==================== cdb_arbiter
### Signal wires by layer, cdb_arbiter

Drawn at 2 px/µm. Two of the layers only.
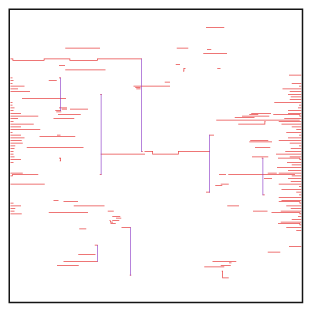

## config.mk

```make
export PLATFORM = sky130hd
export DESIGN_NAME = cdb_arbiter
export DESIGN_NICKNAME = d
export VERILOG_FILES = /design/src/rtl/cdb_arbiter.sv
export SDC_FILE = /design/constraint.sdc
export NUM_CORES = 1
export LEC_CHECK = 0
export CAP_MARGIN = 5
export CORE_UTILIZATION = 30
export CTS_BUF_LIST = sky130_fd_sc_hd__clkbuf_4
export DETAILED_ROUTE_END_ITERATION = 12
export SETUP_SLACK_MARGIN = 0.15
export SLEW_MARGIN = 20
export SYNTH_ARGS = -nofsm -noshare
export SYNTH_HDL_FRONTEND = slang
export SYNTH_SLANG_ARGS = --single-unit
```

## constraint.sdc

```tcl
create_clock -name clk -period 4.45 [get_ports clk]
set_input_delay 0.6675 -clock clk [delete_from_list [all_inputs] [get_ports clk]]
set_output_delay 0.6675 -clock clk [all_outputs]
set_load 0.02 [all_outputs]
```

## src/rtl/cdb_arbiter.sv

```systemverilog
// Round-robin arbiter and registered driver for the common data bus (CDB).
// Define CDB_PERF_CNT_EN to add the perf_bcast / perf_stall counters.
module cdb_arbiter #(
  parameter int NREQ = 4,
  parameter int PTRW = $clog2(NREQ)
) (
  input  logic                 clk,
  input  logic                 nRST,
  input  logic                 flush,
  input  logic [NREQ-1:0]      req_valid,
  input  logic [4*NREQ-1:0]    req_label,
  input  logic [32*NREQ-1:0]   req_data,
  output logic [NREQ-1:0]      req_ready,
  output logic                 BCEN,
  output logic [3:0]           BClabel,
  output logic [31:0]          BCdata,
  output logic [PTRW-1:0]      BCsrc,
  output logic                 conflict,
  output logic                 err_label0
`ifdef CDB_PERF_CNT_EN
  ,
  output logic [31:0]          perf_bcast,
  output logic [31:0]          perf_stall
`endif
);

  localparam int CNTW = $clog2(NREQ + 1);

  logic [PTRW-1:0] rr_ptr;
  logic [PTRW-1:0] ptr_next;
  logic [NREQ-1:0] grant;
  logic [PTRW-1:0] gnt_idx;
  logic            gnt_any;
  logic [3:0]      gnt_label;
  logic [31:0]     gnt_data;

  // NOTE: every variable gets a default before the search loop so no latch is inferred.
  always_comb begin : arbitrate
    int unsigned idx;
    grant     = '0;
    gnt_idx   = '0;
    gnt_any   = 1'b0;
    gnt_label = '0;
    gnt_data  = '0;
    idx       = 0;
    if (!flush) begin
      for (int k = 0; k < NREQ; k++) begin
        idx = (int'(rr_ptr) + k) % NREQ;
        if (!gnt_any && req_valid[idx]) begin
          gnt_any    = 1'b1;
          grant[idx] = 1'b1;
          gnt_idx    = PTRW'(idx);
          gnt_label  = req_label[4*idx +: 4];
          gnt_data   = req_data[32*idx +: 32];
        end
      end
    end
  end

  // Grant is masked while reset is held so no unit retires into a dead bus.
  assign req_ready = nRST ? grant : '0;
  assign ptr_next  = (gnt_idx == PTRW'(NREQ - 1)) ? '0 : gnt_idx + PTRW'(1);

  // NOTE: sequential state uses non-blocking assignments so all registers sample pre-edge values.
  always_ff @(posedge clk or negedge nRST) begin
    if (!nRST) begin
      rr_ptr     <= '0;
      BCEN       <= 1'b0;
      BClabel    <= '0;
      BCdata     <= '0;
      BCsrc      <= '0;
      conflict   <= 1'b0;
      err_label0 <= 1'b0;
    end else begin
      conflict <= !flush && ($countones(req_valid) > 1);
      if (gnt_any) begin
        rr_ptr <= ptr_next;
        if (gnt_label != 4'd0) begin
          BCEN    <= 1'b1;
          BClabel <= gnt_label;
          BCdata  <= gnt_data;
          BCsrc   <= gnt_idx;
        end else begin
          // Tag 0 is consumed but never broadcast; it flags a producer bug.
          BCEN       <= 1'b0;
          BClabel    <= '0;
          BCdata     <= '0;
          err_label0 <= 1'b1;
        end
      end else begin
        BCEN    <= 1'b0;
        BClabel <= '0;
        BCdata  <= '0;
      end
    end
  end

`ifdef CDB_PERF_CNT_EN
  logic [CNTW-1:0] stall_add;
  logic [32:0]     stall_sum;

  assign stall_add = CNTW'($countones(req_valid)) - CNTW'(gnt_any);
  assign stall_sum = {1'b0, perf_stall} + 33'(stall_add);

  // Both counters saturate rather than wrap so long runs stay meaningful.
  always_ff @(posedge clk or negedge nRST) begin
    if (!nRST) begin
      perf_bcast <= '0;
      perf_stall <= '0;
    end else begin
      if (BCEN && perf_bcast != 32'hFFFF_FFFF) perf_bcast <= perf_bcast + 32'd1;
      perf_stall <= stall_sum[32] ? 32'hFFFF_FFFF : stall_sum[31:0];
    end
  end
`endif

endmodule

```

==================== sc_obstacle_scheduler
===== src/rtl/sc_obstacle_pkg.sv =====
// sc_obstacle_pkg
//  Shared definitions for the obstacle scheduler and the obstacle register bank.
//  Contents:
//   STATE_W    width of the scheduler state register
//   state_e    scheduler state encodings (3-bit, explicit values so the bank can decode them)
//   laneWidth  width of a lane index for a given lane count (at least 1 bit)
package sc_obstacle_pkg;

  localparam int STATE_W = 3;

  typedef enum logic [STATE_W-1:0] {
    S_IDLE       = 3'd0,
    S_ARB        = 3'd1,
    S_LOAD       = 3'd2,
    S_HOLD       = 3'd3,
    S_GAP        = 3'd4,
    S_CLEAR      = 3'd5,
    S_CLEAR_WAIT = 3'd6
  } state_e;

  function automatic int laneWidth(input int numLanes);
    return (numLanes <= 2) ? 1 : $clog2(numLanes);
  endfunction

endpackage


===== src/rtl/sc_rr_arbiter.sv =====
// sc_rr_arbiter
//  Combinational round-robin pick. Scans i_ptr, i_ptr+1, ... modulo NUM_LANES and
//  returns the first lane whose request is set.
//  Ports:
//   i_req    in   NUM_LANES  request vector, active-high
//   i_ptr    in   LANE_W     lane that has highest priority this round (< NUM_LANES)
//   o_idx    out  LANE_W     chosen lane index (0 when nothing is requested)
//   o_valid  out  1          at least one request is set
module sc_rr_arbiter
  import sc_obstacle_pkg::*;
#(
  parameter int NUM_LANES = 4,
  localparam int LANE_W = laneWidth(NUM_LANES)
) (
  input  logic [NUM_LANES-1:0] i_req,
  input  logic [LANE_W-1:0]    i_ptr,
  output logic [LANE_W-1:0]    o_idx,
  output logic                 o_valid
);

  // Walk the offsets from the farthest to the nearest so that the lane closest
  // to the priority pointer is the last (and therefore winning) assignment.
  // The modulo is a single conditional subtract because i_ptr is always a
  // legal lane, which keeps non-power-of-two lane counts correct.
  always_comb begin
    int w_lane;
    o_idx   = '0;
    o_valid = 1'b0;
    w_lane  = 0;
    for (int off = NUM_LANES - 1; off >= 0; off--) begin
      w_lane = int'(i_ptr) + off;
      if (w_lane >= NUM_LANES) w_lane = w_lane - NUM_LANES;
      if (i_req[LANE_W'(w_lane)]) begin
        o_idx   = LANE_W'(w_lane);
        o_valid = 1'b1;
      end
    end
  end

endmodule


===== src/rtl/sc_obstacle_scheduler.sv =====
// sc_obstacle_scheduler
//  Shares the obstacle register bank load/clear strobes between NUM_LANES lane
//  spawners: round-robin arbitration, one load pulse per grant, a global clear that
//  overrides everything, and GAP_CYCLES idle cycles after each completed load.
//  Ports:
//   SC_OBSTACLESCHEDULER_CLOCK_50       in   1          clock
//   SC_OBSTACLESCHEDULER_RESET_InHigh   in   1          synchronous reset, active-high
//   SC_OBSTACLESCHEDULER_enable_InHigh  in   1          game running, gates new arbitration
//   SC_OBSTACLESCHEDULER_clear_InLow    in   1          global clear request, level
//   SC_OBSTACLESCHEDULER_request_InLow  in   NUM_LANES  per-lane spawn request, level
//   SC_OBSTACLESCHEDULER_clear_OutLow   out  1          clear strobe, one-cycle pulse
//   SC_OBSTACLESCHEDULER_load_OutLow    out  1          load strobe, one-cycle pulse
//   SC_OBSTACLESCHEDULER_lane_Out       out  LANE_W     granted lane index
//   SC_OBSTACLESCHEDULER_grant_OutLow   out  NUM_LANES  one-hot grant
//   SC_OBSTACLESCHEDULER_busy_OutHigh   out  1          scheduler not idle
//  Build option: define SC_OBSTACLESCHEDULER_STARVATION_GUARD_EN to bound HOLD to
//  4*GAP_CYCLES cycles so a stuck lane cannot block the others.
module sc_obstacle_scheduler
  import sc_obstacle_pkg::*;
#(
  parameter int NUM_LANES  = 4,
  parameter int GAP_CYCLES = 16,
  localparam int LANE_W = laneWidth(NUM_LANES)
) (
  input  logic                 SC_OBSTACLESCHEDULER_CLOCK_50,
  input  logic                 SC_OBSTACLESCHEDULER_RESET_InHigh,
  input  logic                 SC_OBSTACLESCHEDULER_enable_InHigh,
  input  logic                 SC_OBSTACLESCHEDULER_clear_InLow,
  input  logic [NUM_LANES-1:0] SC_OBSTACLESCHEDULER_request_InLow,
  output logic                 SC_OBSTACLESCHEDULER_clear_OutLow,
  output logic                 SC_OBSTACLESCHEDULER_load_OutLow,
  output logic [LANE_W-1:0]    SC_OBSTACLESCHEDULER_lane_Out,
  output logic [NUM_LANES-1:0] SC_OBSTACLESCHEDULER_grant_OutLow,
  output logic                 SC_OBSTACLESCHEDULER_busy_OutHigh
);

  localparam int GAP_W = $clog2(GAP_CYCLES + 1);

  state_e               r_state;
  state_e               w_nextState;
  logic [LANE_W-1:0]    r_rrPtr;
  logic [LANE_W-1:0]    r_lane;
  logic [GAP_W-1:0]     r_gapCnt;
  logic [NUM_LANES-1:0] w_req;
  logic [NUM_LANES-1:0] w_grantHot;
  logic [LANE_W-1:0]    w_arbIdx;
  logic                 w_arbValid;
  logic                 w_clear;
  logic                 w_grantedReq;
  logic                 w_holdTimeout;

  assign w_req        = ~SC_OBSTACLESCHEDULER_request_InLow;
  assign w_clear      = ~SC_OBSTACLESCHEDULER_clear_InLow;
  assign w_grantedReq = w_req[r_lane];
  assign w_grantHot   = NUM_LANES'(1) << r_lane;

  sc_rr_arbiter #(
    .NUM_LANES(NUM_LANES)
  ) u_arbiter (
    .i_req  (w_req),
    .i_ptr  (r_rrPtr),
    .o_idx  (w_arbIdx),
    .o_valid(w_arbValid)
  );

`ifdef SC_OBSTACLESCHEDULER_STARVATION_GUARD_EN
  localparam int HOLD_LIMIT = 4 * GAP_CYCLES;
  localparam int HOLD_W     = $clog2(HOLD_LIMIT);

  logic [HOLD_W-1:0] r_holdCnt;

  // Counts cycles spent in HOLD for the current grant. It restarts whenever the
  // scheduler is anywhere else, so each grant gets a fresh HOLD_LIMIT-cycle budget
  // and the timeout fires on the last of those cycles.
  always_ff @(posedge SC_OBSTACLESCHEDULER_CLOCK_50) begin
    if (SC_OBSTACLESCHEDULER_RESET_InHigh) begin
      r_holdCnt <= '0;
    end else if (r_state == S_HOLD) begin
      r_holdCnt <= r_holdCnt + HOLD_W'(1);
    end else begin
      r_holdCnt <= '0;
    end
  end

  assign w_holdTimeout = (r_holdCnt == HOLD_W'(HOLD_LIMIT - 1));
`else
  assign w_holdTimeout = 1'b0;
`endif

  // Next-state logic. A pending clear is looked at first in every state that can
  // be interrupted; LOAD always completes so the bank never sees a truncated load.
  // Enable is only consulted when leaving IDLE, so a transaction already in
  // flight (including its GAP) runs to the end after the game stops.
  always_comb begin
    w_nextState = S_IDLE;
    case (r_state)
      S_IDLE: begin
        if (w_clear)                                                 w_nextState = S_CLEAR;
        else if (SC_OBSTACLESCHEDULER_enable_InHigh && (|w_req))     w_nextState = S_ARB;
        else                                                         w_nextState = S_IDLE;
      end
      S_ARB: begin
        if (w_clear)         w_nextState = S_CLEAR;
        else if (w_arbValid) w_nextState = S_LOAD;
        else                 w_nextState = S_IDLE;
      end
      S_LOAD:  w_nextState = S_HOLD;
      S_HOLD: begin
        if (w_clear)                            w_nextState = S_CLEAR;
        else if (!w_grantedReq || w_holdTimeout) w_nextState = S_GAP;
        else                                     w_nextState = S_HOLD;
      end
      S_GAP: begin
        if (w_clear)                        w_nextState = S_CLEAR;
        else if (r_gapCnt == GAP_W'(1))     w_nextState = S_IDLE;
        else                                w_nextState = S_GAP;
      end
      S_CLEAR: w_nextState = S_CLEAR_WAIT;
      S_CLEAR_WAIT: begin
        if (w_clear) w_nextState = S_CLEAR_WAIT;
        else         w_nextState = S_IDLE;
      end
      default: w_nextState = S_IDLE;
    endcase
  end

  // State register plus the datapath registers it owns. The granted lane is
  // captured on the ARB->LOAD step, the round-robin pointer moves past the
  // granted lane only when the grant completes normally (HOLD->GAP), and a clear
  // throws away both the pointer and any gap in progress.
  always_ff @(posedge SC_OBSTACLESCHEDULER_CLOCK_50) begin
    if (SC_OBSTACLESCHEDULER_RESET_InHigh) begin
      r_state  <= S_IDLE;
      r_rrPtr  <= '0;
      r_lane   <= '0;
      r_gapCnt <= '0;
    end else begin
      r_state <= w_nextState;
      case (r_state)
        S_ARB: begin
          if (w_nextState == S_LOAD) r_lane <= w_arbIdx;
        end
        S_HOLD: begin
          if (w_nextState == S_GAP) begin
            r_rrPtr  <= (r_lane == LANE_W'(NUM_LANES - 1)) ? '0 : r_lane + LANE_W'(1);
            r_gapCnt <= GAP_W'(GAP_CYCLES);
          end
        end
        S_GAP: r_gapCnt <= r_gapCnt - GAP_W'(1);
        S_CLEAR: begin
          r_rrPtr  <= '0;
          r_gapCnt <= '0;
        end
        default: ;
      endcase
    end
  end

  // Moore output decode. Anything that is not a named state drives the same
  // quiet outputs as IDLE, so a corrupted state register never strobes the bank.
  always_comb begin
    SC_OBSTACLESCHEDULER_clear_OutLow = 1'b1;
    SC_OBSTACLESCHEDULER_load_OutLow  = 1'b1;
    SC_OBSTACLESCHEDULER_grant_OutLow = '1;
    SC_OBSTACLESCHEDULER_busy_OutHigh = 1'b0;
    case (r_state)
      S_ARB:   SC_OBSTACLESCHEDULER_busy_OutHigh = 1'b1;
      S_LOAD: begin
        SC_OBSTACLESCHEDULER_load_OutLow  = 1'b0;
        SC_OBSTACLESCHEDULER_grant_OutLow = ~w_grantHot;
        SC_OBSTACLESCHEDULER_busy_OutHigh = 1'b1;
      end
      S_HOLD: begin
        SC_OBSTACLESCHEDULER_grant_OutLow = ~w_grantHot;
        SC_OBSTACLESCHEDULER_busy_OutHigh = 1'b1;
      end
      S_GAP:   SC_OBSTACLESCHEDULER_busy_OutHigh = 1'b1;
      S_CLEAR: begin
        SC_OBSTACLESCHEDULER_clear_OutLow = 1'b0;
        SC_OBSTACLESCHEDULER_busy_OutHigh = 1'b1;
      end
      S_CLEAR_WAIT: SC_OBSTACLESCHEDULER_busy_OutHigh = 1'b1;
      default: ;
    endcase
  end

  assign SC_OBSTACLESCHEDULER_lane_Out = r_lane;

endmodule

===== config.mk =====
export PLATFORM = sky130hd
export DESIGN_NAME = sc_obstacle_scheduler
export DESIGN_NICKNAME = d
export VERILOG_FILES = /design/src/rtl/sc_obstacle_pkg.sv /design/src/rtl/sc_rr_arbiter.sv /design/src/rtl/sc_obstacle_scheduler.sv
export SDC_FILE = /design/constraint.sdc
export NUM_CORES = 1
export LEC_CHECK = 0
export CAP_MARGIN = 20
export CORE_MARGIN = 2
export CORE_UTILIZATION = 50
export CTS_CLUSTER_SIZE = 10
export DETAILED_ROUTE_END_ITERATION = 10
export PLACE_DENSITY = 0.76
export SLEW_MARGIN = 20
export SYNTH_ARGS = -nofsm -noshare
export SYNTH_HDL_FRONTEND = slang
export SYNTH_SLANG_ARGS = --single-unit

===== constraint.sdc =====
create_clock -name SC_OBSTACLESCHEDULER_CLOCK_50 -period 2.35 [get_ports SC_OBSTACLESCHEDULER_CLOCK_50]
set_input_delay 0.47 -clock SC_OBSTACLESCHEDULER_CLOCK_50 [delete_from_list [all_inputs] [get_ports SC_OBSTACLESCHEDULER_CLOCK_50]]
set_output_delay 0.47 -clock SC_OBSTACLESCHEDULER_CLOCK_50 [all_outputs]
set_load 0.005 [all_outputs]

==================== serial_frame_rx
[config.mk]
export PLATFORM = sky130hd
export DESIGN_NAME = serial_frame_rx
export DESIGN_NICKNAME = d
export VERILOG_FILES = /design/src/rtl/serial_frame_rx.sv
export SDC_FILE = /design/constraint.sdc
export NUM_CORES = 1
export LEC_CHECK = 0
export CAP_MARGIN = 20
export CELL_PAD_IN_SITES_DETAIL_PLACEMENT = 1
export CELL_PAD_IN_SITES_GLOBAL_PLACEMENT = 2
export CORE_ASPECT_RATIO = 1.5
export CORE_MARGIN = 10
export CORE_UTILIZATION = 40
export CTS_CLUSTER_DIAMETER = 200
export CTS_CLUSTER_SIZE = 30
export DETAILED_ROUTE_END_ITERATION = 12
export PLACE_DENSITY_LB_ADDON = 0.1
export REMOVE_ABC_BUFFERS = 1
export SLEW_MARGIN = 10
export SYNTH_ARGS = -nofsm -noshare
export SYNTH_HDL_FRONTEND = slang
export SYNTH_SLANG_ARGS = --single-unit
[constraint.sdc]
create_clock -name clock -period 2.35 [get_ports clock]
set_clock_uncertainty 0.05 [all_clocks]
set_input_delay 0.235 -clock clock [delete_from_list [all_inputs] [get_ports clock]]
set_output_delay 0.235 -clock clock [all_outputs]
set_load 0.1 [all_outputs]
[src/rtl/serial_frame_rx.sv]
// rtl/serial_frame_rx.sv - serial frame receiver with mid-bit sampling and valid/ready word output
module serial_frame_rx #(
    parameter int DATA_W       = 8,
    parameter int CLKS_PER_BIT = 4
) (
    input  logic              clock,
    input  logic              i_rst_n,
    input  logic              i_data,
    input  logic              i_ready,
    output logic [DATA_W-1:0] o_data,
    output logic              o_valid,
    output logic              o_busy,
    output logic              o_frame_err,
    output logic              o_overrun
);

    localparam int H     = CLKS_PER_BIT / 2;
    localparam int CNT_W = (CLKS_PER_BIT > 1) ? $clog2(CLKS_PER_BIT) : 1;
    localparam int IDX_W = $clog2(DATA_W + 1);

    localparam logic [CNT_W-1:0] CNT_HALF = CNT_W'(H - 1);
    localparam logic [CNT_W-1:0] CNT_FULL = CNT_W'(CLKS_PER_BIT - 1);
    localparam logic [IDX_W-1:0] IDX_LAST = IDX_W'(DATA_W - 1);

    typedef enum logic [1:0] {
        S_IDLE,
        S_START,
        S_DATA,
        S_STOP
    } state_t;

    state_t            state;
    logic              sync1;
    logic              sync2;
    logic              prev;
    logic [CNT_W-1:0]  cnt;
    logic [IDX_W-1:0]  idx;
    logic [DATA_W-1:0] shreg;

    // Two-flop synchronizer plus one delayed copy for falling-edge detection; idle level is high
    always_ff @(posedge clock or negedge i_rst_n) begin
        if (!i_rst_n) begin
            sync1 <= 1'b1;
            sync2 <= 1'b1;
            prev  <= 1'b1;
        end else begin
            sync1 <= i_data;
            sync2 <= sync1;
            prev  <= sync2;
        end
    end

    // Frame FSM: mid-bit sampling, LSB-first assembly, output handshake and status pulses
    always_ff @(posedge clock or negedge i_rst_n) begin
        if (!i_rst_n) begin
            state       <= S_IDLE;
            cnt         <= '0;
            idx         <= '0;
            shreg       <= '0;
            o_data      <= '0;
            o_valid     <= 1'b0;
            o_busy      <= 1'b0;
            o_frame_err <= 1'b0;
            o_overrun   <= 1'b0;
        end else begin
            o_frame_err <= 1'b0;
            o_overrun   <= 1'b0;

            // Consumer take; a word completing on the same edge overrides this below
            if (o_valid && i_ready) begin
                o_valid <= 1'b0;
            end

            case (state)
                S_IDLE: begin
                    // Only a high-to-low transition starts a frame, so a line held low is ignored
                    if (!sync2 && prev) begin
                        state  <= S_START;
                        cnt    <= '0;
                        o_busy <= 1'b1;
                    end
                end

                S_START: begin
                    if (cnt == CNT_HALF) begin
                        cnt <= '0;
                        idx <= '0;
                        if (!sync2) begin
                            state <= S_DATA;
                        end else begin
                            // Line back high at mid start bit: treat as a glitch
                            state  <= S_IDLE;
                            o_busy <= 1'b0;
                        end
                    end else begin
                        cnt <= cnt + 1'b1;
                    end
                end

                S_DATA: begin
                    if (cnt == CNT_FULL) begin
                        cnt              <= '0;
                        idx              <= idx + 1'b1;
                        shreg[DATA_W-1]  <= sync2;
                        for (int i = 0; i < DATA_W - 1; i++) begin
                            shreg[i] <= shreg[i+1];
                        end
                        if (idx == IDX_LAST) begin
                            state <= S_STOP;
                        end
                    end else begin
                        cnt <= cnt + 1'b1;
                    end
                end

                S_STOP: begin
                    if (cnt == CNT_FULL) begin
                        cnt    <= '0;
                        state  <= S_IDLE;
                        o_busy <= 1'b0;
                        if (!sync2) begin
                            o_frame_err <= 1'b1;
                        end else if (!o_valid || i_ready) begin
                            o_data  <= shreg;
                            o_valid <= 1'b1;
                        end else begin
                            o_overrun <= 1'b1;
                        end
                    end else begin
                        cnt <= cnt + 1'b1;
                    end
                end

                default: begin
                    state  <= S_IDLE;
                    o_busy <= 1'b0;
                end
            endcase
        end
    end

endmodule

==================== console_mem_cycle
--- src/rtl/console_mem_cycle.sv ---
`default_nettype none
// +--------------------------------------------------------------------------+
// | Module      : console_mem_cycle                                          |
// | Description : Front-panel examine/deposit engine. Turns EXAMINE,         |
// |               EXAMINE NEXT, DEPOSIT and DEPOSIT NEXT key presses into    |
// |               complete membus read/write cycles, loading MA, AR and MB,  |
// |               with key-settle delay, NXM timeout, busy interlock and an  |
// |               auto-repeat mode for scope loops.                          |
// | Revision    : 1.0  initial release                                       |
// +--------------------------------------------------------------------------+
// Ports:
//   clk, reset (async, active low)
//   key_ex/key_ex_nxt/key_dep/key_dep_nxt : console key levels
//   sw_repeat : auto-repeat last operation   sw_fmc : fast-memory select
//   mas / datasw : address / data switches
//   ma / ar / mb : console registers         busy / nxm : status
//   membus_* : memory bus request, address, data and handshake lines
module console_mem_cycle #(
    parameter int AW   = 18,
    parameter int MAW  = 15,
    parameter int SW   = 4,
    parameter int DW   = 36,
    parameter int KDLY = 20,
    parameter int TMO  = 1024,
    parameter int RPT  = 50000
) (
    input  logic          clk,
    input  logic          reset,
    input  logic          key_ex,
    input  logic          key_ex_nxt,
    input  logic          key_dep,
    input  logic          key_dep_nxt,
    input  logic          sw_repeat,
    input  logic          sw_fmc,
    input  logic [AW-1:0] mas,
    input  logic [DW-1:0] datasw,
    output logic [AW-1:0] ma,
    output logic [DW-1:0] ar,
    output logic [DW-1:0] mb,
    output logic          busy,
    output logic          nxm,
    output logic          membus_rq_cyc,
    output logic          membus_rd_rq,
    output logic          membus_wr_rq,
    output logic          membus_wr_rs,
    output logic [MAW-1:0] membus_ma,
    output logic [SW-1:0] membus_sel,
    output logic          membus_fmc_select,
    output logic [DW-1:0] membus_mb_out,
    input  logic          membus_addr_ack,
    input  logic          membus_rd_rs,
    input  logic [DW-1:0] membus_mb_in
);

    // One shared counter serves the key delays, the NXM timeout and the
    // repeat spacing, so it is sized for the largest of the three.
    localparam int CMAX = (KDLY > TMO) ? ((KDLY > RPT) ? KDLY : RPT)
                                       : ((TMO > RPT) ? TMO : RPT);
    localparam int CW   = $clog2(CMAX + 1);

    localparam logic [CW-1:0] C_KDLY = CW'(KDLY);
    localparam logic [CW-1:0] C_TMO1 = CW'(TMO - 1);
    localparam logic [CW-1:0] C_RPT1 = CW'(RPT - 1);

    typedef enum logic [3:0] {
        IDLE = 4'd0,
        KT0  = 4'd1,
        KT1  = 4'd2,
        RQ   = 4'd3,
        RDW  = 4'd4,
        WRS  = 4'd5,
        DONE = 4'd6,
        RPTW = 4'd7
    } state_t;

    state_t        state_q, state_d;
    logic [CW-1:0] cnt_q, cnt_d;
    logic [AW-1:0] ma_q, ma_d;
    logic [DW-1:0] ar_q, ar_d;
    logic [DW-1:0] mb_q, mb_d;
    logic          busy_q, busy_d;
    logic          nxm_q, nxm_d;
    logic          op_wr_q, op_wr_d;     // latched "last key": write vs read
    logic          op_nxt_q, op_nxt_d;   // latched "last key": next variant
    logic          key_or_q, key_or_d;
    logic          rd_rs_q, rd_rs_d;

    logic          key_or;
    logic          key_edge;
    logic          rd_rs_edge;
    logic          in_cycle;

    assign key_or     = key_ex | key_ex_nxt | key_dep | key_dep_nxt;
    assign key_edge   = key_or & ~key_or_q;
    assign rd_rs_edge = membus_rd_rs & ~rd_rs_q;

    always_ff @(posedge clk or negedge reset) begin
        if (!reset) begin
            state_q  <= IDLE;
            cnt_q    <= '0;
            ma_q     <= '0;
            ar_q     <= '0;
            mb_q     <= '0;
            busy_q   <= 1'b0;
            nxm_q    <= 1'b0;
            op_wr_q  <= 1'b0;
            op_nxt_q <= 1'b0;
            key_or_q <= 1'b0;
            rd_rs_q  <= 1'b0;
        end else begin
            state_q  <= state_d;
            cnt_q    <= cnt_d;
            ma_q     <= ma_d;
            ar_q     <= ar_d;
            mb_q     <= mb_d;
            busy_q   <= busy_d;
            nxm_q    <= nxm_d;
            op_wr_q  <= op_wr_d;
            op_nxt_q <= op_nxt_d;
            key_or_q <= key_or_d;
            rd_rs_q  <= rd_rs_d;
        end
    end

    always_comb begin
        state_d  = state_q;
        cnt_d    = cnt_q;
        ma_d     = ma_q;
        ar_d     = ar_q;
        mb_d     = mb_q;
        busy_d   = busy_q;
        nxm_d    = nxm_q;
        op_wr_d  = op_wr_q;
        op_nxt_d = op_nxt_q;
        // Key and rd_rs history track every cycle, so a key held through a
        // busy period can never produce a late, queued edge.
        key_or_d = key_or;
        rd_rs_d  = membus_rd_rs;

        unique case (state_q)
            IDLE: begin
                if (key_edge) begin
                    state_d  = KT0;
                    cnt_d    = '0;
                    busy_d   = 1'b1;
                    nxm_d    = 1'b0;
                    // Priority dep_nxt > dep > ex_nxt > ex.
                    op_wr_d  = key_dep_nxt | key_dep;
                    op_nxt_d = key_dep_nxt | (~key_dep & key_ex_nxt);
                end
            end

            KT0: begin
                if (cnt_q == '0) begin
                    ma_d = op_nxt_q ? (ma_q + 1'b1) : '0;
                    if (op_wr_q) begin
                        ar_d = '0;
                    end else begin
                        mb_d = '0;
                    end
                end
                if (cnt_q == C_KDLY) begin
                    state_d = KT1;
                    cnt_d   = '0;
                end else begin
                    cnt_d = cnt_q + 1'b1;
                end
            end

            KT1: begin
                if (cnt_q == '0) begin
                    if (!op_nxt_q) begin
                        ma_d = ma_q | mas;
                    end
                    if (op_wr_q) begin
                        ar_d = ar_q | datasw;
                    end
                end
                if (cnt_q == C_KDLY) begin
                    // ar_d rather than ar_q so a zero delay still sees the
                    // freshly ORed data switches.
                    if (op_wr_q) begin
                        mb_d = ar_d;
                    end
                    state_d = RQ;
                    cnt_d   = '0;
                end else begin
                    cnt_d = cnt_q + 1'b1;
                end
            end

            RQ: begin
                if (membus_addr_ack) begin
                    state_d = op_wr_q ? WRS : RDW;
                    cnt_d   = '0;
                end else if (cnt_q == C_TMO1) begin
                    nxm_d   = 1'b1;
                    state_d = DONE;
                    cnt_d   = '0;
                end else begin
                    cnt_d = cnt_q + 1'b1;
                end
            end

            RDW: begin
                // Read data is a wired-OR bus: accumulate every cycle,
                // including the one where the restart edge arrives.
                mb_d = mb_q | membus_mb_in;
                if (rd_rs_edge) begin
                    state_d = DONE;
                    cnt_d   = '0;
                end else if (cnt_q == C_TMO1) begin
                    nxm_d   = 1'b1;
                    state_d = DONE;
                    cnt_d   = '0;
                end else begin
                    cnt_d = cnt_q + 1'b1;
                end
            end

            WRS: begin
                // Two drive cycles: restart pulse + data, then data only.
                if (cnt_q == '0) begin
                    cnt_d = {{(CW-1){1'b0}}, 1'b1};
                end else begin
                    state_d = DONE;
                    cnt_d   = '0;
                end
            end

            DONE: begin
                cnt_d = '0;
                if (sw_repeat) begin
                    state_d = RPTW;
                end else begin
                    state_d = IDLE;
                    busy_d  = 1'b0;
                end
            end

            RPTW: begin
                if (cnt_q == C_RPT1) begin
                    cnt_d = '0;
                    if (sw_repeat) begin
                        state_d = KT0;
                        nxm_d   = 1'b0;
                    end else begin
                        state_d = IDLE;
                        busy_d  = 1'b0;
                    end
                end else begin
                    cnt_d = cnt_q + 1'b1;
                end
            end

            default: begin
                state_d = IDLE;
                cnt_d   = '0;
                busy_d  = 1'b0;
            end
        endcase
    end

    // Bus outputs decode directly from registered state so that an
    // asynchronous reset clears them immediately.
    assign in_cycle = (state_q == RQ) || (state_q == RDW) || (state_q == WRS);

    assign ma   = ma_q;
    assign ar   = ar_q;
    assign mb   = mb_q;
    assign busy = busy_q;
    assign nxm  = nxm_q;

    assign membus_rq_cyc     = (state_q == RQ);
    assign membus_rd_rq      = ~op_wr_q & ((state_q == RQ) || (state_q == RDW));
    assign membus_wr_rq      =  op_wr_q & ((state_q == RQ) || (state_q == WRS));
    assign membus_wr_rs      = (state_q == WRS) && (cnt_q == '0);
    assign membus_ma         = in_cycle ? ma_q[MAW-1:0] : '0;
    assign membus_sel        = in_cycle ? ma_q[AW-1 -: SW] : '0;
    assign membus_fmc_select = in_cycle & sw_fmc;
    assign membus_mb_out     = (state_q == WRS) ? mb_q : '0;

endmodule
`default_nettype wire
--- config.mk ---
export PLATFORM = sky130hd
export DESIGN_NAME = console_mem_cycle
export DESIGN_NICKNAME = d
export VERILOG_FILES = /design/src/rtl/console_mem_cycle.sv
export SDC_FILE = /design/constraint.sdc
export NUM_CORES = 1
export LEC_CHECK = 0
export ABC_AREA = 1
export CORE_UTILIZATION = 42
export DETAILED_ROUTE_END_ITERATION = 12
export PLACE_DENSITY = 0.86
export SYNTH_ARGS = -nofsm -noshare
export SYNTH_HDL_FRONTEND = slang
export SYNTH_SLANG_ARGS = --single-unit
--- constraint.sdc ---
create_clock -name clk -period 2.3 [get_ports clk]
set_input_delay 0.69 -clock clk [delete_from_list [all_inputs] [get_ports clk]]
set_output_delay 0.69 -clock clk [all_outputs]
set_load 0.005 [all_outputs]
### Met4 routing, console_mem_cycle

Drawn at 3 px/µm.
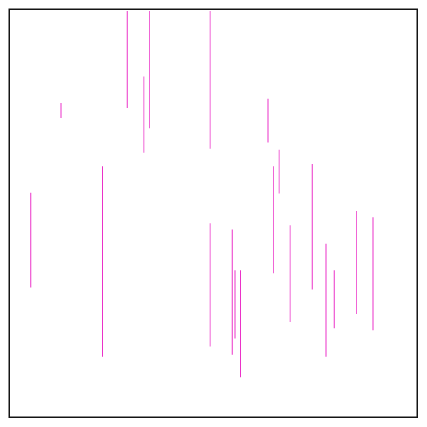
main direction = vertical
wire length on this layer = 646 µm
longest straight run = 63.2 µm
nets with wire on the layer = 16

==> flow_summary.ini, console_mem_cycle <==
; implementation run metrics
[status]
status = complete, but fails checks
violations = negative setup slack

[timing]
fin_ws_ps = -271
finClkSkew_ps = 14.4
fin_crit_sh = 1.12
drv_slew = 0
setup_viol = 58
max_freq_mhz = 389

[placed_design]
dp.cells = 1646
dpl_worst_slack_ps = -187

[critical_path]
crit_type = reg2out
crit_fanout = 5
critPathBufInv = 6
arrival_ps = 1880
reg2reg_depth = 10

[yosys]
simple_gate_area_frac = 0.399
yosys_warnings = 0
synth_chip_area_um2 = 7490
aoi_share = 0.0883
netlist_top_cells_count = 441 x nand2_1, 144 x inv_1, 121 x nor2_1
syn_area_um2 = 7490
synth_top_area_share = 0.388

[global_route]
grt_max_degree = 63
grt.total_usage = 0.291
gr-usage-met2 = 0.512
grt_use_met1 = 0.340
grt_pass1_wl_mm = 41.6

[power_and_ir_drop]
power.density_nw_per_um2 = 989
seqPwrFrac = 0.310
total_power_mw = 11.3
power_leader = combinational logic
ir_drop_v = 0.000659
clk-power_mw = 2.66

[floorplan]
die-area_um2 = 18400
taps = 225
core_area_um2 = 17400
rows = 48

[detailed_routing]
drtAntennaViolNets = 0
vias_per_cell = 5.14
route.top_layer_used = met4
drc = 0
drt-total-wl_mm = 26.6

[clocking]
cts.path.max_buffers = 2
path_clk_slew_ps = 50
cts.sinks = 116
cts_resized = 174
cts_root_buf = clkbuf_16

[finish]
drive_above_1_share = 0.183
multi_input_comb_cells = 854
dominant_cells = logic gates
seq_area_um2 = 2910

[hold_path]
hp-class = in2async
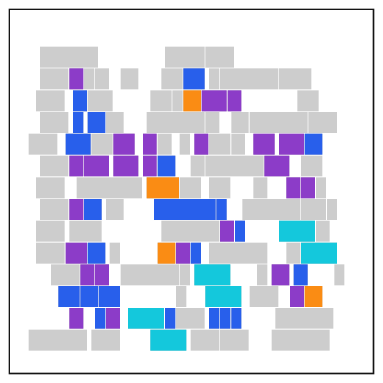
*Logic cells by family, sc_obstacle_scheduler*
Drawn at 8 px/µm.
and/or cells -> orange  # cells 4
fa/ha/maj cells -> cyan  # cells 6
aoi and oai cells -> purple  # cells 25
nand cells -> blue  # cells 22

### Signal wires by layer, sc_obstacle_scheduler

Drawn at 6 px/µm. Two of the layers only.
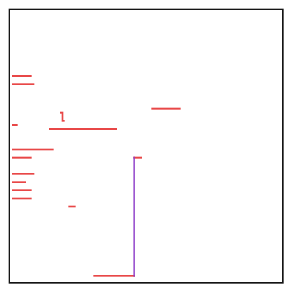
M3 -> red  # wire length 54.5 µm
M4 -> purple  # wire length 19.7 µm

==> flow_summary.ini, sc_obstacle_scheduler <==
; implementation run metrics
[power_and_ir_drop]
p_sw_frac = 0.348

[critical_path]
cp_slowest_cell = dfxtp_1
cp-end-kind = primary output
reg2reg_depth = 4

[global_route]
grt.total_usage = 0.206

[status]
status = complete, no violations

[detailed_routing]
wl_met2_um = 940
route.top_layer_used = met4
m1WireLength_um = 895

[clocking]
postCtsSetupBuffers = 0
path_clk_slew_ps = 80

[job]
cap_violations = 0

[yosys]
synth_area_per_cell_um2 = 8.06
synth_flops = 12
muxShareOfSynthArea = 0.0512

[hold_path]
whs_path_depth = 1

[timing]
setup_viol = 0
drv_slew = 0
### Clock routing, serial_frame_rx

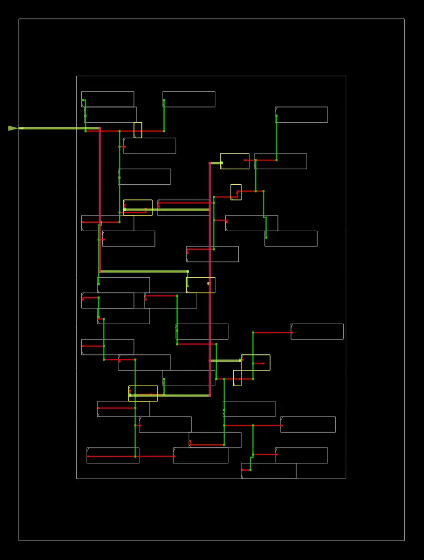
clock buffers created by TritonCTS: 5
clk sinks: 31
clk latency late pin: 280 ps

==> flow_summary.ini, serial_frame_rx <==
; implementation run metrics
[status]
status = complete, no violations

[yosys]
edf_count = 0
yosys_warnings = 0
async_flop_share = 1.00
synth_flops = 31
ys_sh_xor = 0
synth_area_per_cell_um2 = 13.4
yosys-dominant-comb-family = multiplexers
netlist_top_cells_count = 28 x dfrtp_1, 8 x mux2_4, 7 x mux2_1
synth_top_area_share = 0.512
simple_gate_area_frac = 0.114
syn_area_um2 = 1370
netlist-cell-type-count = 30
ys_seq_share = 0.569

[finish]
clk_share = 0.0506
ff_count = 31
buf_share = 0.0887
post-route-util = 0.480
fillers = 364
inv_count = 3
lay_top_count = dfrtp_1
nets = 130
final-comb-area_um2 = 541
instances_no_fill = 165
antennaDiodeCount = 0
multi_input_comb_cells = 63
sh_seq_area = 0.485
signal_buffers = 18
comb_share = 0.336

[floorplan]
die_y_um = 91.6
fp_util = 0.409
die-area_um2 = 6210
core_area_um2 = 3350

[critical_path]
cp-startpoint = cnt[0]$_DFFE_PN0P_
path_delay_family = flip-flops
crit_cells = 5
r2r-end = o_data[2]$_DFFE_PN0P_
arrival_ps = 1860
crit_chain = ha_1 -> nand4_2 -> nor2b_2 -> buf_4 -> mux2_4
cp-start-kind = flip-flop
critPathRequiredTime_ps = 2460

[job]
cap_violations = 0
warnings = 27

[timing]
rsz0062_at_grt = false
finalSetupTns_ps = 0
finalHoldViolCount = 0
setup_viol = 0
relSlewSlack = 0.741
drv_slew = 0

[detailed_routing]
vias = 862
vias_per_cell = 5.22

[power_and_ir_drop]
p_sw_uw = 663
total_power_mw = 1.71
clk-power_uw = 398
p_sw_frac = 0.387
p_comb_uw = 583
power_frac_clock = 0.232
ir_drop_v = 0.000549

[clocking]
cts_hold_buf = 0
htreeDepth = 2
cts.path.max_buffers = 2

[global_route]
grt_pass1_wl_mm = 4.68
grt_max_degree = 32
gr-usage-met3 = 0.0402
busiest_layer = met2
grt_pass1_vias = 973

[placed_design]
dp.cells = 157
dpl_worst_slack_ps = 606

[hold_path]
hp-class = in2async
### Clock routing, cdb_arbiter

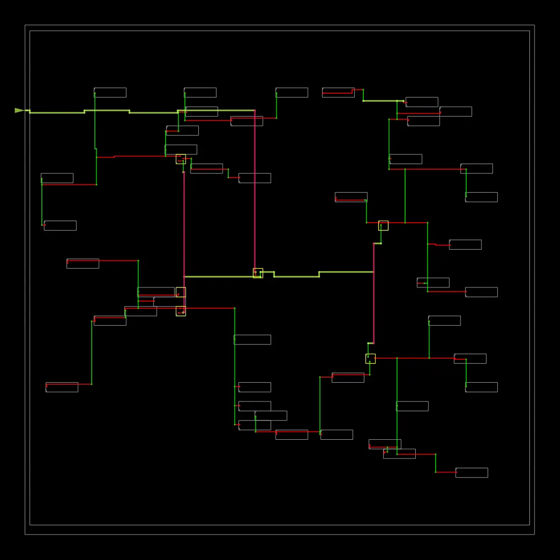
Clock Skews: 6.23 ps
clk latency late pin: 390 ps
clock buffers created by TritonCTS: 5
Clk. pwr: 220 µW
clk sinks: 43

## Picture notes: 'Signal wires by layer' of cdb_arbiter
M4 -> purple  # wire length 182 µm
M3 -> red  # wire length 1230 µm

==> flow_summary.ini, cdb_arbiter <==
; implementation run metrics
[detailed_routing]
route.top_layer_used = met4
m1WireLength_mm = 8.35
drtAntennaViolNets = 0
drtIter0Drc = 245
wl_per_cell_um = 21.6
vias_per_cell = 6.16

[yosys]
syn_inst = 508
top_cells_by_area = mux4_2 50%, dfrtp_1 17%, a221o_1 5.3%
synth_flops = 43
ys_sh_adder = 0.0153
flop_cell = dfrtp_1

[critical_path]
critPathRequiredTime_ps = 3780
crit_chain = clkdlybuf4s50_1 -> mux4_2 -> nor2b_4 -> a221o_1 -> o21ai_0 -> a21oi_1 -> clkdlybuf4s50_1
cpMostUsedCell = clkdlybuf4s50_1
crit_cells = 7

[power_and_ir_drop]
combPwrFrac = 0.846
power_frac_clock = 0.037

[finish]
final_cell_mix = 194 x clkdlybuf4s50_1, 138 x mux4_2, 45 x a21oi_1, 45 x o21ai_0, 41 x dfrtp_1
final-comb-area_um2 = 4770
clk_share = 0.00541

[clocking]
path_clk_slew_ps = 150
cts.path.max_buffers = 2
cts_tree = built
htreeDepth = 2
cts_root_buf = clkbuf_4

[floorplan]
taps = 270
core_area_um2 = 20200
die_y_um = 146

[placed_design]
port-buffer-count = 195
dp.cells = 921
place_hpwl_mm = 13.8

[status]
status = complete, no violations

[global_route]
grt_pass1_vias = 5669

[job]
warnings = 31

[timing]
holdWs_ps = 452

==================== dmem_banked_rw
### Ports around the boundary, dmem_banked_rw

Drawn at 1 px/µm. Pins as bars across the die edge, other pins in grey.
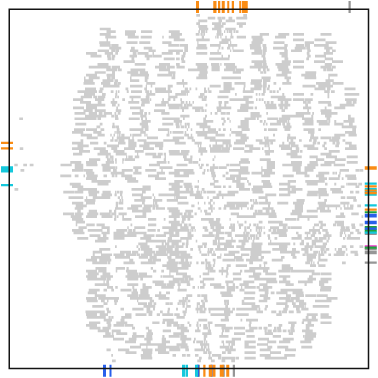

==> config.mk <==
export PLATFORM = sky130hd
export DESIGN_NAME = dmem_banked_rw
export DESIGN_NICKNAME = d
export VERILOG_FILES = /design/src/rtl/dmem_banked_rw.sv
export SDC_FILE = /design/constraint.sdc
export NUM_CORES = 1
export LEC_CHECK = 0
export CORE_MARGIN = 4
export CORE_UTILIZATION = 25
export DETAILED_ROUTE_END_ITERATION = 6
export GPL_TIMING_DRIVEN = 0
export PLACE_DENSITY = 0.37
export SLEW_MARGIN = 20
export SYNTH_ARGS = -nofsm -noshare
export SYNTH_HDL_FRONTEND = slang
export SYNTH_SLANG_ARGS = --single-unit
==> constraint.sdc <==
create_clock -name clk -period 3.75 [get_ports clk]
set_input_delay 0.75 -clock clk [delete_from_list [all_inputs] [get_ports clk]]
set_output_delay 0.75 -clock clk [all_outputs]
set_load 0.05 [all_outputs]
==> src/rtl/dmem_banked_rw.sv <==
// Banked data memory: NUM_RD registered read ports plus one byte-masked write port. A post-reset sweep zeroes words CLR_BASE..depth-1.
// Latency: read data and rd_valid are registered, so they appear 1 cycle after rd_en. A write commits on the clock edge.
// Backpressure: none while running; every request is served in the cycle it arrives. While busy, all requests are dropped.
//
// Ports:
//   clk, rst      rising-edge clock; asynchronous active-low reset
//   rd_en/rd_addr per-port read request; port p address is rd_addr[p*ADDR_W +: ADDR_W]
//   rd_data       per-port registered read data; port p is rd_data[p*DATA_LEN +: DATA_LEN]
//   rd_valid      per-port one-cycle pulse that marks fresh rd_data
//   wr_en/wr_addr/wr_be/wr_data  write request with per-byte enables
//   busy          high while the clear sweep runs
module dmem_banked_rw #(
  parameter int DATA_LEN = 16,
  parameter int ADDR_W   = 5,
  parameter int NUM_RD   = 2,
  parameter int CLR_BASE = 13
) (
  input  logic                       clk,
  input  logic                       rst,
  input  logic [NUM_RD-1:0]          rd_en,
  input  logic [NUM_RD*ADDR_W-1:0]   rd_addr,
  output logic [NUM_RD*DATA_LEN-1:0] rd_data,
  output logic [NUM_RD-1:0]          rd_valid,
  input  logic                       wr_en,
  input  logic [ADDR_W-1:0]          wr_addr,
  input  logic [DATA_LEN/8-1:0]      wr_be,
  input  logic [DATA_LEN-1:0]        wr_data,
  output logic                       busy
);

  localparam int DEPTH = 1 << ADDR_W;
  localparam int NB    = DATA_LEN / 8;

  localparam logic [ADDR_W-1:0] CLR_START = ADDR_W'(CLR_BASE);
  localparam logic [ADDR_W-1:0] CLR_LAST  = {ADDR_W{1'b1}};

  typedef enum logic {
    S_CLEAR = 1'b0,
    S_RUN   = 1'b1
  } state_t;

  state_t              state;
  state_t              state_nxt;
  logic [ADDR_W-1:0]   clr_cnt;
  logic                clr_we;
  logic                acc_en;
  logic [DATA_LEN-1:0] mem [DEPTH];
  logic [DATA_LEN-1:0] wr_merged;

  // ---------------------------------------------------------------------------
  // FSM: state register
  // ---------------------------------------------------------------------------
  always_ff @(posedge clk or negedge rst) begin
    if (!rst) begin
      state <= S_CLEAR;
    end else begin
      state <= state_nxt;
    end
  end

  // ---------------------------------------------------------------------------
  // FSM: next-state logic. The sweep ends on the cycle that clears the top word.
  // ---------------------------------------------------------------------------
  always_comb begin
    state_nxt = state;
    case (state)
      S_CLEAR: if (clr_cnt == CLR_LAST) state_nxt = S_RUN;
      S_RUN:   state_nxt = S_RUN;
      default: state_nxt = S_CLEAR;
    endcase
  end

  // ---------------------------------------------------------------------------
  // FSM: outputs
  // ---------------------------------------------------------------------------
  always_comb begin
    busy   = 1'b1;
    clr_we = 1'b0;
    acc_en = 1'b0;
    case (state)
      S_CLEAR: begin
        busy   = 1'b1;
        clr_we = 1'b1;
      end
      S_RUN: begin
        busy   = 1'b0;
        acc_en = 1'b1;
      end
      default: begin
        busy = 1'b1;
      end
    endcase
  end

  // ---------------------------------------------------------------------------
  // Sweep counter. It stops at the top word, so it never wraps back into the
  // preserved region below CLR_BASE.
  // ---------------------------------------------------------------------------
  always_ff @(posedge clk or negedge rst) begin
    if (!rst) begin
      clr_cnt <= CLR_START;
    end else if (clr_we && (clr_cnt != CLR_LAST)) begin
      clr_cnt <= clr_cnt + 1'b1;
    end
  end

  // ---------------------------------------------------------------------------
  // Post-write image of word[wr_addr]. The array write uses it, and so does
  // any read of the same address in the same cycle, which makes reads
  // write-first.
  // ---------------------------------------------------------------------------
  always_comb begin
    wr_merged = mem[wr_addr];
    for (int b = 0; b < NB; b++) begin
      if (wr_be[b]) wr_merged[b*8 +: 8] = wr_data[b*8 +: 8];
    end
  end

  // ---------------------------------------------------------------------------
  // Storage array. It has no reset, so contents below CLR_BASE survive reset.
  // Reset drives the FSM to CLEAR asynchronously, so a write is never
  // committed once rst is low.
  // ---------------------------------------------------------------------------
  always_ff @(posedge clk) begin
    if (clr_we) begin
      mem[clr_cnt] <= '0;
    end else if (acc_en && wr_en) begin
      mem[wr_addr] <= wr_merged;
    end
  end

  // ---------------------------------------------------------------------------
  // Read ports. rd_data holds its last value when a port is idle; rd_valid is
  // a one-cycle pulse.
  // ---------------------------------------------------------------------------
  always_ff @(posedge clk or negedge rst) begin
    if (!rst) begin
      rd_data  <= '0;
      rd_valid <= '0;
    end else begin
      for (int p = 0; p < NUM_RD; p++) begin
        rd_valid[p] <= acc_en && rd_en[p];
        if (acc_en && rd_en[p]) begin
          if (wr_en && (wr_addr == rd_addr[p*ADDR_W +: ADDR_W])) begin
            rd_data[p*DATA_LEN +: DATA_LEN] <= wr_merged;
          end else begin
            rd_data[p*DATA_LEN +: DATA_LEN] <= mem[rd_addr[p*ADDR_W +: ADDR_W]];
          end
        end
      end
    end
  end

endmodule

==================== stream_fetch
--- src/rtl/stream_fetch.sv ---
// Memory-to-stream fetch engine: AXI4 INCR read bursts into a word FIFO, drained as one AXI-Stream packet.
// Optional build macro STREAM_FETCH_4K_SPLIT_EN keeps every burst inside a single 4 KB page.
module stream_fetch #(
    parameter int ADDR_WIDTH = 16,
    parameter int DATA_WIDTH = 32,
    parameter int MAX_BURST  = 16,
    parameter int FIFO_DEPTH = 32
) (
    input  logic                  aclk,
    input  logic                  aresetn,
    input  logic                  start,
    input  logic [ADDR_WIDTH-1:0] base_addr,
    input  logic [15:0]           num_words,
    output logic                  busy,
    output logic                  done,
    output logic                  err,
    output logic [ADDR_WIDTH-1:0] araddr,
    output logic [7:0]            arlen,
    output logic                  arvalid,
    input  logic                  arready,
    input  logic [DATA_WIDTH-1:0] rdata,
    input  logic [1:0]            rresp,
    input  logic                  rlast,
    input  logic                  rvalid,
    output logic                  rready,
    output logic [DATA_WIDTH-1:0] m_tdata,
    output logic                  m_tlast,
    output logic                  m_tvalid,
    input  logic                  m_tready
);
    localparam int BYTES  = DATA_WIDTH / 8;
    localparam int BSHIFT = $clog2(BYTES);
    localparam int PW     = $clog2(FIFO_DEPTH);

    typedef enum logic [1:0] {IDLE, ADDR, DATA, DRAIN} state_t;

    state_t                state_q, state_d;
    logic [ADDR_WIDTH-1:0] addr_q, addr_d;
    logic [15:0]           rem_q, rem_d;
    logic                  err_q, err_d;
    logic                  done_q, done_d;
    logic                  seen_q, seen_d;

    logic [DATA_WIDTH-1:0] mem_q [FIFO_DEPTH];
    logic [FIFO_DEPTH-1:0] lastv_q;
    logic [PW-1:0]         wr_ptr_q, rd_ptr_q;
    logic [PW:0]           cnt_q;

    logic [31:0] blen;
    logic        credit_ok;
    logic        beat, full, pop, push_ok;

    // Burst length L from the words left, the burst cap and (optionally) the 4 KB page end.
    always_comb begin
        blen = (32'(rem_q) > 32'(MAX_BURST)) ? 32'(MAX_BURST) : 32'(rem_q);
`ifdef STREAM_FETCH_4K_SPLIT_EN
        if (((32'd4096 - (32'(addr_q) & 32'hFFF)) >> BSHIFT) < blen)
            blen = (32'd4096 - (32'(addr_q) & 32'hFFF)) >> BSHIFT;
`else
`endif
        credit_ok = (32'(FIFO_DEPTH) - 32'(cnt_q)) >= blen;
    end

    assign busy     = (state_q != IDLE);
    assign done     = done_q;
    assign err      = err_q;
    assign araddr   = addr_q;
    assign arvalid  = (state_q == ADDR) && credit_ok;
    assign arlen    = (state_q == ADDR) ? 8'(blen - 32'd1) : 8'd0;
    assign rready   = (state_q == DATA);

    assign m_tvalid = (cnt_q != '0);
    assign m_tdata  = m_tvalid ? mem_q[rd_ptr_q] : '0;
    assign m_tlast  = m_tvalid & lastv_q[rd_ptr_q];

    assign full     = cnt_q[PW];
    assign pop      = m_tvalid && m_tready;
    assign beat     = (state_q == DATA) && rvalid;
    assign push_ok  = beat && (!full || pop);

    always_comb begin
        state_d = state_q;
        addr_d  = addr_q;
        rem_d   = rem_q;
        err_d   = err_q;
        done_d  = 1'b0;
        seen_d  = seen_q || (pop && m_tlast);
        case (state_q)
            IDLE: begin
                if (start) begin
                    if (num_words != 16'd0) begin
                        addr_d  = base_addr & ~ADDR_WIDTH'(BYTES - 1);
                        rem_d   = num_words;
                        err_d   = 1'b0;
                        seen_d  = 1'b0;
                        state_d = ADDR;
                    end else begin
                        done_d = 1'b1;
                    end
                end
            end
            ADDR: begin
                if (arvalid && arready) begin
                    addr_d  = addr_q + ADDR_WIDTH'(blen << BSHIFT);
                    state_d = DATA;
                end
            end
            DATA: begin
                if (beat) begin
                    rem_d = (rem_q == 16'd0) ? 16'd0 : rem_q - 16'd1;
                    if (rresp != 2'b00) err_d = 1'b1;
                    if (rlast) state_d = (rem_d != 16'd0) ? ADDR : DRAIN;
                end
            end
            DRAIN: begin
                // Finish once the tagged last word has left and nothing else is queued.
                if ((pop && m_tlast && cnt_q == (PW+1)'(1)) || (seen_q && cnt_q == '0)) begin
                    done_d  = 1'b1;
                    state_d = IDLE;
                end
            end
            default: state_d = IDLE;
        endcase
    end

    always_ff @(posedge aclk or negedge aresetn) begin
        if (!aresetn) begin
            state_q  <= IDLE;
            addr_q   <= '0;
            rem_q    <= '0;
            err_q    <= 1'b0;
            done_q   <= 1'b0;
            seen_q   <= 1'b0;
            wr_ptr_q <= '0;
            rd_ptr_q <= '0;
            cnt_q    <= '0;
        end else begin
            state_q <= state_d;
            addr_q  <= addr_d;
            rem_q   <= rem_d;
            err_q   <= err_d;
            done_q  <= done_d;
            seen_q  <= seen_d;
            if (push_ok) wr_ptr_q <= wr_ptr_q + PW'(1);
            if (pop)     rd_ptr_q <= rd_ptr_q + PW'(1);
            case ({push_ok, pop})
                2'b10:   cnt_q <= cnt_q + (PW+1)'(1);
                2'b01:   cnt_q <= cnt_q - (PW+1)'(1);
                default: cnt_q <= cnt_q;
            endcase
        end
    end

    // The beat counter, not rlast, tags the final word of the packet.
    always_ff @(posedge aclk) begin
        if (push_ok) begin
            mem_q[wr_ptr_q]   <= rdata;
            lastv_q[wr_ptr_q] <= (rem_q == 16'd1);
        end
    end
endmodule

--- config.mk ---
export PLATFORM = sky130hd
export DESIGN_NAME = stream_fetch
export DESIGN_NICKNAME = d
export VERILOG_FILES = /design/src/rtl/stream_fetch.sv
export SDC_FILE = /design/constraint.sdc
export NUM_CORES = 1
export LEC_CHECK = 0
export CAP_MARGIN = 20
export CORE_MARGIN = 3
export CORE_UTILIZATION = 65
export CTS_BUF_LIST = sky130_fd_sc_hd__clkbuf_8
export DETAILED_ROUTE_END_ITERATION = 10
export PLACE_DENSITY = 0.82
export SETUP_SLACK_MARGIN = 0.3
export SYNTH_ARGS = -nofsm -noshare
export SYNTH_HDL_FRONTEND = slang
export SYNTH_SLANG_ARGS = --single-unit
--- constraint.sdc ---
create_clock -name aclk -period 5.55 [get_ports aclk]
set_clock_uncertainty 0.15 [all_clocks]
set_input_delay 1.11 -clock aclk [delete_from_list [all_inputs] [get_ports aclk]]
set_output_delay 1.11 -clock aclk [all_outputs]
set_load 0.02 [all_outputs]
==================== hazard_scoreboard
File: src/rtl/hazard_scoreboard.sv
// Per-register stall scoreboard between Decode and Execute: stalls dependents of loads/multiplies.
// Optional macro STALL_CNT_EN builds a saturating 32-bit stall statistics counter.
module hazard_scoreboard #(
   parameter int AW       = 5,
   parameter int LOAD_LAT = 1,
   parameter int MUL_LAT  = 3,
   parameter int CW       = 3
) (
   input  logic                clk,
   input  logic                rst,
   input  logic [AW-1:0]       Rs1_D,
   input  logic [AW-1:0]       Rs2_D,
   input  logic                Rs1_used,
   input  logic                Rs2_used,
   input  logic [AW-1:0]       RD_D,
   input  logic                RegWriteD,
   input  logic                MemReadD,
   input  logic                MulD,
   input  logic                ValidD,
   input  logic                BranchFlush,
   output logic                PCWrite,
   output logic                IF_ID_Write,
   output logic                FlushE,
   output logic [(1<<AW)-1:0]  Busy,
   output logic [31:0]         stall_count
);

   localparam int NREG = 1 << AW;
   localparam logic [CW-1:0] LOAD_V = CW'(LOAD_LAT);
   localparam logic [CW-1:0] MUL_V  = CW'(MUL_LAT);
   localparam logic [CW-1:0] ZERO_V = {CW{1'b0}};
   localparam logic [CW-1:0] ONE_V  = {{(CW-1){1'b0}}, 1'b1};

   logic [CW-1:0]   r_cnt [1:NREG-1];
   logic [NREG-1:0] w_busy;
   logic            w_haz;
   logic            w_stall;
   logic            w_issue;
   logic [CW-1:0]   w_new_cnt;

   // x0 has no counter and is never busy
   assign w_busy[0] = 1'b0;
   for (genvar g = 1; g < NREG; g++) begin : g_busy
      assign w_busy[g] = (r_cnt[g] != ZERO_V);
   end

   assign w_haz     = ValidD & ((Rs1_used & w_busy[Rs1_D]) | (Rs2_used & w_busy[Rs2_D]));
   assign w_stall   = w_haz & ~BranchFlush;
   assign w_issue   = ValidD & ~w_haz & ~BranchFlush;
   assign w_new_cnt = MemReadD ? LOAD_V : (MulD ? MUL_V : ZERO_V);

   assign PCWrite     = ~w_stall;
   assign IF_ID_Write = ~w_stall;
   assign FlushE      = w_haz | BranchFlush;
   assign Busy        = w_busy;

   // Newest producer reloads its counter; otherwise counters count down to zero
   always_ff @(posedge clk or negedge rst) begin
      if (!rst) begin
         for (int r = 1; r < NREG; r++) r_cnt[r] <= ZERO_V;
      end else begin
         for (int r = 1; r < NREG; r++) begin
            if (w_issue && RegWriteD && (RD_D == AW'(r))) r_cnt[r] <= w_new_cnt;
            else if (r_cnt[r] != ZERO_V)                  r_cnt[r] <= r_cnt[r] - ONE_V;
            else                                          r_cnt[r] <= r_cnt[r];
         end
      end
   end

`ifdef STALL_CNT_EN
   logic [31:0] r_stall_count;

   // Saturating count of stalled cycles
   always_ff @(posedge clk or negedge rst) begin
      if (!rst)                                    r_stall_count <= 32'h0;
      else if (w_stall && (r_stall_count != 32'hFFFF_FFFF)) r_stall_count <= r_stall_count + 32'h1;
      else                                         r_stall_count <= r_stall_count;
   end

   assign stall_count = r_stall_count;
`else
   assign stall_count = 32'h0;
`endif

endmodule

File: config.mk
export PLATFORM = sky130hd
export DESIGN_NAME = hazard_scoreboard
export DESIGN_NICKNAME = d
export VERILOG_FILES = /design/src/rtl/hazard_scoreboard.sv
export SDC_FILE = /design/constraint.sdc
export NUM_CORES = 1
export LEC_CHECK = 0
export CAP_MARGIN = 20
export CORE_ASPECT_RATIO = 0.9
export CORE_MARGIN = 2
export CORE_UTILIZATION = 45
export CTS_BUF_LIST = sky130_fd_sc_hd__clkbuf_8
export CTS_CLUSTER_DIAMETER = 40
export DETAILED_ROUTE_END_ITERATION = 10
export PLACE_DENSITY = 0.77
export SLEW_MARGIN = 0
export SYNTH_ARGS = -nofsm -noshare
export SYNTH_HDL_FRONTEND = slang
export SYNTH_SLANG_ARGS = --single-unit
File: constraint.sdc
create_clock -name clk -period 6.1 [get_ports clk]
set_input_delay 1.83 -clock clk [delete_from_list [all_inputs] [get_ports clk]]
set_output_delay 1.83 -clock clk [all_outputs]
set_load 0.005 [all_outputs]

==> screenshots <==
Met4 routing.
Plate I
Drawn at 1.5 px/µm.
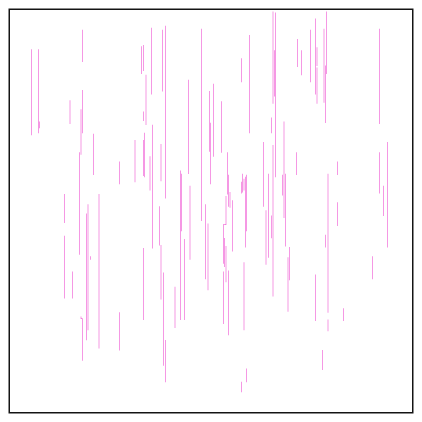
Plate II
Drawn at 1 px/µm.
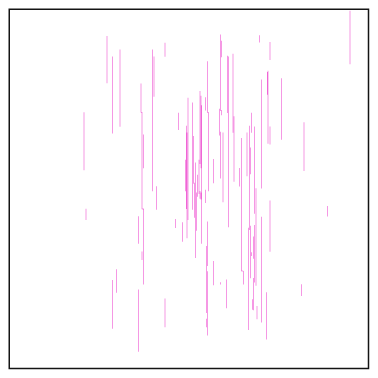
Plate III
Drawn at 3 px/µm.
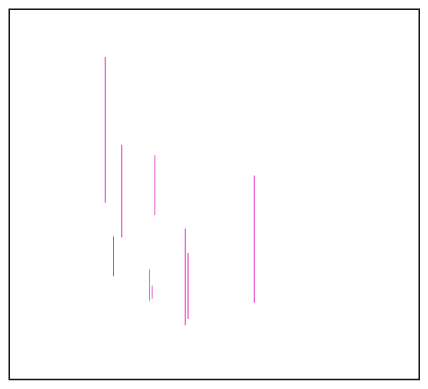
Plate III comes from hazard_scoreboard.
Plate I comes from stream_fetch.
Plate II comes from dmem_banked_rw.

Key to Plate I:
main direction = vertical
wire length on this layer = 3960 µm

### Signal wires by layer, dmem_banked_rw

Drawn at 1 px/µm. Two of the layers only.
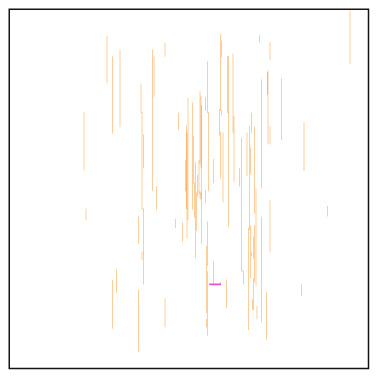
M5 -> magenta  # wire length 10.1 µm
M4 -> orange  # wire length 4480 µm

About 'Ports around the boundary' of dmem_banked_rw:
wr_data -> cyan  # pins 16, direction input, edge 6 east, 5 west, 5 south
wr_addr -> green  # pins 5, direction input, edge east
wr_en -> magenta  # pins 1, direction input, edge east
rd_addr -> blue  # pins 10, direction input, edge 5 south, 5 east
rd_data -> orange  # pins 32, direction output, edge 14 north, 10 south, 6 east, 2 west
all pins by edge = 28 east, 23 south, 15 north, 7 west

==> flow_summary.ini, dmem_banked_rw <==
; implementation run metrics
[global_route]
antenna_found_initial = 8

[power_and_ir_drop]
p_sw_frac = 0.287
power.density_nw_per_um2 = 437
p_sw_mw = 4.67

[placed_design]
place_congestion = 0.973

[critical_path]
critPathRequiredTime_ps = 4240
timing.rr.start = state$_DFF_PN0_
crit_fanout = 10

[yosys]
top_cells_by_area = edfxtp_1 50%, mux4_2 18%, mux2i_1 8.3%
aoi_share = 0.0843
syn_nets = 2129
top_area_cell = edfxtp_1

[finish]
buf_share = 0.0769
nets = 2329

[detailed_routing]
vias = 22783
drtIter0Drc = 3203

[timing]
setup_viol = 74
fin_ws_ps = -105

[status]
violations = negative setup slack
status = complete, but fails checks
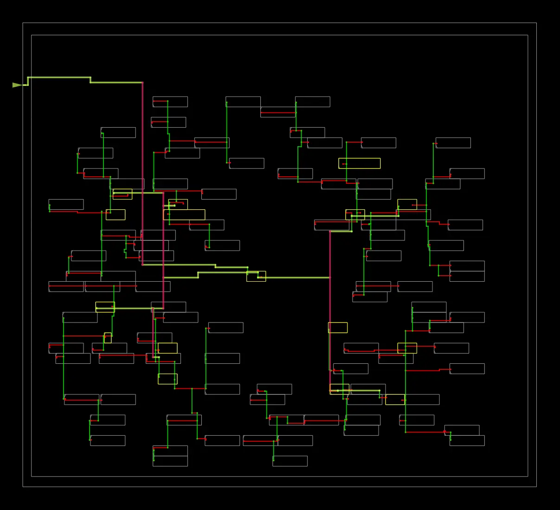
*Clock routing, hazard_scoreboard*
clock buffers created by TritonCTS: 9
Clk. pwr: 495 µW
clk latency late pin: 370 ps
clk sinks: 93
Clock Skews: 7.37 ps

==> flow_summary.ini, hazard_scoreboard <==
; implementation run metrics
[hold_path]
whs_path_depth = 2
hp-class = reg2reg

[critical_path]
crit_type = in2out
rrSetupSlack_ps = 2590
critPathBufInv = 2
cp-startpoint = Rs2_D[0]
critPathRequiredTime_ps = 4270
crit_fanout = 3
crit_cells = 8
crit_chain = clkdlybuf4s50_1 -> mux4_2 -> o22ai_1 -> a211oi_1 -> a211oi_4 -> nand2_2 -> a21o_1 -> clkdlybuf4s50_1
crit_end = FlushE
cp_slowest_cell = clkdlybuf4s50_1
r2r-end = r_cnt[53]$_DFFE_PN0P_
path_delay_family = buffers and inverters

[detailed_routing]
route.top_layer_used = met4
wl_per_cell_um = 15.6
drtIter0Drc = 406
vias_per_cell = 5.15
drc = 0

[timing]
fin_crit_sh = 0.989
tightest_slew_ps = 883
finalSetupTns_ps = 0
drv_slew = 0
fin_ws_ps = 64.4

[global_route]
gr-usage-met2 = 0.313
grt_use_met1 = 0.269
gr-usage-met3 = 0.0365
antenna_found_initial = 0
overflow = 0
busiest_layer = met2

[finish]
post-route-util = 0.517
largest_register = r_cnt
lay_top_count = mux2i_1
nClkBuffers = 13
multi_input_comb_cells = 527
sh_seq_area = 0.293
largest_reg_flops = 93
comb_share = 0.525
areaGrowthSynthToFinish_pct = 12.4
seq_area_um2 = 2330

[yosys]
netlist-cell-type-count = 51
flop_cell = dfrtp_1
ys_seq_share = 0.329
muxShareOfSynthArea = 0.163
synth_area_per_cell_um2 = 9.70
synth_flops = 93
netlist_top_cells_count = 95 x mux2i_1, 93 x dfrtp_1, 68 x inv_1, 68 x nor2_1, 62 x ha_1
simple_gate_area_frac = 0.182
yosys-dominant-comb-family = simple AND/OR/NAND/NOR gates
syn_inst = 729

[clocking]
cts.path.max_buffers = 2
htreeDepth = 3
cts_tree = built
cts_root_buf = clkbuf_8

[placed_design]
port-buffer-count = 57
place_area_um2 = 7700

[floorplan]
die_y_um = 123
die-area_um2 = 16700
taps = 202
fp_util = 0.460

[power_and_ir_drop]
total_power_mw = 3.64
p_comb_mw = 1.99
intPower_mw = 2.21
ir_drop_v = 0.000254
power.density_nw_per_um2 = 458
seq_power_mw = 1.16

[status]
status = complete, no violations
### Clock routing, stream_fetch

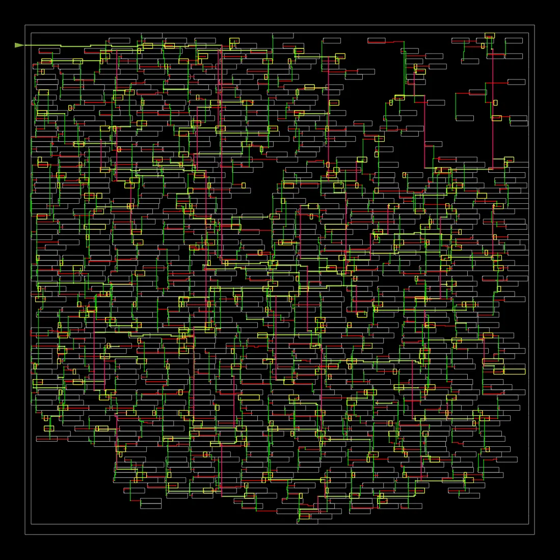
clk latency late pin: 810 ps
clock buffers created by TritonCTS: 167
Clk. pwr: 6.18 mW
Flop Count: 1107
clk sinks: 1107

==> flow_summary.ini, stream_fetch <==
; implementation run metrics
[status]
status = complete, no violations

[finish]
clk_share = 0.0598
nClkBuffers = 172
comb_share = 0.221
design_area_um2 = 51200
nets = 2543
multi_input_comb_cells = 879
inv_count = 32
signal_buffers = 238
antennaDiodeCount = 7
areaGrowthSynthToFinish_pct = 14.8
drive_above_1_share = 0.279
buf_share = 0.0504

[global_route]
antenna_found_initial = 7
grt_use_met1 = 0.417
grt_pass1_vias = 23741
gr-usage-met2 = 0.495
overflow = 0
grt.total_usage = 0.305

[yosys]
syn_area_um2 = 44600
yosys-dominant-comb-family = multiplexers
flop_cell = edfxtp_1
synth_chip_area_um2 = 44600
ys_seq_share = 0.739
netlist-cell-type-count = 75
top_cells_by_area = edfxtp_1 71%, mux4_2 16%, dfrtp_1 2.9%
ys_sh_xor = 0.00628
synth_area_per_cell_um2 = 21.1
simple_gate_area_frac = 0.0271
async_flop_share = 0.0461
ys_cells = 2110

[timing]
relSlewSlack = 0.250
drv_slew = 0
finalHoldViolCount = 0
finalSetupTns_ps = 0

[power_and_ir_drop]
seqPwrFrac = 0.399
combPwrFrac = 0.355
p_sw_mw = 8.16
power_leader = sequential cells
ir_drop_v = 0.000577
p_leak_nw = 16.8
intPower_mw = 17.0

[critical_path]
crit_cells = 10
crit_type = reg2out
crit_fanout = 9
timing.rr.start = rem_q[8]$_DFFE_PN0P_
crit_chain = nor4_4 -> nand4b_1 -> a21oi_4 -> nand2_1 -> ha_1 -> a21oi_2 -> o311ai_2 -> o21ai_2 -> a21oi_1 -> dlygate4sd2_1
reg2reg_depth = 10
r2r-end = araddr[5]$_DFFE_PN0P_
cp-start-kind = flip-flop

[placed_design]
place_area_um2 = 47700

[clocking]
cts.path.max_buffers = 3
cts_hold_buf = 0
postCtsSetupBuffers = 12

[job]
warnings = 43

[floorplan]
io_pins = 136
fp.dieW_um = 268
fp_util = 0.660

[detailed_routing]
m1WireLength_mm = 37.7
route.top_layer_used = met4
wl_per_cell_um = 31.3
drtIter0Drc = 3120

==================== cascade_timer_flat
### Clock routing, cascade_timer_flat

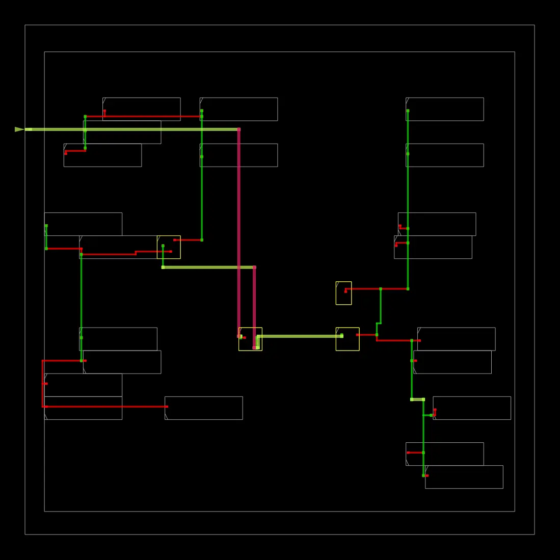

--- src/rtl/timer_pkg.sv ---
// Shared constants for the cascaded digit timer: default digit width,
// common per-digit terminal-value presets and a small clamp helper.
package timer_pkg;

    // Default width of one digit stage (BCD-sized).
    localparam int DEFAULT_DIGIT_W = 4;

    // Per-digit terminal values for a minutes:seconds display, digit 0 in the
    // low nibble: seconds-ones 9, seconds-tens 5, minutes-ones 9, minutes-tens 5.
    localparam logic [15:0] MMSS_MAX = 16'h5959;

    // Per-digit terminal values for an hours:minutes display.  Digits cascade
    // independently, so the hours-ones digit must be allowed to reach 9
    // (hours 00-29); a true 24-hour rollover needs extra logic outside.
    localparam logic [15:0] HHMM_MAX = 16'h2959;

    // Saturate a loaded digit value to its terminal value.
    function automatic int unsigned clamp_digit(input int unsigned value,
                                                input int unsigned max_value);
        return (value > max_value) ? max_value : value;
    endfunction

endpackage

--- src/rtl/cascade_timer_if.sv ---
// Control/status bundle of the cascaded digit timer.  The controlling side
// (master) drives the count controls and watches the digit outputs; the
// timer itself takes the slave view.
interface cascade_timer_if
    import timer_pkg::*;
#(
    parameter int DIGITS  = 4,
    parameter int DIGIT_W = DEFAULT_DIGIT_W
);
    logic                        tick;
    logic                        pause;
    logic                        up;
    logic                        stop_at_zero;
    logic                        load;
    logic [DIGITS*DIGIT_W-1:0]   load_value;
    logic [DIGITS*DIGIT_W-1:0]   count;
    logic [DIGITS-1:0]           digit_clk;
    logic                        wrap;
    logic                        zero;

    modport master (
        output tick,
        output pause,
        output up,
        output stop_at_zero,
        output load,
        output load_value,
        input  count,
        input  digit_clk,
        input  wrap,
        input  zero
    );

    modport slave (
        input  tick,
        input  pause,
        input  up,
        input  stop_at_zero,
        input  load,
        input  load_value,
        output count,
        output digit_clk,
        output wrap,
        output zero
    );
endinterface

--- src/rtl/timer_digit.sv ---
// One stage of the cascade: a modulo-(MAX+1) up/down digit with a clamped
// synchronous load and a registered "upper half" flag used as a divided clock.
module timer_digit
    import timer_pkg::*;
#(
    parameter int                 DIGIT_W = DEFAULT_DIGIT_W,
    parameter logic [DIGIT_W-1:0] MAX     = DIGIT_W'(9)
) (
    input  logic               clk,
    input  logic               nReset,
    input  logic               en,
    input  logic               up,
    input  logic               load,
    input  logic [DIGIT_W-1:0] load_val,
    output logic [DIGIT_W-1:0] value,
    output logic               at_max,
    output logic               at_zero,
    output logic               half
);

    // Threshold above which the divided clock is high: floor(MAX/2).
    localparam logic [DIGIT_W-1:0] HALF_POINT = MAX >> 1;

    logic [DIGIT_W-1:0] value_reg;
    logic [DIGIT_W-1:0] value_next;
    logic               half_reg;
    logic               half_next;

    // Next digit value: load (clamped) has priority, otherwise step when enabled.
    always_comb begin
        value_next = value_reg;
        if (load) begin
            value_next = DIGIT_W'(clamp_digit(int'(load_val), int'(MAX)));
        end else if (en) begin
            if (up) begin
                value_next = (value_reg == MAX) ? '0 : value_reg + DIGIT_W'(1);
            end else begin
                value_next = (value_reg == '0) ? MAX : value_reg - DIGIT_W'(1);
            end
        end
    end

    // The divided clock is decoded from the next value so it changes on the
    // same edge as the digit and never sees the inputs combinationally.
    always_comb begin
        half_next = (value_next > HALF_POINT);
    end

    // Digit and divided-clock registers, cleared asynchronously.
    always_ff @(posedge clk or negedge nReset) begin
        if (!nReset) begin
            value_reg <= '0;
            half_reg  <= 1'b0;
        end else begin
            value_reg <= value_next;
            half_reg  <= half_next;
        end
    end

    assign value   = value_reg;
    assign half    = half_reg;
    assign at_max  = (value_reg == MAX);
    assign at_zero = (value_reg == '0);

endmodule

--- src/rtl/cascade_timer.sv ---
// Cascaded multi-digit up/down timer.  Each digit is a timer_digit stage;
// the carry/borrow enable chain and the full-counter wrap flag live here.
module cascade_timer
    import timer_pkg::*;
#(
    parameter int                        DIGITS  = 4,
    parameter int                        DIGIT_W = DEFAULT_DIGIT_W,
    parameter logic [DIGITS*DIGIT_W-1:0] MAX_VEC = MMSS_MAX
) (
    input  logic            clk,
    input  logic            nReset,
    cascade_timer_if.slave  bus
);

    logic [DIGITS-1:0]         en;
    logic [DIGITS-1:0]         at_max;
    logic [DIGITS-1:0]         at_zero;
    logic [DIGITS-1:0]         ripple;
    logic [DIGITS-1:0]         half;
    logic [DIGITS*DIGIT_W-1:0] count_w;
    logic                      all_zero;
    logic                      hold_zero;
    logic                      step;
    logic                      top_wrap;
    logic                      wrap_reg;

    assign all_zero = &at_zero;

    // In down mode with stop_at_zero the counter parks at all-zero.
    assign hold_zero = !bus.up && bus.stop_at_zero && all_zero;

    // Load overrides pause, pause overrides tick.
    assign step = bus.tick && !bus.pause && !bus.load && !hold_zero;

    genvar gi;
    generate
        for (gi = 0; gi < DIGITS; gi++) begin : g_digit
            // A digit passes the step upward when it is about to roll over.
            assign ripple[gi] = bus.up ? at_max[gi] : at_zero[gi];

            if (gi == 0) begin : g_lsd
                assign en[gi] = step;
            end else begin : g_upper
                assign en[gi] = en[gi-1] && ripple[gi-1];
            end

            timer_digit #(
                .DIGIT_W (DIGIT_W),
                .MAX     (MAX_VEC[gi*DIGIT_W +: DIGIT_W])
            ) u_digit (
                .clk      (clk),
                .nReset   (nReset),
                .en       (en[gi]),
                .up       (bus.up),
                .load     (bus.load),
                .load_val (bus.load_value[gi*DIGIT_W +: DIGIT_W]),
                .value    (count_w[gi*DIGIT_W +: DIGIT_W]),
                .at_max   (at_max[gi]),
                .at_zero  (at_zero[gi]),
                .half     (half[gi])
            );
        end
    endgenerate

    // The whole counter wraps exactly when the top digit steps and rolls over.
    assign top_wrap = en[DIGITS-1] && ripple[DIGITS-1];

    // Wrap pulse register: high only for the cycle after a top-digit rollover.
    always_ff @(posedge clk or negedge nReset) begin
        if (!nReset) begin
            wrap_reg <= 1'b0;
        end else begin
            wrap_reg <= top_wrap;
        end
    end

    assign bus.count     = count_w;
    assign bus.digit_clk = half;
    assign bus.wrap      = wrap_reg;
    assign bus.zero      = all_zero;

endmodule
--- src/flat_wrapper.sv ---
// flat-port wrapper written by rule: the top's interface ports become plain ports
module cascade_timer_flat import timer_pkg::*;
#(
    parameter int                        DIGITS  = 4,
    parameter int                        DIGIT_W = DEFAULT_DIGIT_W,
    parameter logic [DIGITS*DIGIT_W-1:0] MAX_VEC = MMSS_MAX
)
  (clk, nReset, bus_tick, bus_pause, bus_up, bus_stop_at_zero, bus_load, bus_load_value, bus_count, bus_digit_clk, bus_wrap, bus_zero);
  cascade_timer_if #(.DIGITS(DIGITS), .DIGIT_W(DIGIT_W)) bus_i ();
  input  logic clk;
  input  logic nReset;
  input wire logic [$bits(bus_i.tick)-1:0] bus_tick;
  input wire logic [$bits(bus_i.pause)-1:0] bus_pause;
  input wire logic [$bits(bus_i.up)-1:0] bus_up;
  input wire logic [$bits(bus_i.stop_at_zero)-1:0] bus_stop_at_zero;
  input wire logic [$bits(bus_i.load)-1:0] bus_load;
  input wire logic [$bits(bus_i.load_value)-1:0] bus_load_value;
  output wire logic [$bits(bus_i.count)-1:0] bus_count;
  output wire logic [$bits(bus_i.digit_clk)-1:0] bus_digit_clk;
  output wire logic [$bits(bus_i.wrap)-1:0] bus_wrap;
  output wire logic [$bits(bus_i.zero)-1:0] bus_zero;
  assign bus_i.tick = bus_tick;
  assign bus_i.pause = bus_pause;
  assign bus_i.up = bus_up;
  assign bus_i.stop_at_zero = bus_stop_at_zero;
  assign bus_i.load = bus_load;
  assign bus_i.load_value = bus_load_value;
  assign bus_count = bus_i.count;
  assign bus_digit_clk = bus_i.digit_clk;
  assign bus_wrap = bus_i.wrap;
  assign bus_zero = bus_i.zero;
  cascade_timer #(.DIGITS(DIGITS), .DIGIT_W(DIGIT_W), .MAX_VEC(MAX_VEC)) u_core (.clk(clk), .nReset(nReset), .bus(bus_i));
endmodule
--- config.mk ---
export PLATFORM = sky130hd
export DESIGN_NAME = cascade_timer_flat
export DESIGN_NICKNAME = d
export VERILOG_FILES = /design/src/rtl/timer_pkg.sv /design/src/rtl/cascade_timer_if.sv /design/src/rtl/timer_digit.sv /design/src/rtl/cascade_timer.sv /design/src/flat_wrapper.sv
export SDC_FILE = /design/constraint.sdc
export NUM_CORES = 1
export LEC_CHECK = 0
export CAP_MARGIN = 40
export CORE_MARGIN = 2
export CORE_UTILIZATION = 52
export DETAILED_ROUTE_END_ITERATION = 10
export PLACE_DENSITY = 0.88
export RECOVER_POWER = 25
export SETUP_SLACK_MARGIN = 0.1
export SLEW_MARGIN = 0
export SYNTH_ARGS = -nofsm -noshare
export SYNTH_HDL_FRONTEND = slang
export SYNTH_SLANG_ARGS = --single-unit
--- constraint.sdc ---
create_clock -name clk -period 5.1 [get_ports clk]
set_clock_uncertainty 0.05 [all_clocks]
set_input_delay 1.275 -clock clk [delete_from_list [all_inputs] [get_ports clk]]
set_output_delay 1.275 -clock clk [all_outputs]
set_load 0.01 [all_outputs]
==================== Adder_16
<file path="src/rtl/fib_stream_checker_adder.sv">
// Adder_16: plain 16-bit ripple adder with carry-in and carry-out.
module Adder_16 (
    input  logic [15:0] a,
    input  logic [15:0] b,
    input  logic        cin,
    output logic [15:0] sum,
    output logic        cout
);

    logic [16:0] full_s;

    // Widen both operands so the carry-out lands in bit 16
    always_comb begin
        full_s = {1'b0, a} + {1'b0, b} + {16'd0, cin};
    end

    assign sum  = full_s[15:0];
    assign cout = full_s[16];

endmodule

</file>
<file path="config.mk">
export PLATFORM = sky130hd
export DESIGN_NAME = Adder_16
export DESIGN_NICKNAME = d
export VERILOG_FILES = /design/src/rtl/fib_stream_checker_adder.sv
export SDC_FILE = /design/constraint.sdc
export NUM_CORES = 1
export LEC_CHECK = 0
export CAP_MARGIN = 10
export CORE_MARGIN = 10
export CORE_UTILIZATION = 41
export DETAILED_ROUTE_END_ITERATION = 12
export PLACE_DENSITY = 0.91
export SYNTH_ARGS = -nofsm -noshare
export SYNTH_HDL_FRONTEND = slang
export SYNTH_SLANG_ARGS = --single-unit
</file>
<file path="constraint.sdc">
create_clock -name vclk -period 7.8
set_input_delay 2.34 -clock vclk [all_inputs]
set_output_delay 2.34 -clock vclk [all_outputs]
set_load 0.01 [all_outputs]
</file>
==================== inst_prefetch_buffer
==> config.mk <==
export PLATFORM = sky130hd
export DESIGN_NAME = inst_prefetch_buffer
export DESIGN_NICKNAME = d
export VERILOG_FILES = /design/src/rtl/inst_prefetch_buffer_pkg.sv /design/src/rtl/prefetch_fifo.sv /design/src/rtl/inst_prefetch_buffer.sv
export SDC_FILE = /design/constraint.sdc
export NUM_CORES = 1
export LEC_CHECK = 0
export ABC_AREA = 1
export CORE_MARGIN = 2
export CORE_UTILIZATION = 30
export DETAILED_ROUTE_END_ITERATION = 8
export GPL_ROUTABILITY_DRIVEN = 0
export GPL_TIMING_DRIVEN = 0
export SETUP_SLACK_MARGIN = 0.5
export SLEW_MARGIN = 5
export SYNTH_ARGS = -nofsm -noshare
export SYNTH_HDL_FRONTEND = slang
export SYNTH_HIERARCHICAL = 1
export SYNTH_SLANG_ARGS = --single-unit
export TNS_END_PERCENT = 30
==> constraint.sdc <==
create_clock -name clk -period 9 [get_ports clk]
set_clock_uncertainty 0.2 [all_clocks]
set_input_delay 1.35 -clock clk [delete_from_list [all_inputs] [get_ports clk]]
set_output_delay 1.35 -clock clk [all_outputs]
set_load 0.01 [all_outputs]
==> src/rtl/inst_prefetch_buffer_pkg.sv <==
// Shared types and constants for the instruction prefetch buffer.
package inst_prefetch_buffer_pkg;

  localparam int          INST_W           = 32;
  localparam int          ADDR_INCR        = 4;
  localparam logic [31:0] DEFAULT_RST_ADDR = 32'h8000_0000;

  typedef enum logic [1:0] {
    ST_IDLE    = 2'd0,
    ST_REQ     = 2'd1,
    ST_DISCARD = 2'd2
  } fetch_state_e;

  // Bit 31 is the supervisor bit and survives the increment; [30:0] wraps.
  function automatic logic [INST_W-1:0] next_fetch_addr(input logic [INST_W-1:0] addr);
    return {addr[INST_W-1], addr[INST_W-2:0] + (INST_W-1)'(ADDR_INCR)};
  endfunction

endpackage

==> src/rtl/prefetch_fifo.sv <==
// Circular instruction queue: DEPTH entries of {data, address} with push, pop and flush.
module prefetch_fifo
  import inst_prefetch_buffer_pkg::*;
#(
  parameter  int DEPTH   = 4,
  parameter  int ENTRY_W = 2 * INST_W,
  localparam int PTR_W   = $clog2(DEPTH),
  localparam int CNT_W   = PTR_W + 1
) (
  input  logic               clk,
  input  logic               rst_n,
  input  logic               i_push,
  input  logic [ENTRY_W-1:0] i_push_data,
  input  logic               i_pop,
  input  logic               i_flush,
  output logic [ENTRY_W-1:0] o_head,
  output logic [CNT_W-1:0]   o_count
);

  logic [ENTRY_W-1:0] r_mem [DEPTH];
  logic [PTR_W-1:0]   r_wr_ptr;
  logic [PTR_W-1:0]   r_rd_ptr;
  logic [CNT_W-1:0]   r_count;
  logic               w_push;
  logic               w_pop;
  logic               w_full;

  // Flush wins over both push and pop in the same cycle.
  assign w_push = i_push && !i_flush;
  assign w_pop  = i_pop && !i_flush && (r_count != '0);
  assign w_full = (r_count == CNT_W'(DEPTH));

  // NOTE: storage is not reset; the pointers and count alone decide which entries are live.
  always_ff @(posedge clk) begin
    if (w_push) r_mem[r_wr_ptr] <= i_push_data;
  end

  // NOTE: sequential state uses non-blocking assignments so every register samples pre-edge values.
  always_ff @(posedge clk or negedge rst_n) begin
    if (!rst_n) begin
      r_wr_ptr <= '0;
      r_rd_ptr <= '0;
      r_count  <= '0;
    end else if (i_flush) begin
      r_wr_ptr <= '0;
      r_rd_ptr <= '0;
      r_count  <= '0;
    end else begin
      if (w_push) r_wr_ptr <= r_wr_ptr + PTR_W'(1);
      if (w_pop)  r_rd_ptr <= r_rd_ptr + PTR_W'(1);
      r_count <= r_count + CNT_W'(w_push) - CNT_W'(w_pop);
    end
  end

  assign o_head  = r_mem[r_rd_ptr];
  assign o_count = r_count;

  a_push_not_full: assert property (@(posedge clk) disable iff (!rst_n) !(w_push && w_full));

endmodule

==> src/rtl/inst_prefetch_buffer.sv <==
// Instruction prefetch buffer: keeps one memory read in flight and queues returned words for the core.
module inst_prefetch_buffer
  import inst_prefetch_buffer_pkg::*;
#(
  parameter logic [31:0] RstAddr = DEFAULT_RST_ADDR,
  parameter int          DEPTH   = 4
) (
  input  logic              clk,
  input  logic              rst_n,
  input  logic              i_redirect,
  input  logic [INST_W-1:0] i_redirect_addr,
  output logic              o_inst_valid,
  output logic [INST_W-1:0] o_inst_data,
  output logic [INST_W-1:0] o_inst_addr,
  input  logic              i_inst_ready,
  output logic              o_mem_req,
  output logic [INST_W-1:0] o_mem_addr,
  input  logic              i_mem_ack,
  input  logic [INST_W-1:0] i_mem_rdata
);

  localparam int CNT_W = $clog2(DEPTH) + 1;

  fetch_state_e        r_state;
  fetch_state_e        w_state_nxt;
  logic [INST_W-1:0]   r_fetch_addr;
  logic [INST_W-1:0]   w_fetch_nxt;
  logic [INST_W-1:0]   r_mem_addr;
  logic [INST_W-1:0]   w_redirect_addr;
  logic                w_issue;
  logic                w_push;
  logic                w_pop;
  logic [CNT_W-1:0]    w_count;
  logic [2*INST_W-1:0] w_head;
  logic                w_unused_addr_bits;

  assign w_redirect_addr    = {i_redirect_addr[INST_W-1:2], 2'b00};
  assign w_unused_addr_bits = ^i_redirect_addr[1:0];

  // Redirect discards the head, so a pop in the redirect cycle is suppressed.
  assign w_pop = o_inst_valid && i_inst_ready && !i_redirect;

  // NOTE: every combinational output gets a default first, so no path can infer a latch.
  always_comb begin
    w_state_nxt = r_state;
    w_fetch_nxt = r_fetch_addr;
    w_push      = 1'b0;
    w_issue     = 1'b0;
    unique case (r_state)
      ST_IDLE: begin
        if (i_redirect) begin
          w_fetch_nxt = w_redirect_addr;
          w_issue     = 1'b1;
        end else begin
          w_issue = (w_count < CNT_W'(DEPTH));
        end
      end
      ST_REQ: begin
        if (i_mem_ack) begin
          w_state_nxt = ST_IDLE;
          if (i_redirect) begin
            w_fetch_nxt = w_redirect_addr;
            w_issue     = 1'b1;
          end else begin
            w_push      = 1'b1;
            w_fetch_nxt = next_fetch_addr(r_fetch_addr);
            w_issue     = (w_count < CNT_W'(DEPTH - 1));
          end
        end else if (i_redirect) begin
          w_fetch_nxt = w_redirect_addr;
          w_state_nxt = ST_DISCARD;
        end
      end
      ST_DISCARD: begin
        // The stale response is dropped; the queue was already flushed, so reissue is always allowed.
        if (i_redirect) w_fetch_nxt = w_redirect_addr;
        if (i_mem_ack)  w_issue     = 1'b1;
      end
      default: w_state_nxt = ST_IDLE;
    endcase
    if (w_issue) w_state_nxt = ST_REQ;
  end

  always_ff @(posedge clk or negedge rst_n) begin
    if (!rst_n) begin
      r_state      <= ST_IDLE;
      r_fetch_addr <= RstAddr;
      r_mem_addr   <= RstAddr;
    end else begin
      r_state      <= w_state_nxt;
      r_fetch_addr <= w_fetch_nxt;
      if (w_issue) r_mem_addr <= w_fetch_nxt;
    end
  end

  prefetch_fifo #(
    .DEPTH   (DEPTH),
    .ENTRY_W (2 * INST_W)
  ) u_fifo (
    .clk         (clk),
    .rst_n       (rst_n),
    .i_push      (w_push),
    .i_push_data ({i_mem_rdata, r_mem_addr}),
    .i_pop       (w_pop),
    .i_flush     (i_redirect),
    .o_head      (w_head),
    .o_count     (w_count)
  );

  assign o_mem_req    = (r_state != ST_IDLE);
  assign o_mem_addr   = r_mem_addr;
  assign o_inst_valid = (w_count != '0);
  assign o_inst_data  = w_head[2*INST_W-1:INST_W];
  assign o_inst_addr  = w_head[INST_W-1:0];

endmodule


==> notes/layouts.md <==
Pictures saved along the way, in no particular order.

Logic cells by family.
picture 1
Drawn at 1.5 px/µm.
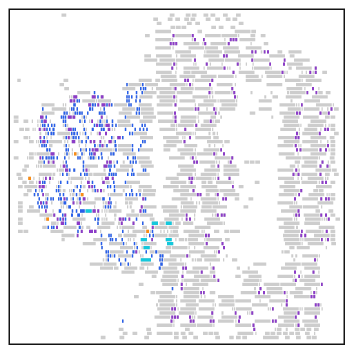
picture 2
Drawn at 6 px/µm.
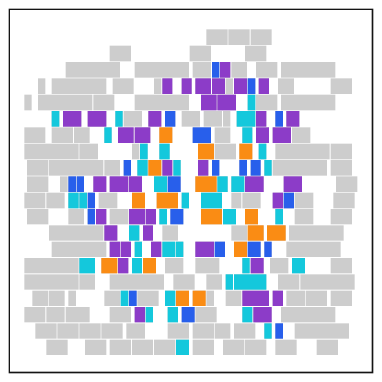
picture 3
Drawn at 6 px/µm.
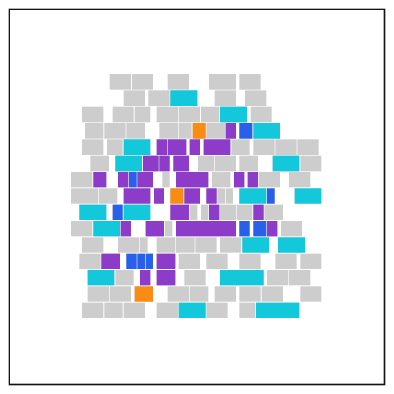
- fewest cells: picture 3
- most cells: picture 1
- picture 2 = cascade_timer_flat
- picture 3 = Adder_16
- picture 1 = inst_prefetch_buffer

Key to picture 2:
and/or cells -> orange  # cells 16
nor cells -> cyan  # cells 39
nand cells -> blue  # cells 22
aoi and oai cells -> purple  # cells 41

### Met4 routing, inst_prefetch_buffer

Drawn at 1.5 px/µm.
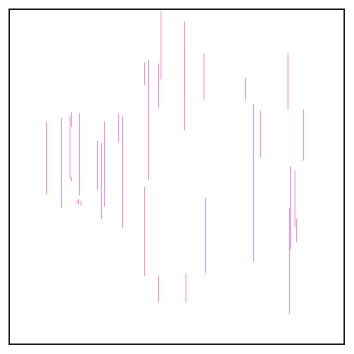
longest straight run = 105 µm
wire length on this layer = 1280 µm
share of all routed wire = 3.1%
main direction = vertical
nets with wire on the layer = 23

==> flow_summary.ini, inst_prefetch_buffer <==
; implementation run metrics
[yosys]
ys_cells = 1377
synth_area_per_cell_um2 = 10.4

[finish]
nClkBuffers = 53
signal_buffers = 241

[detailed_routing]
drc = 0
wl_met3_mm = 2.59
wl_per_cell_um = 18.2

[clocking]
htreeDepth = 2

[critical_path]
crit_fanout = 25
arrival_ps = 4460
timing.rr.start = r_state[0]$_DFFE_PN0P_
cp_slowest_cell = nor2_4

[timing]
finalHoldViolCount = 0
rsz0062_at_grt = false

[power_and_ir_drop]
p_comb_uw = 588
intPower_mw = 2.91

[status]
status = complete, no violations

[global_route]
grt_pass1_vias = 10509
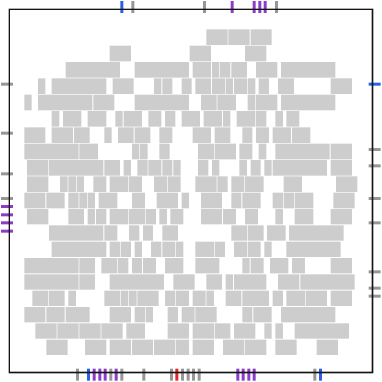
*Ports around the boundary, cascade_timer_flat*
Drawn at 6 px/µm. Pins as bars across the die edge, other pins in grey.
bus_digit_clk -> blue  # pins 4, direction output, edge 2 south, 1 north, 1 east
bus_load_value -> purple  # pins 16, direction input, edge 8 south, 4 north, 4 west
bus_tick -> red  # pins 1, direction input, edge south

### Clock network drawn from the DEF, cascade_timer_flat

Drawn at 8 px/µm.
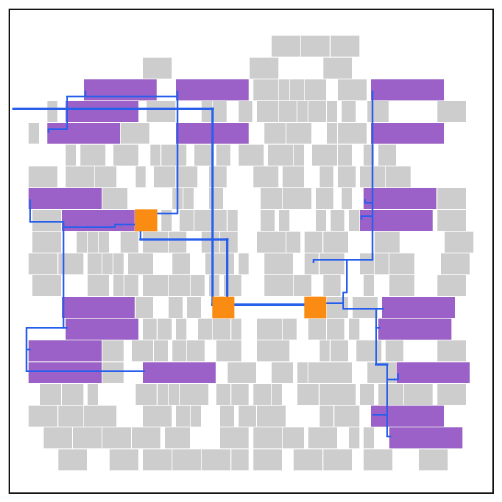
clock-net drivers -> orange  # count 3
flip-flops -> purple  # count 21
clock wires -> blue  # length 251 µm
routed clock nets = 4

Notes on 'Clock routing' of cascade_timer_flat above:
clk_buf instances: 3
clock buffers created by TritonCTS: 3
Clk. pwr: 79.9 µW
Flop Count: 21

==> flow_summary.ini, cascade_timer_flat <==
; implementation run metrics
[yosys]
syn_inst = 203
synth_area_per_cell_um2 = 8.12
ys_seq_share = 0.319
ys_sh_adder = 0
yosys-dominant-comb-family = AND-OR/OR-AND gates

[clocking]
cts.path.max_buffers = 2
path_clk_slew_ps = 110
cts_resized = 0
cts_root_buf = clkbuf_4

[finish]
nets = 256
sh_seq_area = 0.252
instances_no_fill = 276
design_area_um2 = 2080
fillers = 259
comb_share = 0.474
antennaDiodeCount = 0

[power_and_ir_drop]
p_comb_uw = 142
power.density_nw_per_um2 = 208
power_leader = sequential cells

[detailed_routing]
wl_met2_mm = 1.86
vias = 1589
m1WireLength_mm = 1.76
drc = 0
drtIter0Drc = 77

[placed_design]
place_hpwl_mm = 2.89
place_area_um2 = 2070

[critical_path]
cp_slowest_cell = or4b_1
cp-end-kind = flip-flop
critPathRequiredTime_ps = 5250

[floorplan]
die-area_um2 = 3640

[status]
status = complete, no violations

[timing]
relSlewSlack = 0.410
setup_viol = 0

[hold_path]
whs_path_depth = 1
### Ports around the boundary, Adder_16

Drawn at 6 px/µm. Pins as bars across the die edge, other pins in grey.
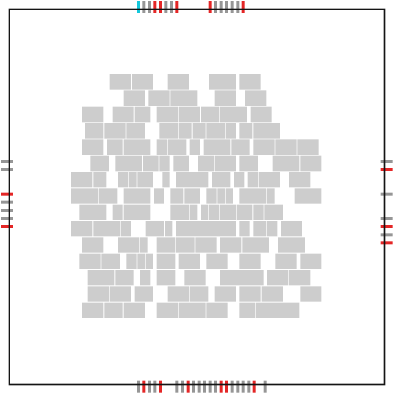
a -> red  # pins 16, direction input, edge 6 south, 5 north, 3 east, 2 west
cout -> cyan  # pins 1, direction output, edge north
all pins by edge = 21 south, 15 north, 7 west, 7 east

==> flow_summary.ini, Adder_16 <==
; implementation run metrics
[global_route]
grt_pass1_wl_mm = 4.26
grt_max_degree = 7
grt_pass1_vias = 891
grt_use_met1 = 0.133

[timing]
max_freq_mhz = 130
relSlewSlack = 0.766

[finish]
antennaDiodeCount = 0
drive_above_1_share = 0.0791
instances_no_fill = 164
fillers = 136

[yosys]
ys_sh_xor = 0.167
ys_cells = 89
yosys_warnings = 0
aoi_share = 0.391
netlist-cell-type-count = 31

[job]
warnings = 33
cap_violations = 0

[status]
status = complete, no violations

[floorplan]
io_pins = 50

[detailed_routing]
route.top_layer_used = met4
drtIter0Drc = 15

[critical_path]
crit_cells = 10
path_delay_family = AND-OR/OR-AND gates
cp-start-kind = primary input

[hold_path]
whs_path_depth = 4

[placed_design]
place_congestion = 0.858

[power_and_ir_drop]
combPwrFrac = 1.000

==================== fpu_op_sequencer
### Logic cells by family, fpu_op_sequencer

Drawn at 6 px/µm.
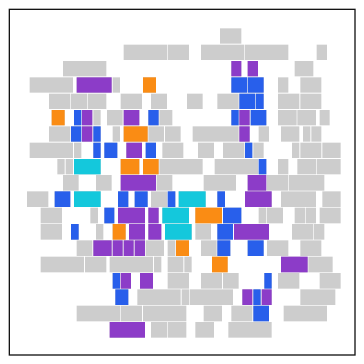

==> config.mk <==
export PLATFORM = sky130hd
export DESIGN_NAME = fpu_op_sequencer
export DESIGN_NICKNAME = d
export VERILOG_FILES = /design/src/rtl/fpu_op_sequencer.sv
export SDC_FILE = /design/constraint.sdc
export NUM_CORES = 1
export LEC_CHECK = 0
export CAP_MARGIN = 20
export CORE_MARGIN = 2
export CORE_UTILIZATION = 40
export DETAILED_ROUTE_END_ITERATION = 7
export HOLD_SLACK_MARGIN = 0.15
export PLACE_DENSITY = 0.76
export SYNTH_ARGS = -nofsm -noshare
export SYNTH_HDL_FRONTEND = slang
export SYNTH_SLANG_ARGS = --single-unit
==> constraint.sdc <==
create_clock -name clk -period 2.6 [get_ports clk]
set_input_delay 0.78 -clock clk [delete_from_list [all_inputs] [get_ports clk]]
set_output_delay 0.78 -clock clk [all_outputs]
set_load 0.02 [all_outputs]
==> src/rtl/fpu_op_sequencer.sv <==
// fpu_op_sequencer: issues one FPU op at a time, times its latency by op
// class, and holds the result for writeback with a valid/ready handshake.
// Stalls decode on structural conflicts and on RAW hazards against the
// pending destination.
// Optional build macro FPSEQ_STATS_EN adds the StallCount/OpCount ports.
//
// state | meaning
// IDLE  | no op pending; decode may issue
// EXEC  | op in flight; counter counts down the remaining latency
// WB    | result valid; waiting for WBReady
module fpu_op_sequencer #(
  parameter int unsigned ADD_LAT = 2,
  parameter int unsigned MUL_LAT = 5,
  parameter int unsigned DIV_LAT = 19
) (
  input  logic       clk,
  input  logic       reset,
  input  logic       DecValid,
  input  logic       IssueValid,
  input  logic [0:2] FPUOp,
  input  logic [0:4] IssueDest,
  input  logic       IssueFPDest,
  input  logic [0:4] SrcA,
  input  logic [0:4] SrcB,
  input  logic       SrcFP,
  input  logic       Flush,
  output logic       Stall,
  output logic       Start,
  output logic       Busy,
  output logic       WBValid,
  input  logic       WBReady,
  output logic [0:4] WBDest,
  output logic       WBFPDest
`ifdef FPSEQ_STATS_EN
  ,
  output logic [0:31] StallCount,
  output logic [0:31] OpCount
`endif
);

  if (ADD_LAT < 1 || ADD_LAT > 63 || MUL_LAT < 1 || MUL_LAT > 63 ||
      DIV_LAT < 1 || DIV_LAT > 63) begin : g_bad_lat
    $error("fpu_op_sequencer: latency parameters must be in 1..63");
  end

  localparam logic [5:0] ADD_L = 6'(ADD_LAT);
  localparam logic [5:0] MUL_L = 6'(MUL_LAT);
  localparam logic [5:0] DIV_L = 6'(DIV_LAT);

  typedef enum logic [1:0] {IDLE, EXEC, WB} state_t;

  state_t     state_q, state_d;
  logic [5:0] cnt_q, cnt_d;
  logic [0:4] dest_q, dest_d;
  logic       fpdest_q, fpdest_d;
  logic       start_q, start_d;
  logic       busy_q, wbvalid_q;
  logic       hs, strct, raw, accept;
  logic [5:0] lat;

  // Latency by op class; compare/convert/move (1xx) complete in one cycle.
  function automatic logic [5:0] lat_of(input logic [0:2] op);
    if (op[0])                 return 6'd1;
    else if (op[1:2] == 2'b11) return DIV_L;
    else if (op[1:2] == 2'b10) return MUL_L;
    else                       return ADD_L;
  endfunction

  // Hazard detection, stall and accept decision for the decode instruction.
  always_comb begin
    hs     = (state_q == WB) && WBReady;
    strct  = IssueValid && ((state_q == EXEC) || ((state_q == WB) && !WBReady));
    // GPR r0 is hardwired and never creates a hazard; FPR f0 is a real register.
    raw    = (state_q != IDLE) && !hs && (SrcFP == fpdest_q) &&
             ((SrcA == dest_q) || (SrcB == dest_q)) &&
             !(!fpdest_q && (dest_q == 5'd0));
    Stall  = DecValid && !Flush && (strct || raw);
    accept = IssueValid && DecValid && !Stall && !Flush &&
             ((state_q == IDLE) || hs);
    lat    = lat_of(FPUOp);
  end

  // Next-state logic; Flush wins over both the handshake and any accept.
  always_comb begin
    state_d  = state_q;
    cnt_d    = cnt_q;
    dest_d   = dest_q;
    fpdest_d = fpdest_q;
    start_d  = 1'b0;
    if (Flush) begin
      state_d = IDLE;
    end else begin
      case (state_q)
        EXEC: begin
          if (cnt_q == 6'd1) state_d = WB;
          else               cnt_d   = cnt_q - 6'd1;
        end
        WB: begin
          if (WBReady) state_d = IDLE;
        end
        default: ;
      endcase
      if (accept) begin
        dest_d   = IssueDest;
        fpdest_d = IssueFPDest;
        cnt_d    = lat - 6'd1;
        start_d  = 1'b1;
        state_d  = (lat == 6'd1) ? WB : EXEC;
      end
    end
  end

  // State and output registers; synchronous reset overrides everything.
  always_ff @(posedge clk) begin
    if (reset) begin
      state_q   <= IDLE;
      cnt_q     <= '0;
      dest_q    <= '0;
      fpdest_q  <= 1'b0;
      start_q   <= 1'b0;
      busy_q    <= 1'b0;
      wbvalid_q <= 1'b0;
    end else begin
      state_q   <= state_d;
      cnt_q     <= cnt_d;
      dest_q    <= dest_d;
      fpdest_q  <= fpdest_d;
      start_q   <= start_d;
      busy_q    <= (state_d != IDLE);
      wbvalid_q <= (state_d == WB);
    end
  end

  assign Start    = start_q;
  assign Busy     = busy_q;
  assign WBValid  = wbvalid_q;
  assign WBDest   = dest_q;
  assign WBFPDest = fpdest_q;

`ifdef FPSEQ_STATS_EN
  logic [31:0] stall_cnt_q, op_cnt_q;

  // Free-running event counters; wrap naturally at 2^32.
  always_ff @(posedge clk) begin
    if (reset) begin
      stall_cnt_q <= '0;
      op_cnt_q    <= '0;
    end else begin
      if (Stall)         stall_cnt_q <= stall_cnt_q + 32'd1;
      if (hs && !Flush)  op_cnt_q    <= op_cnt_q + 32'd1;
    end
  end

  assign StallCount = stall_cnt_q;
  assign OpCount    = op_cnt_q;
`endif

endmodule

==================== stage_controller
## config.mk

```make
export PLATFORM = sky130hd
export DESIGN_NAME = stage_controller
export DESIGN_NICKNAME = d
export VERILOG_FILES = /design/src/rtl/stage_controller.sv
export SDC_FILE = /design/constraint.sdc
export NUM_CORES = 1
export LEC_CHECK = 0
export ABC_AREA = 1
export CAP_MARGIN = 20
export CORE_MARGIN = 5
export CORE_UTILIZATION = 51
export CTS_CLUSTER_DIAMETER = 200
export CTS_CLUSTER_SIZE = 16
export DETAILED_ROUTE_END_ITERATION = 12
export GPL_TIMING_DRIVEN = 0
export PLACE_DENSITY = 0.92
export REMOVE_ABC_BUFFERS = 1
export SETUP_SLACK_MARGIN = 0.5
export SYNTH_ARGS = -nofsm -noshare
export SYNTH_HDL_FRONTEND = slang
export SYNTH_SLANG_ARGS = --single-unit
```

## constraint.sdc

```tcl
create_clock -name clk -period 2.6 [get_ports clk]
set_clock_uncertainty 0.05 [all_clocks]
set_input_delay 0.52 -clock clk [delete_from_list [all_inputs] [get_ports clk]]
set_output_delay 0.52 -clock clk [all_outputs]
set_load 0.02 [all_outputs]
```

## src/rtl/stage_controller.sv

```systemverilog
// stage_controller: multi-cycle instruction sequencer.
// Walks each instruction through FETCH, DECODE, optional MEMORY and REGISTER_UPDATE,
// then PC_UPDATE, and tracks the program counter and the retired-instruction count.
// Optional feature: define MEM_TIMEOUT_EN to add a memory-request watchdog that
// parks the controller in FAULT when a request waits MEM_TIMEOUT cycles.
module stage_controller #(
    parameter logic [31:0] RESET_PC    = 32'h0,
    parameter int unsigned PC_STEP     = 4,
    parameter int unsigned MEM_TIMEOUT = 255,
    parameter int unsigned STAGE_WIDTH = 3
) (
    input  logic                   clk,
    input  logic                   rst,
    input  logic                   start,
    input  logic [4:0]             instr_type,
    input  logic                   jump_taken,
    input  logic [31:0]            jump_target,
    input  logic                   mem_ready,
    output logic                   mem_req,
    output logic                   mem_is_write,
    output logic                   instr_latch_en,
    output logic [STAGE_WIDTH-1:0] stage,
    output logic [31:0]            pc,
    output logic                   halted,
    output logic                   fault,
    output logic [31:0]            retired_count
);

    // Instruction type codes; code 0 and every unlisted code behave as a NOP.
    localparam logic [4:0] INSTR_ALU_OP         = 5'd1;
    localparam logic [4:0] INSTR_LOAD_IMMEDIATE = 5'd2;
    localparam logic [4:0] INSTR_LOAD           = 5'd3;
    localparam logic [4:0] INSTR_STORE          = 5'd4;
    localparam logic [4:0] INSTR_JUMP           = 5'd5;
    localparam logic [4:0] INSTR_HALT           = 5'd6;

    // Stage codes presented to register_file_control.
    localparam logic [STAGE_WIDTH-1:0] STAGE_HALTED          = STAGE_WIDTH'(0);
    localparam logic [STAGE_WIDTH-1:0] STAGE_FETCH           = STAGE_WIDTH'(1);
    localparam logic [STAGE_WIDTH-1:0] STAGE_DECODE          = STAGE_WIDTH'(2);
    localparam logic [STAGE_WIDTH-1:0] STAGE_MEMORY          = STAGE_WIDTH'(3);
    localparam logic [STAGE_WIDTH-1:0] STAGE_REGISTER_UPDATE = STAGE_WIDTH'(4);
    localparam logic [STAGE_WIDTH-1:0] STAGE_PC_UPDATE       = STAGE_WIDTH'(5);
    localparam logic [STAGE_WIDTH-1:0] STAGE_FAULT           = STAGE_WIDTH'(6);

    typedef enum logic [2:0] {
        StHalted,
        StFetch,
        StDecode,
        StMemory,
        StRegUpdate,
        StPcUpdate,
        StFault
    } state_e;

    state_e      state_q, state_d;
    logic [31:0] pc_q, pc_d;
    logic [31:0] retired_q, retired_d;
    logic [4:0]  type_q, type_d;
    logic        tmo_hit;

`ifdef MEM_TIMEOUT_EN
    logic [31:0] tmo_q, tmo_d;

    // Fires on the wait cycle that would bring the count up to MEM_TIMEOUT.
    assign tmo_hit = ((tmo_q + 32'd1) >= MEM_TIMEOUT);
`else
    logic unused_tmo;

    // Without the watchdog a request waits indefinitely.
    assign tmo_hit    = 1'b0;
    assign unused_tmo = ^MEM_TIMEOUT;
`endif

    // Next-state, datapath updates and state-decoded outputs.
    always_comb begin
        state_d        = state_q;
        pc_d           = pc_q;
        retired_d      = retired_q;
        type_d         = type_q;
        mem_req        = 1'b0;
        mem_is_write   = 1'b0;
        instr_latch_en = 1'b0;
        halted         = 1'b0;
        fault          = 1'b0;

        unique case (state_q)
            StHalted: begin
                halted = 1'b1;
                if (start) begin
                    state_d = StFetch;
                end
            end

            StFetch: begin
                mem_req = 1'b1;
                if (mem_ready) begin
                    instr_latch_en = 1'b1;
                    state_d        = StDecode;
                end else if (tmo_hit) begin
                    state_d = StFault;
                end
            end

            StDecode: begin
                // The live type is both captured and used for dispatch this cycle.
                type_d = instr_type;
                if (instr_type == INSTR_ALU_OP || instr_type == INSTR_LOAD_IMMEDIATE) begin
                    state_d = StRegUpdate;
                end else if (instr_type == INSTR_LOAD || instr_type == INSTR_STORE) begin
                    state_d = StMemory;
                end else begin
                    state_d = StPcUpdate;
                end
            end

            StMemory: begin
                mem_req      = 1'b1;
                mem_is_write = (type_q == INSTR_STORE);
                if (mem_ready) begin
                    state_d = (type_q == INSTR_LOAD) ? StRegUpdate : StPcUpdate;
                end else if (tmo_hit) begin
                    state_d = StFault;
                end
            end

            StRegUpdate: begin
                state_d = StPcUpdate;
            end

            StPcUpdate: begin
                // Jump inputs are only looked at here; both counters wrap silently.
                if (type_q == INSTR_JUMP && jump_taken) begin
                    pc_d = jump_target;
                end else begin
                    pc_d = pc_q + 32'(PC_STEP);
                end
                retired_d = retired_q + 32'd1;
                state_d   = (type_q == INSTR_HALT) ? StHalted : StFetch;
            end

            StFault: begin
`ifdef MEM_TIMEOUT_EN
                fault = 1'b1;
`endif
                // Sticky until reset; start has no effect here.
                state_d = StFault;
            end

            default: begin
                state_d = StHalted;
            end
        endcase
    end

`ifdef MEM_TIMEOUT_EN
    // Watchdog count: restarts on entry to a requesting state, counts unanswered cycles.
    always_comb begin
        tmo_d = tmo_q;
        if ((state_d == StFetch || state_d == StMemory) && state_d != state_q) begin
            tmo_d = '0;
        end else if (mem_req && !mem_ready) begin
            tmo_d = tmo_q + 32'd1;
        end
    end

    // Watchdog counter register.
    always_ff @(posedge clk or posedge rst) begin
        if (rst) begin
            tmo_q <= '0;
        end else begin
            tmo_q <= tmo_d;
        end
    end
`endif

    // Architectural state; reset abandons any in-flight request.
    always_ff @(posedge clk or posedge rst) begin
        if (rst) begin
            state_q   <= StHalted;
            pc_q      <= RESET_PC;
            retired_q <= '0;
            type_q    <= '0;
        end else begin
            state_q   <= state_d;
            pc_q      <= pc_d;
            retired_q <= retired_d;
            type_q    <= type_d;
        end
    end

    // Map internal state onto the published stage codes.
    always_comb begin
        stage = STAGE_HALTED;
        unique case (state_q)
            StHalted:    stage = STAGE_HALTED;
            StFetch:     stage = STAGE_FETCH;
            StDecode:    stage = STAGE_DECODE;
            StMemory:    stage = STAGE_MEMORY;
            StRegUpdate: stage = STAGE_REGISTER_UPDATE;
            StPcUpdate:  stage = STAGE_PC_UPDATE;
            StFault:     stage = STAGE_FAULT;
            default:     stage = STAGE_HALTED;
        endcase
    end

    assign pc            = pc_q;
    assign retired_count = retired_q;

endmodule
```

### Logic cells by family, stage_controller

Drawn at 3 px/µm.
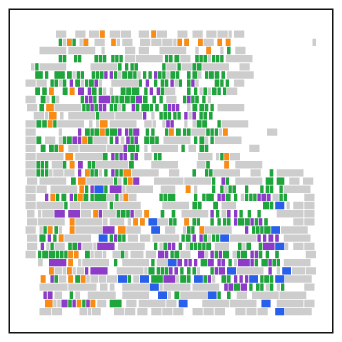
nor cells -> purple  # cells 122
aoi and oai cells -> orange  # cells 57
xor and xnor cells -> blue  # cells 22
nand cells -> green  # cells 351

==> flow_summary.ini, stage_controller <==
; implementation run metrics
[finish]
antennaDiodeCount = 0
lay_top_count = nand2_1
post-route-util = 0.690
areaGrowthSynthToFinish_pct = 31.8
dominant_cells = logic gates
design_area_um2 = 6370
inv_count = 90
seq_area_um2 = 1810

[power_and_ir_drop]
intPower_mw = 2.92
power.density_nw_per_um2 = 848
seqPwrFrac = 0.337
p_sw_frac = 0.460
clk-power_uw = 884
p_comb_mw = 2.70

[clocking]
cts_buffers = 9
htreeDepth = 3
cts.path.max_buffers = 2
clock.latency.late_pin_ps = 350
cts.sinks = 72
cts_root_buf = clkbuf_8

[critical_path]
timing.rr.start = state_q[0]$_DFFE_PP0P_
crit_fanout = 9
reg2reg_depth = 9
critPathBufInv = 2
critPathRequiredTime_ps = 2030

[detailed_routing]
drc = 0
wl_met2_mm = 6.62
first_pass_iters = 5
drtAntennaViolNets = 0
wl_met3_mm = 1.15

[yosys]
ys_cells = 737
yosysMostFrequentCell = nand2_1
simple_gate_area_frac = 0.422
edf_count = 0
yosys-dominant-comb-family = simple AND/OR/NAND/NOR gates
top_area_cell = dfrtp_1

[global_route]
gr-usage-met2 = 0.389
grt_pass1_wl_mm = 22.6
grt_use_met1 = 0.320
antenna_found_initial = 0

[floorplan]
fp_util = 0.523
io_pins = 114
rows = 35
fp.dieW_um = 107

[timing]
setup_viol = 0
fin_crit_sh = 0.819
holdWs_ps = 441

[status]
status = complete, no violations

[job]
warnings = 27

[placed_design]
place_congestion = 0.918
### Clock network drawn from the DEF, fpu_op_sequencer

Drawn at 8 px/µm.
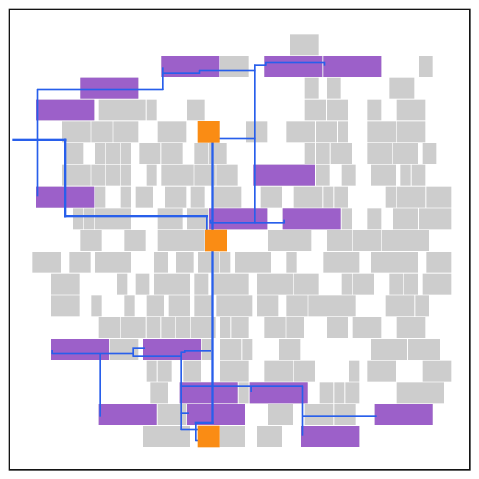
flip-flops -> purple  # count 17
clock wires -> blue  # length 245 µm
clock-net drivers -> orange  # count 3
routed clock nets = 4

## Picture notes: 'Logic cells by family' of fpu_op_sequencer
and/or cells -> orange  # cells 9
nand cells -> blue  # cells 31
fa/ha/maj cells -> cyan  # cells 5, where centre
aoi and oai cells -> purple  # cells 27

==> flow_summary.ini, fpu_op_sequencer <==
; implementation run metrics
[global_route]
antenna_found_initial = 0
grt_pass1_wl_mm = 5.00
grt.total_usage = 0.193

[placed_design]
port-buffer-count = 35
dpl_worst_slack_ps = -781
dp.cells = 205

[critical_path]
path_delay_family = AND-OR/OR-AND gates
cp-startpoint = SrcB[3]
crit_type = in2out
arrival_ps = 1800
cp-end-kind = primary output
cp_slowest_cell = o41ai_2
crit_fanout = 1
critPathBufInv = 2
reg2reg_depth = 8
cp-start-kind = primary input

[timing]
tightest_slew_ps = 324
max_freq_mhz = 388
finClkSkew_ps = 0.797
finalSetupTns_ps = 0
rsz0062_at_grt = true
relSlewSlack = 0.781
min_period_ps = 2580

[hold_path]
whs_path_depth = 2

[yosys]
flop_cell = dfxtp_1
edf_count = 0
syn_inst = 133
synth_area_per_cell_um2 = 8.57
yosysMostFrequentCell = dfxtp_1
yosys-dominant-comb-family = simple AND/OR/NAND/NOR gates
yosys_warnings = 0
synth_top_area_share = 0.299
netlist-cell-type-count = 45
top_cells_by_area = dfxtp_1 30%, xor2_1 7.7%, ha_1 5.5%
ys_cells = 133
top_area_cell = dfxtp_1

[power_and_ir_drop]
clk-power_uw = 145
combPwrFrac = 0.242
p_leak_nw = 0.649
total_power_uw = 556
power_frac_clock = 0.261
seq_power_uw = 277
power.density_nw_per_um2 = 345
ir_drop_v = 0.000274

[finish]
drive_above_1_share = 0.258
fillers = 266
final_cell_mix = 20 x clkdlybuf4s50_1, 16 x dfxtp_1, 13 x nand2_1, 13 x buf_4
dominant_cells = logic gates
post-route-util = 0.590
seq_area_um2 = 342
multi_input_comb_cells = 103
nets = 210
areaGrowthSynthToFinish_pct = 41.5
buf_share = 0.243

[clocking]
path_clk_slew_ps = 100
cts_hold_buf = 0
cts_buffers = 3
cts_tree = built
cts_resized = 28
htreeDepth = 1
postCtsSetupBuffers = 0

[floorplan]
fp_util = 0.417

[detailed_routing]
first_pass_iters = 4
drc = 0
wl_met2_mm = 1.52
vias = 1167
drtAntennaViolNets = 0
route.top_layer_used = met4
drtIter0Drc = 17

[status]
status = complete, no violations

==================== dmem_arbiter
### Clock routing, dmem_arbiter

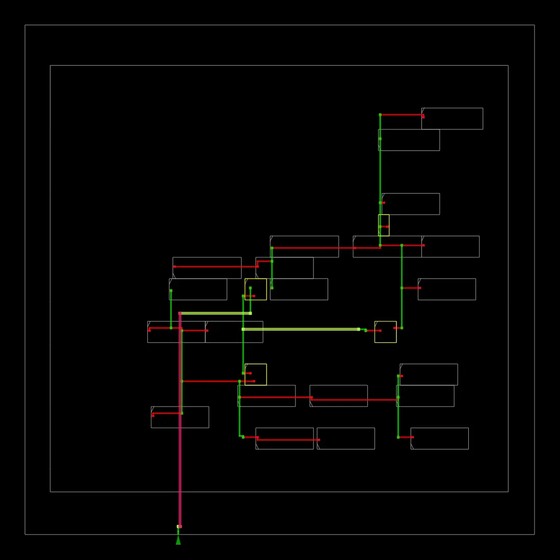
### Clock network drawn from the DEF, dmem_arbiter

Drawn at 8 px/µm.
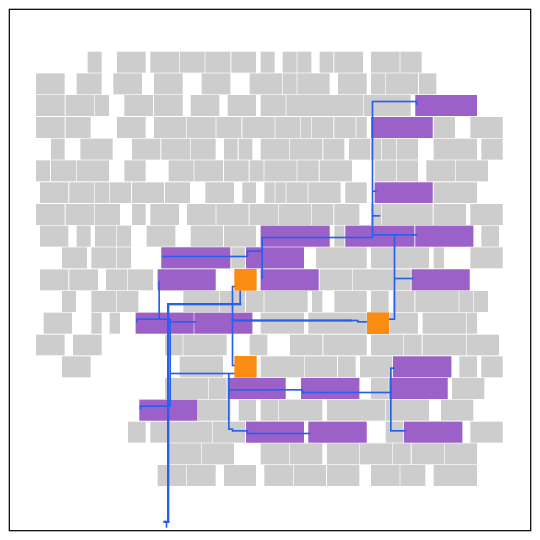
### Ports around the boundary, dmem_arbiter

Drawn at 6 px/µm. Pins as bars across the die edge, other pins in grey.
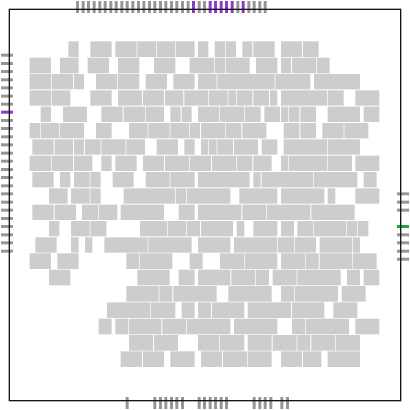
[config.mk]
export PLATFORM = sky130hd
export DESIGN_NAME = dmem_arbiter
export DESIGN_NICKNAME = d
export VERILOG_FILES = /design/src/rtl/dmem_arbiter.sv
export SDC_FILE = /design/constraint.sdc
export NUM_CORES = 1
export LEC_CHECK = 0
export CORE_MARGIN = 3
export CORE_UTILIZATION = 33
export DETAILED_ROUTE_END_ITERATION = 7
export HOLD_SLACK_MARGIN = 0.06
export PLACE_DENSITY = 0.79
export SLEW_MARGIN = 20
export SYNTH_ARGS = -nofsm -noshare
export SYNTH_HDL_FRONTEND = slang
export SYNTH_SLANG_ARGS = --single-unit
[constraint.sdc]
create_clock -name clk -period 1.7 [get_ports clk]
set_input_delay 0.425 -clock clk [delete_from_list [all_inputs] [get_ports clk]]
set_output_delay 0.425 -clock clk [all_outputs]
set_load 0.01 [all_outputs]
[src/rtl/dmem_arbiter.sv]
// Data-memory arbiter: round-robin between CPU ld/st and host loader,
// with a host-lock mode and an in-order fixed-latency read return.
module dmem_arbiter #(
    parameter int AW     = 8,
    parameter int DW     = 8,
    parameter int RD_LAT = 1
) (
    input  logic          clk,
    input  logic          init_n,
    input  logic          cpu_req,
    input  logic          cpu_we,
    input  logic [AW-1:0] cpu_addr,
    input  logic [DW-1:0] cpu_wdata,
    output logic          cpu_gnt,
    output logic          cpu_rvalid,
    output logic [DW-1:0] cpu_rdata,
    input  logic          host_req,
    input  logic          host_we,
    input  logic [AW-1:0] host_addr,
    input  logic [DW-1:0] host_wdata,
    output logic          host_gnt,
    output logic          host_rvalid,
    output logic [DW-1:0] host_rdata,
    input  logic          host_lock,
    output logic          lock_ack,
    output logic [AW-1:0] addr,
    output logic [DW-1:0] mem_in,
    output logic          memory_w_en,
    output logic          memory_r_en,
    input  logic [DW-1:0] mem_out,
    output logic          busy
);

    typedef enum logic [1:0] {ARB, DRAIN, LOCK} state_t;

    state_t state, state_nx;

    logic              last_host;
    logic [RD_LAT-1:0] pv;
    logic [RD_LAT-1:0] po;
    logic [DW-1:0]     cpu_rd_q;
    logic [DW-1:0]     host_rd_q;
    logic              cpu_ok;
    logic              cpu_inflight;
    logic              rd_push;
    logic              out_v;

    // CPU may only win while arbitrating and no lock is being requested
    assign cpu_ok = init_n && (state == ARB) && !host_lock;

    assign cpu_gnt  = cpu_ok && cpu_req && !(host_req && !last_host);
    assign host_gnt = init_n && host_req && !(cpu_ok && cpu_req && last_host);

    assign cpu_inflight = |(pv & ~po);
    assign rd_push      = (cpu_gnt && !cpu_we) || (host_gnt && !host_we);

    always_ff @(posedge clk) begin
        if (!init_n) begin
            state <= ARB;
        end else begin
            state <= state_nx;
        end
    end

    always_comb begin
        state_nx = state;
        unique case (state)
            ARB: begin
                if (host_lock) state_nx = DRAIN;
            end
            DRAIN: begin
                if (!host_lock)        state_nx = ARB;
                else if (!cpu_inflight) state_nx = LOCK;
            end
            LOCK: begin
                if (!host_lock) state_nx = ARB;
            end
            default: state_nx = ARB;
        endcase
    end

    always_comb begin
        addr        = '0;
        mem_in      = '0;
        memory_w_en = 1'b0;
        memory_r_en = 1'b0;
        if (cpu_gnt) begin
            addr        = cpu_addr;
            mem_in      = cpu_wdata;
            memory_w_en = cpu_we;
            memory_r_en = !cpu_we;
        end else if (host_gnt) begin
            addr        = host_addr;
            mem_in      = host_wdata;
            memory_w_en = host_we;
            memory_r_en = !host_we;
        end
    end

    always_ff @(posedge clk) begin
        if (!init_n) begin
            last_host <= 1'b1;
        end else if (cpu_gnt) begin
            last_host <= 1'b0;
        end else if (host_gnt) begin
            last_host <= 1'b1;
        end
    end

    // Owner shift pipeline: po=1 marks a host-owned read
    always_ff @(posedge clk) begin
        if (!init_n) begin
            pv <= '0;
            po <= '0;
        end else begin
            pv[0] <= rd_push;
            po[0] <= host_gnt;
            for (int i = 1; i < RD_LAT; i++) begin
                pv[i] <= pv[i-1];
                po[i] <= po[i-1];
            end
        end
    end

    assign out_v       = init_n && pv[RD_LAT-1];
    assign cpu_rvalid  = out_v && !po[RD_LAT-1];
    assign host_rvalid = out_v && po[RD_LAT-1];

    always_ff @(posedge clk) begin
        if (!init_n) begin
            cpu_rd_q  <= '0;
            host_rd_q <= '0;
        end else begin
            if (cpu_rvalid)  cpu_rd_q  <= mem_out;
            if (host_rvalid) host_rd_q <= mem_out;
        end
    end

    assign cpu_rdata  = cpu_rvalid  ? mem_out : cpu_rd_q;
    assign host_rdata = host_rvalid ? mem_out : host_rd_q;

    assign lock_ack = init_n && (state == LOCK);
    assign busy     = cpu_gnt || host_gnt || (|pv);

endmodule

==> flow_summary.ini <==
; implementation run metrics
[status]
status = complete, but fails checks
violations = negative setup slack

[yosys]
synth_area_per_cell_um2 = 11.2
ys_seq_share = 0.366
ys_cells = 103

[placed_design]
place_congestion = 0.742

[finish]
sh_seq_area = 0.176
nClkBuffers = 4
comb_share = 0.290
inv_count = 6
antennaDiodeCount = 0
instances_no_fill = 276
largest_registers = cpu_rd_q: 8 flops, host_rd_q: 8 flops, state: 2 flops

[detailed_routing]
route.top_layer_used = met4

[floorplan]
die_y_um = 65.0

[power_and_ir_drop]
p_sw_uw = 310
total_power_mw = 1.17

[clocking]
cts_hold_buf = 0

[critical_path]
r2r-end = cpu_rd_q[7]$_SDFF_PN0_

[timing]
fin_ws_ps = -502
finalHoldViolCount = 0
setup_viol = 37

[hold_path]
min_from = init_n
whs_path_depth = 3
About 'Clock routing' of dmem_arbiter:
clk latency late pin: 300 ps
Clk. pwr: 234 µW

About 'Clock network drawn from the DEF' of dmem_arbiter:
flip-flops -> purple  # count 21
clock wires -> blue  # length 231 µm
clock-net drivers -> orange  # count 3
routed clock nets = 4

About 'Ports around the boundary' of dmem_arbiter:
mem_in -> purple  # pins 8, direction output, edge 7 north, 1 west
cpu_rvalid -> green  # pins 1, direction output, edge east



==> screenshots <==
Signal wires by layer.
shot_01.png
Drawn at 4 px/µm. Two of the layers only.
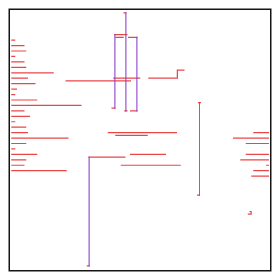
shot_02.png
Drawn at 1 px/µm. Two of the layers only.
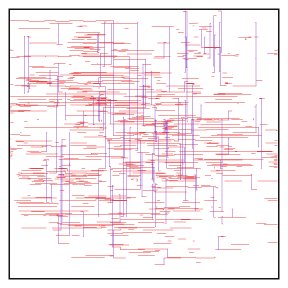
shot_03.png
Drawn at 1 px/µm. Two of the layers only.
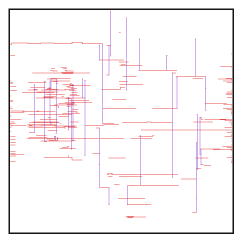
shot_04.png
Drawn at 4 px/µm. Two of the layers only.
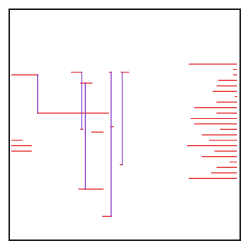
shot_05.png
Drawn at 4 px/µm. Two of the layers only.
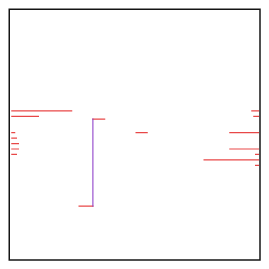
shot_06.png
Drawn at 3 px/µm. Two of the layers only.
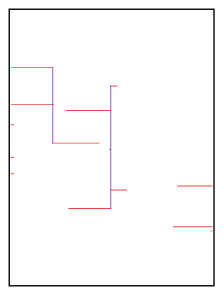
shot_06.png -> serial_frame_rx
shot_04.png -> fpu_op_sequencer
shot_02.png -> stream_fetch
shot_05.png -> Adder_16
shot_01.png -> dmem_arbiter
shot_03.png -> inst_prefetch_buffer
Of these, smallest die: shot_04.png


==> gallery <==
Ports around the boundary.
panel A
Drawn at 1.5 px/µm. Pins as bars across the die edge, other pins in grey.
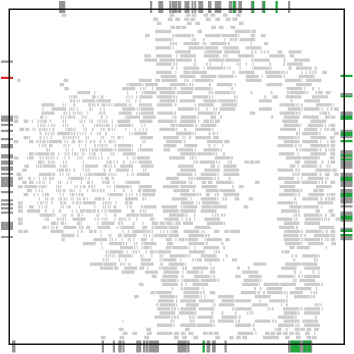
panel B
Drawn at 4 px/µm. Pins as bars across the die edge, other pins in grey.
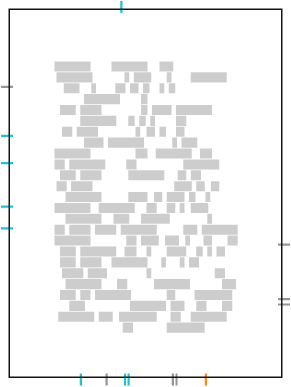
panel C
Drawn at 2 px/µm. Pins as bars across the die edge, other pins in grey.
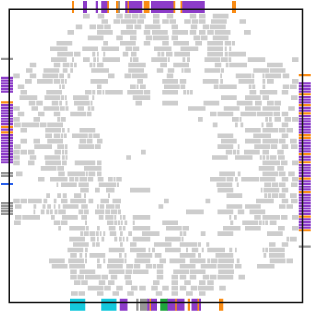
panel D
Drawn at 3 px/µm. Pins as bars across the die edge, other pins in grey.
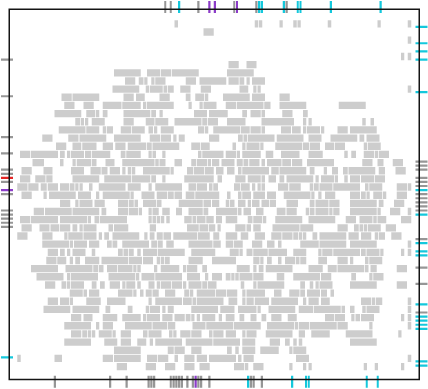
panel E
Drawn at 3 px/µm. Pins as bars across the die edge, other pins in grey.
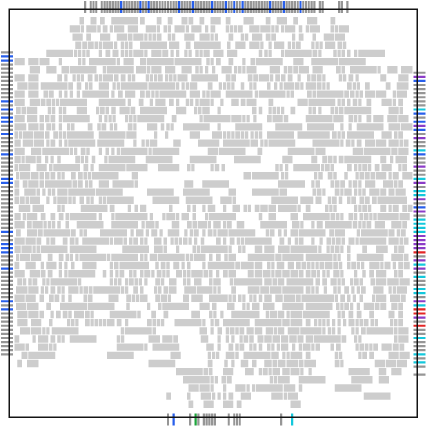
panel F
Drawn at 3 px/µm. Pins as bars across the die edge, other pins in grey.
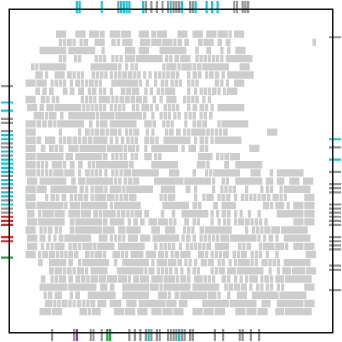
- panel D = hazard_scoreboard
- panel A = inst_prefetch_buffer
- panel B = serial_frame_rx
- panel F = stage_controller
- panel E = console_mem_cycle
- panel C = cdb_arbiter

Key to panel B:
o_overrun -> orange  # pins 1, direction output, edge south
o_data -> cyan  # pins 8, direction output, edge 4 west, 3 south, 1 north
all pins by edge = 7 south, 5 west, 3 east, 1 north

No activity file was given, so power comes from the tool's default toggle rates.
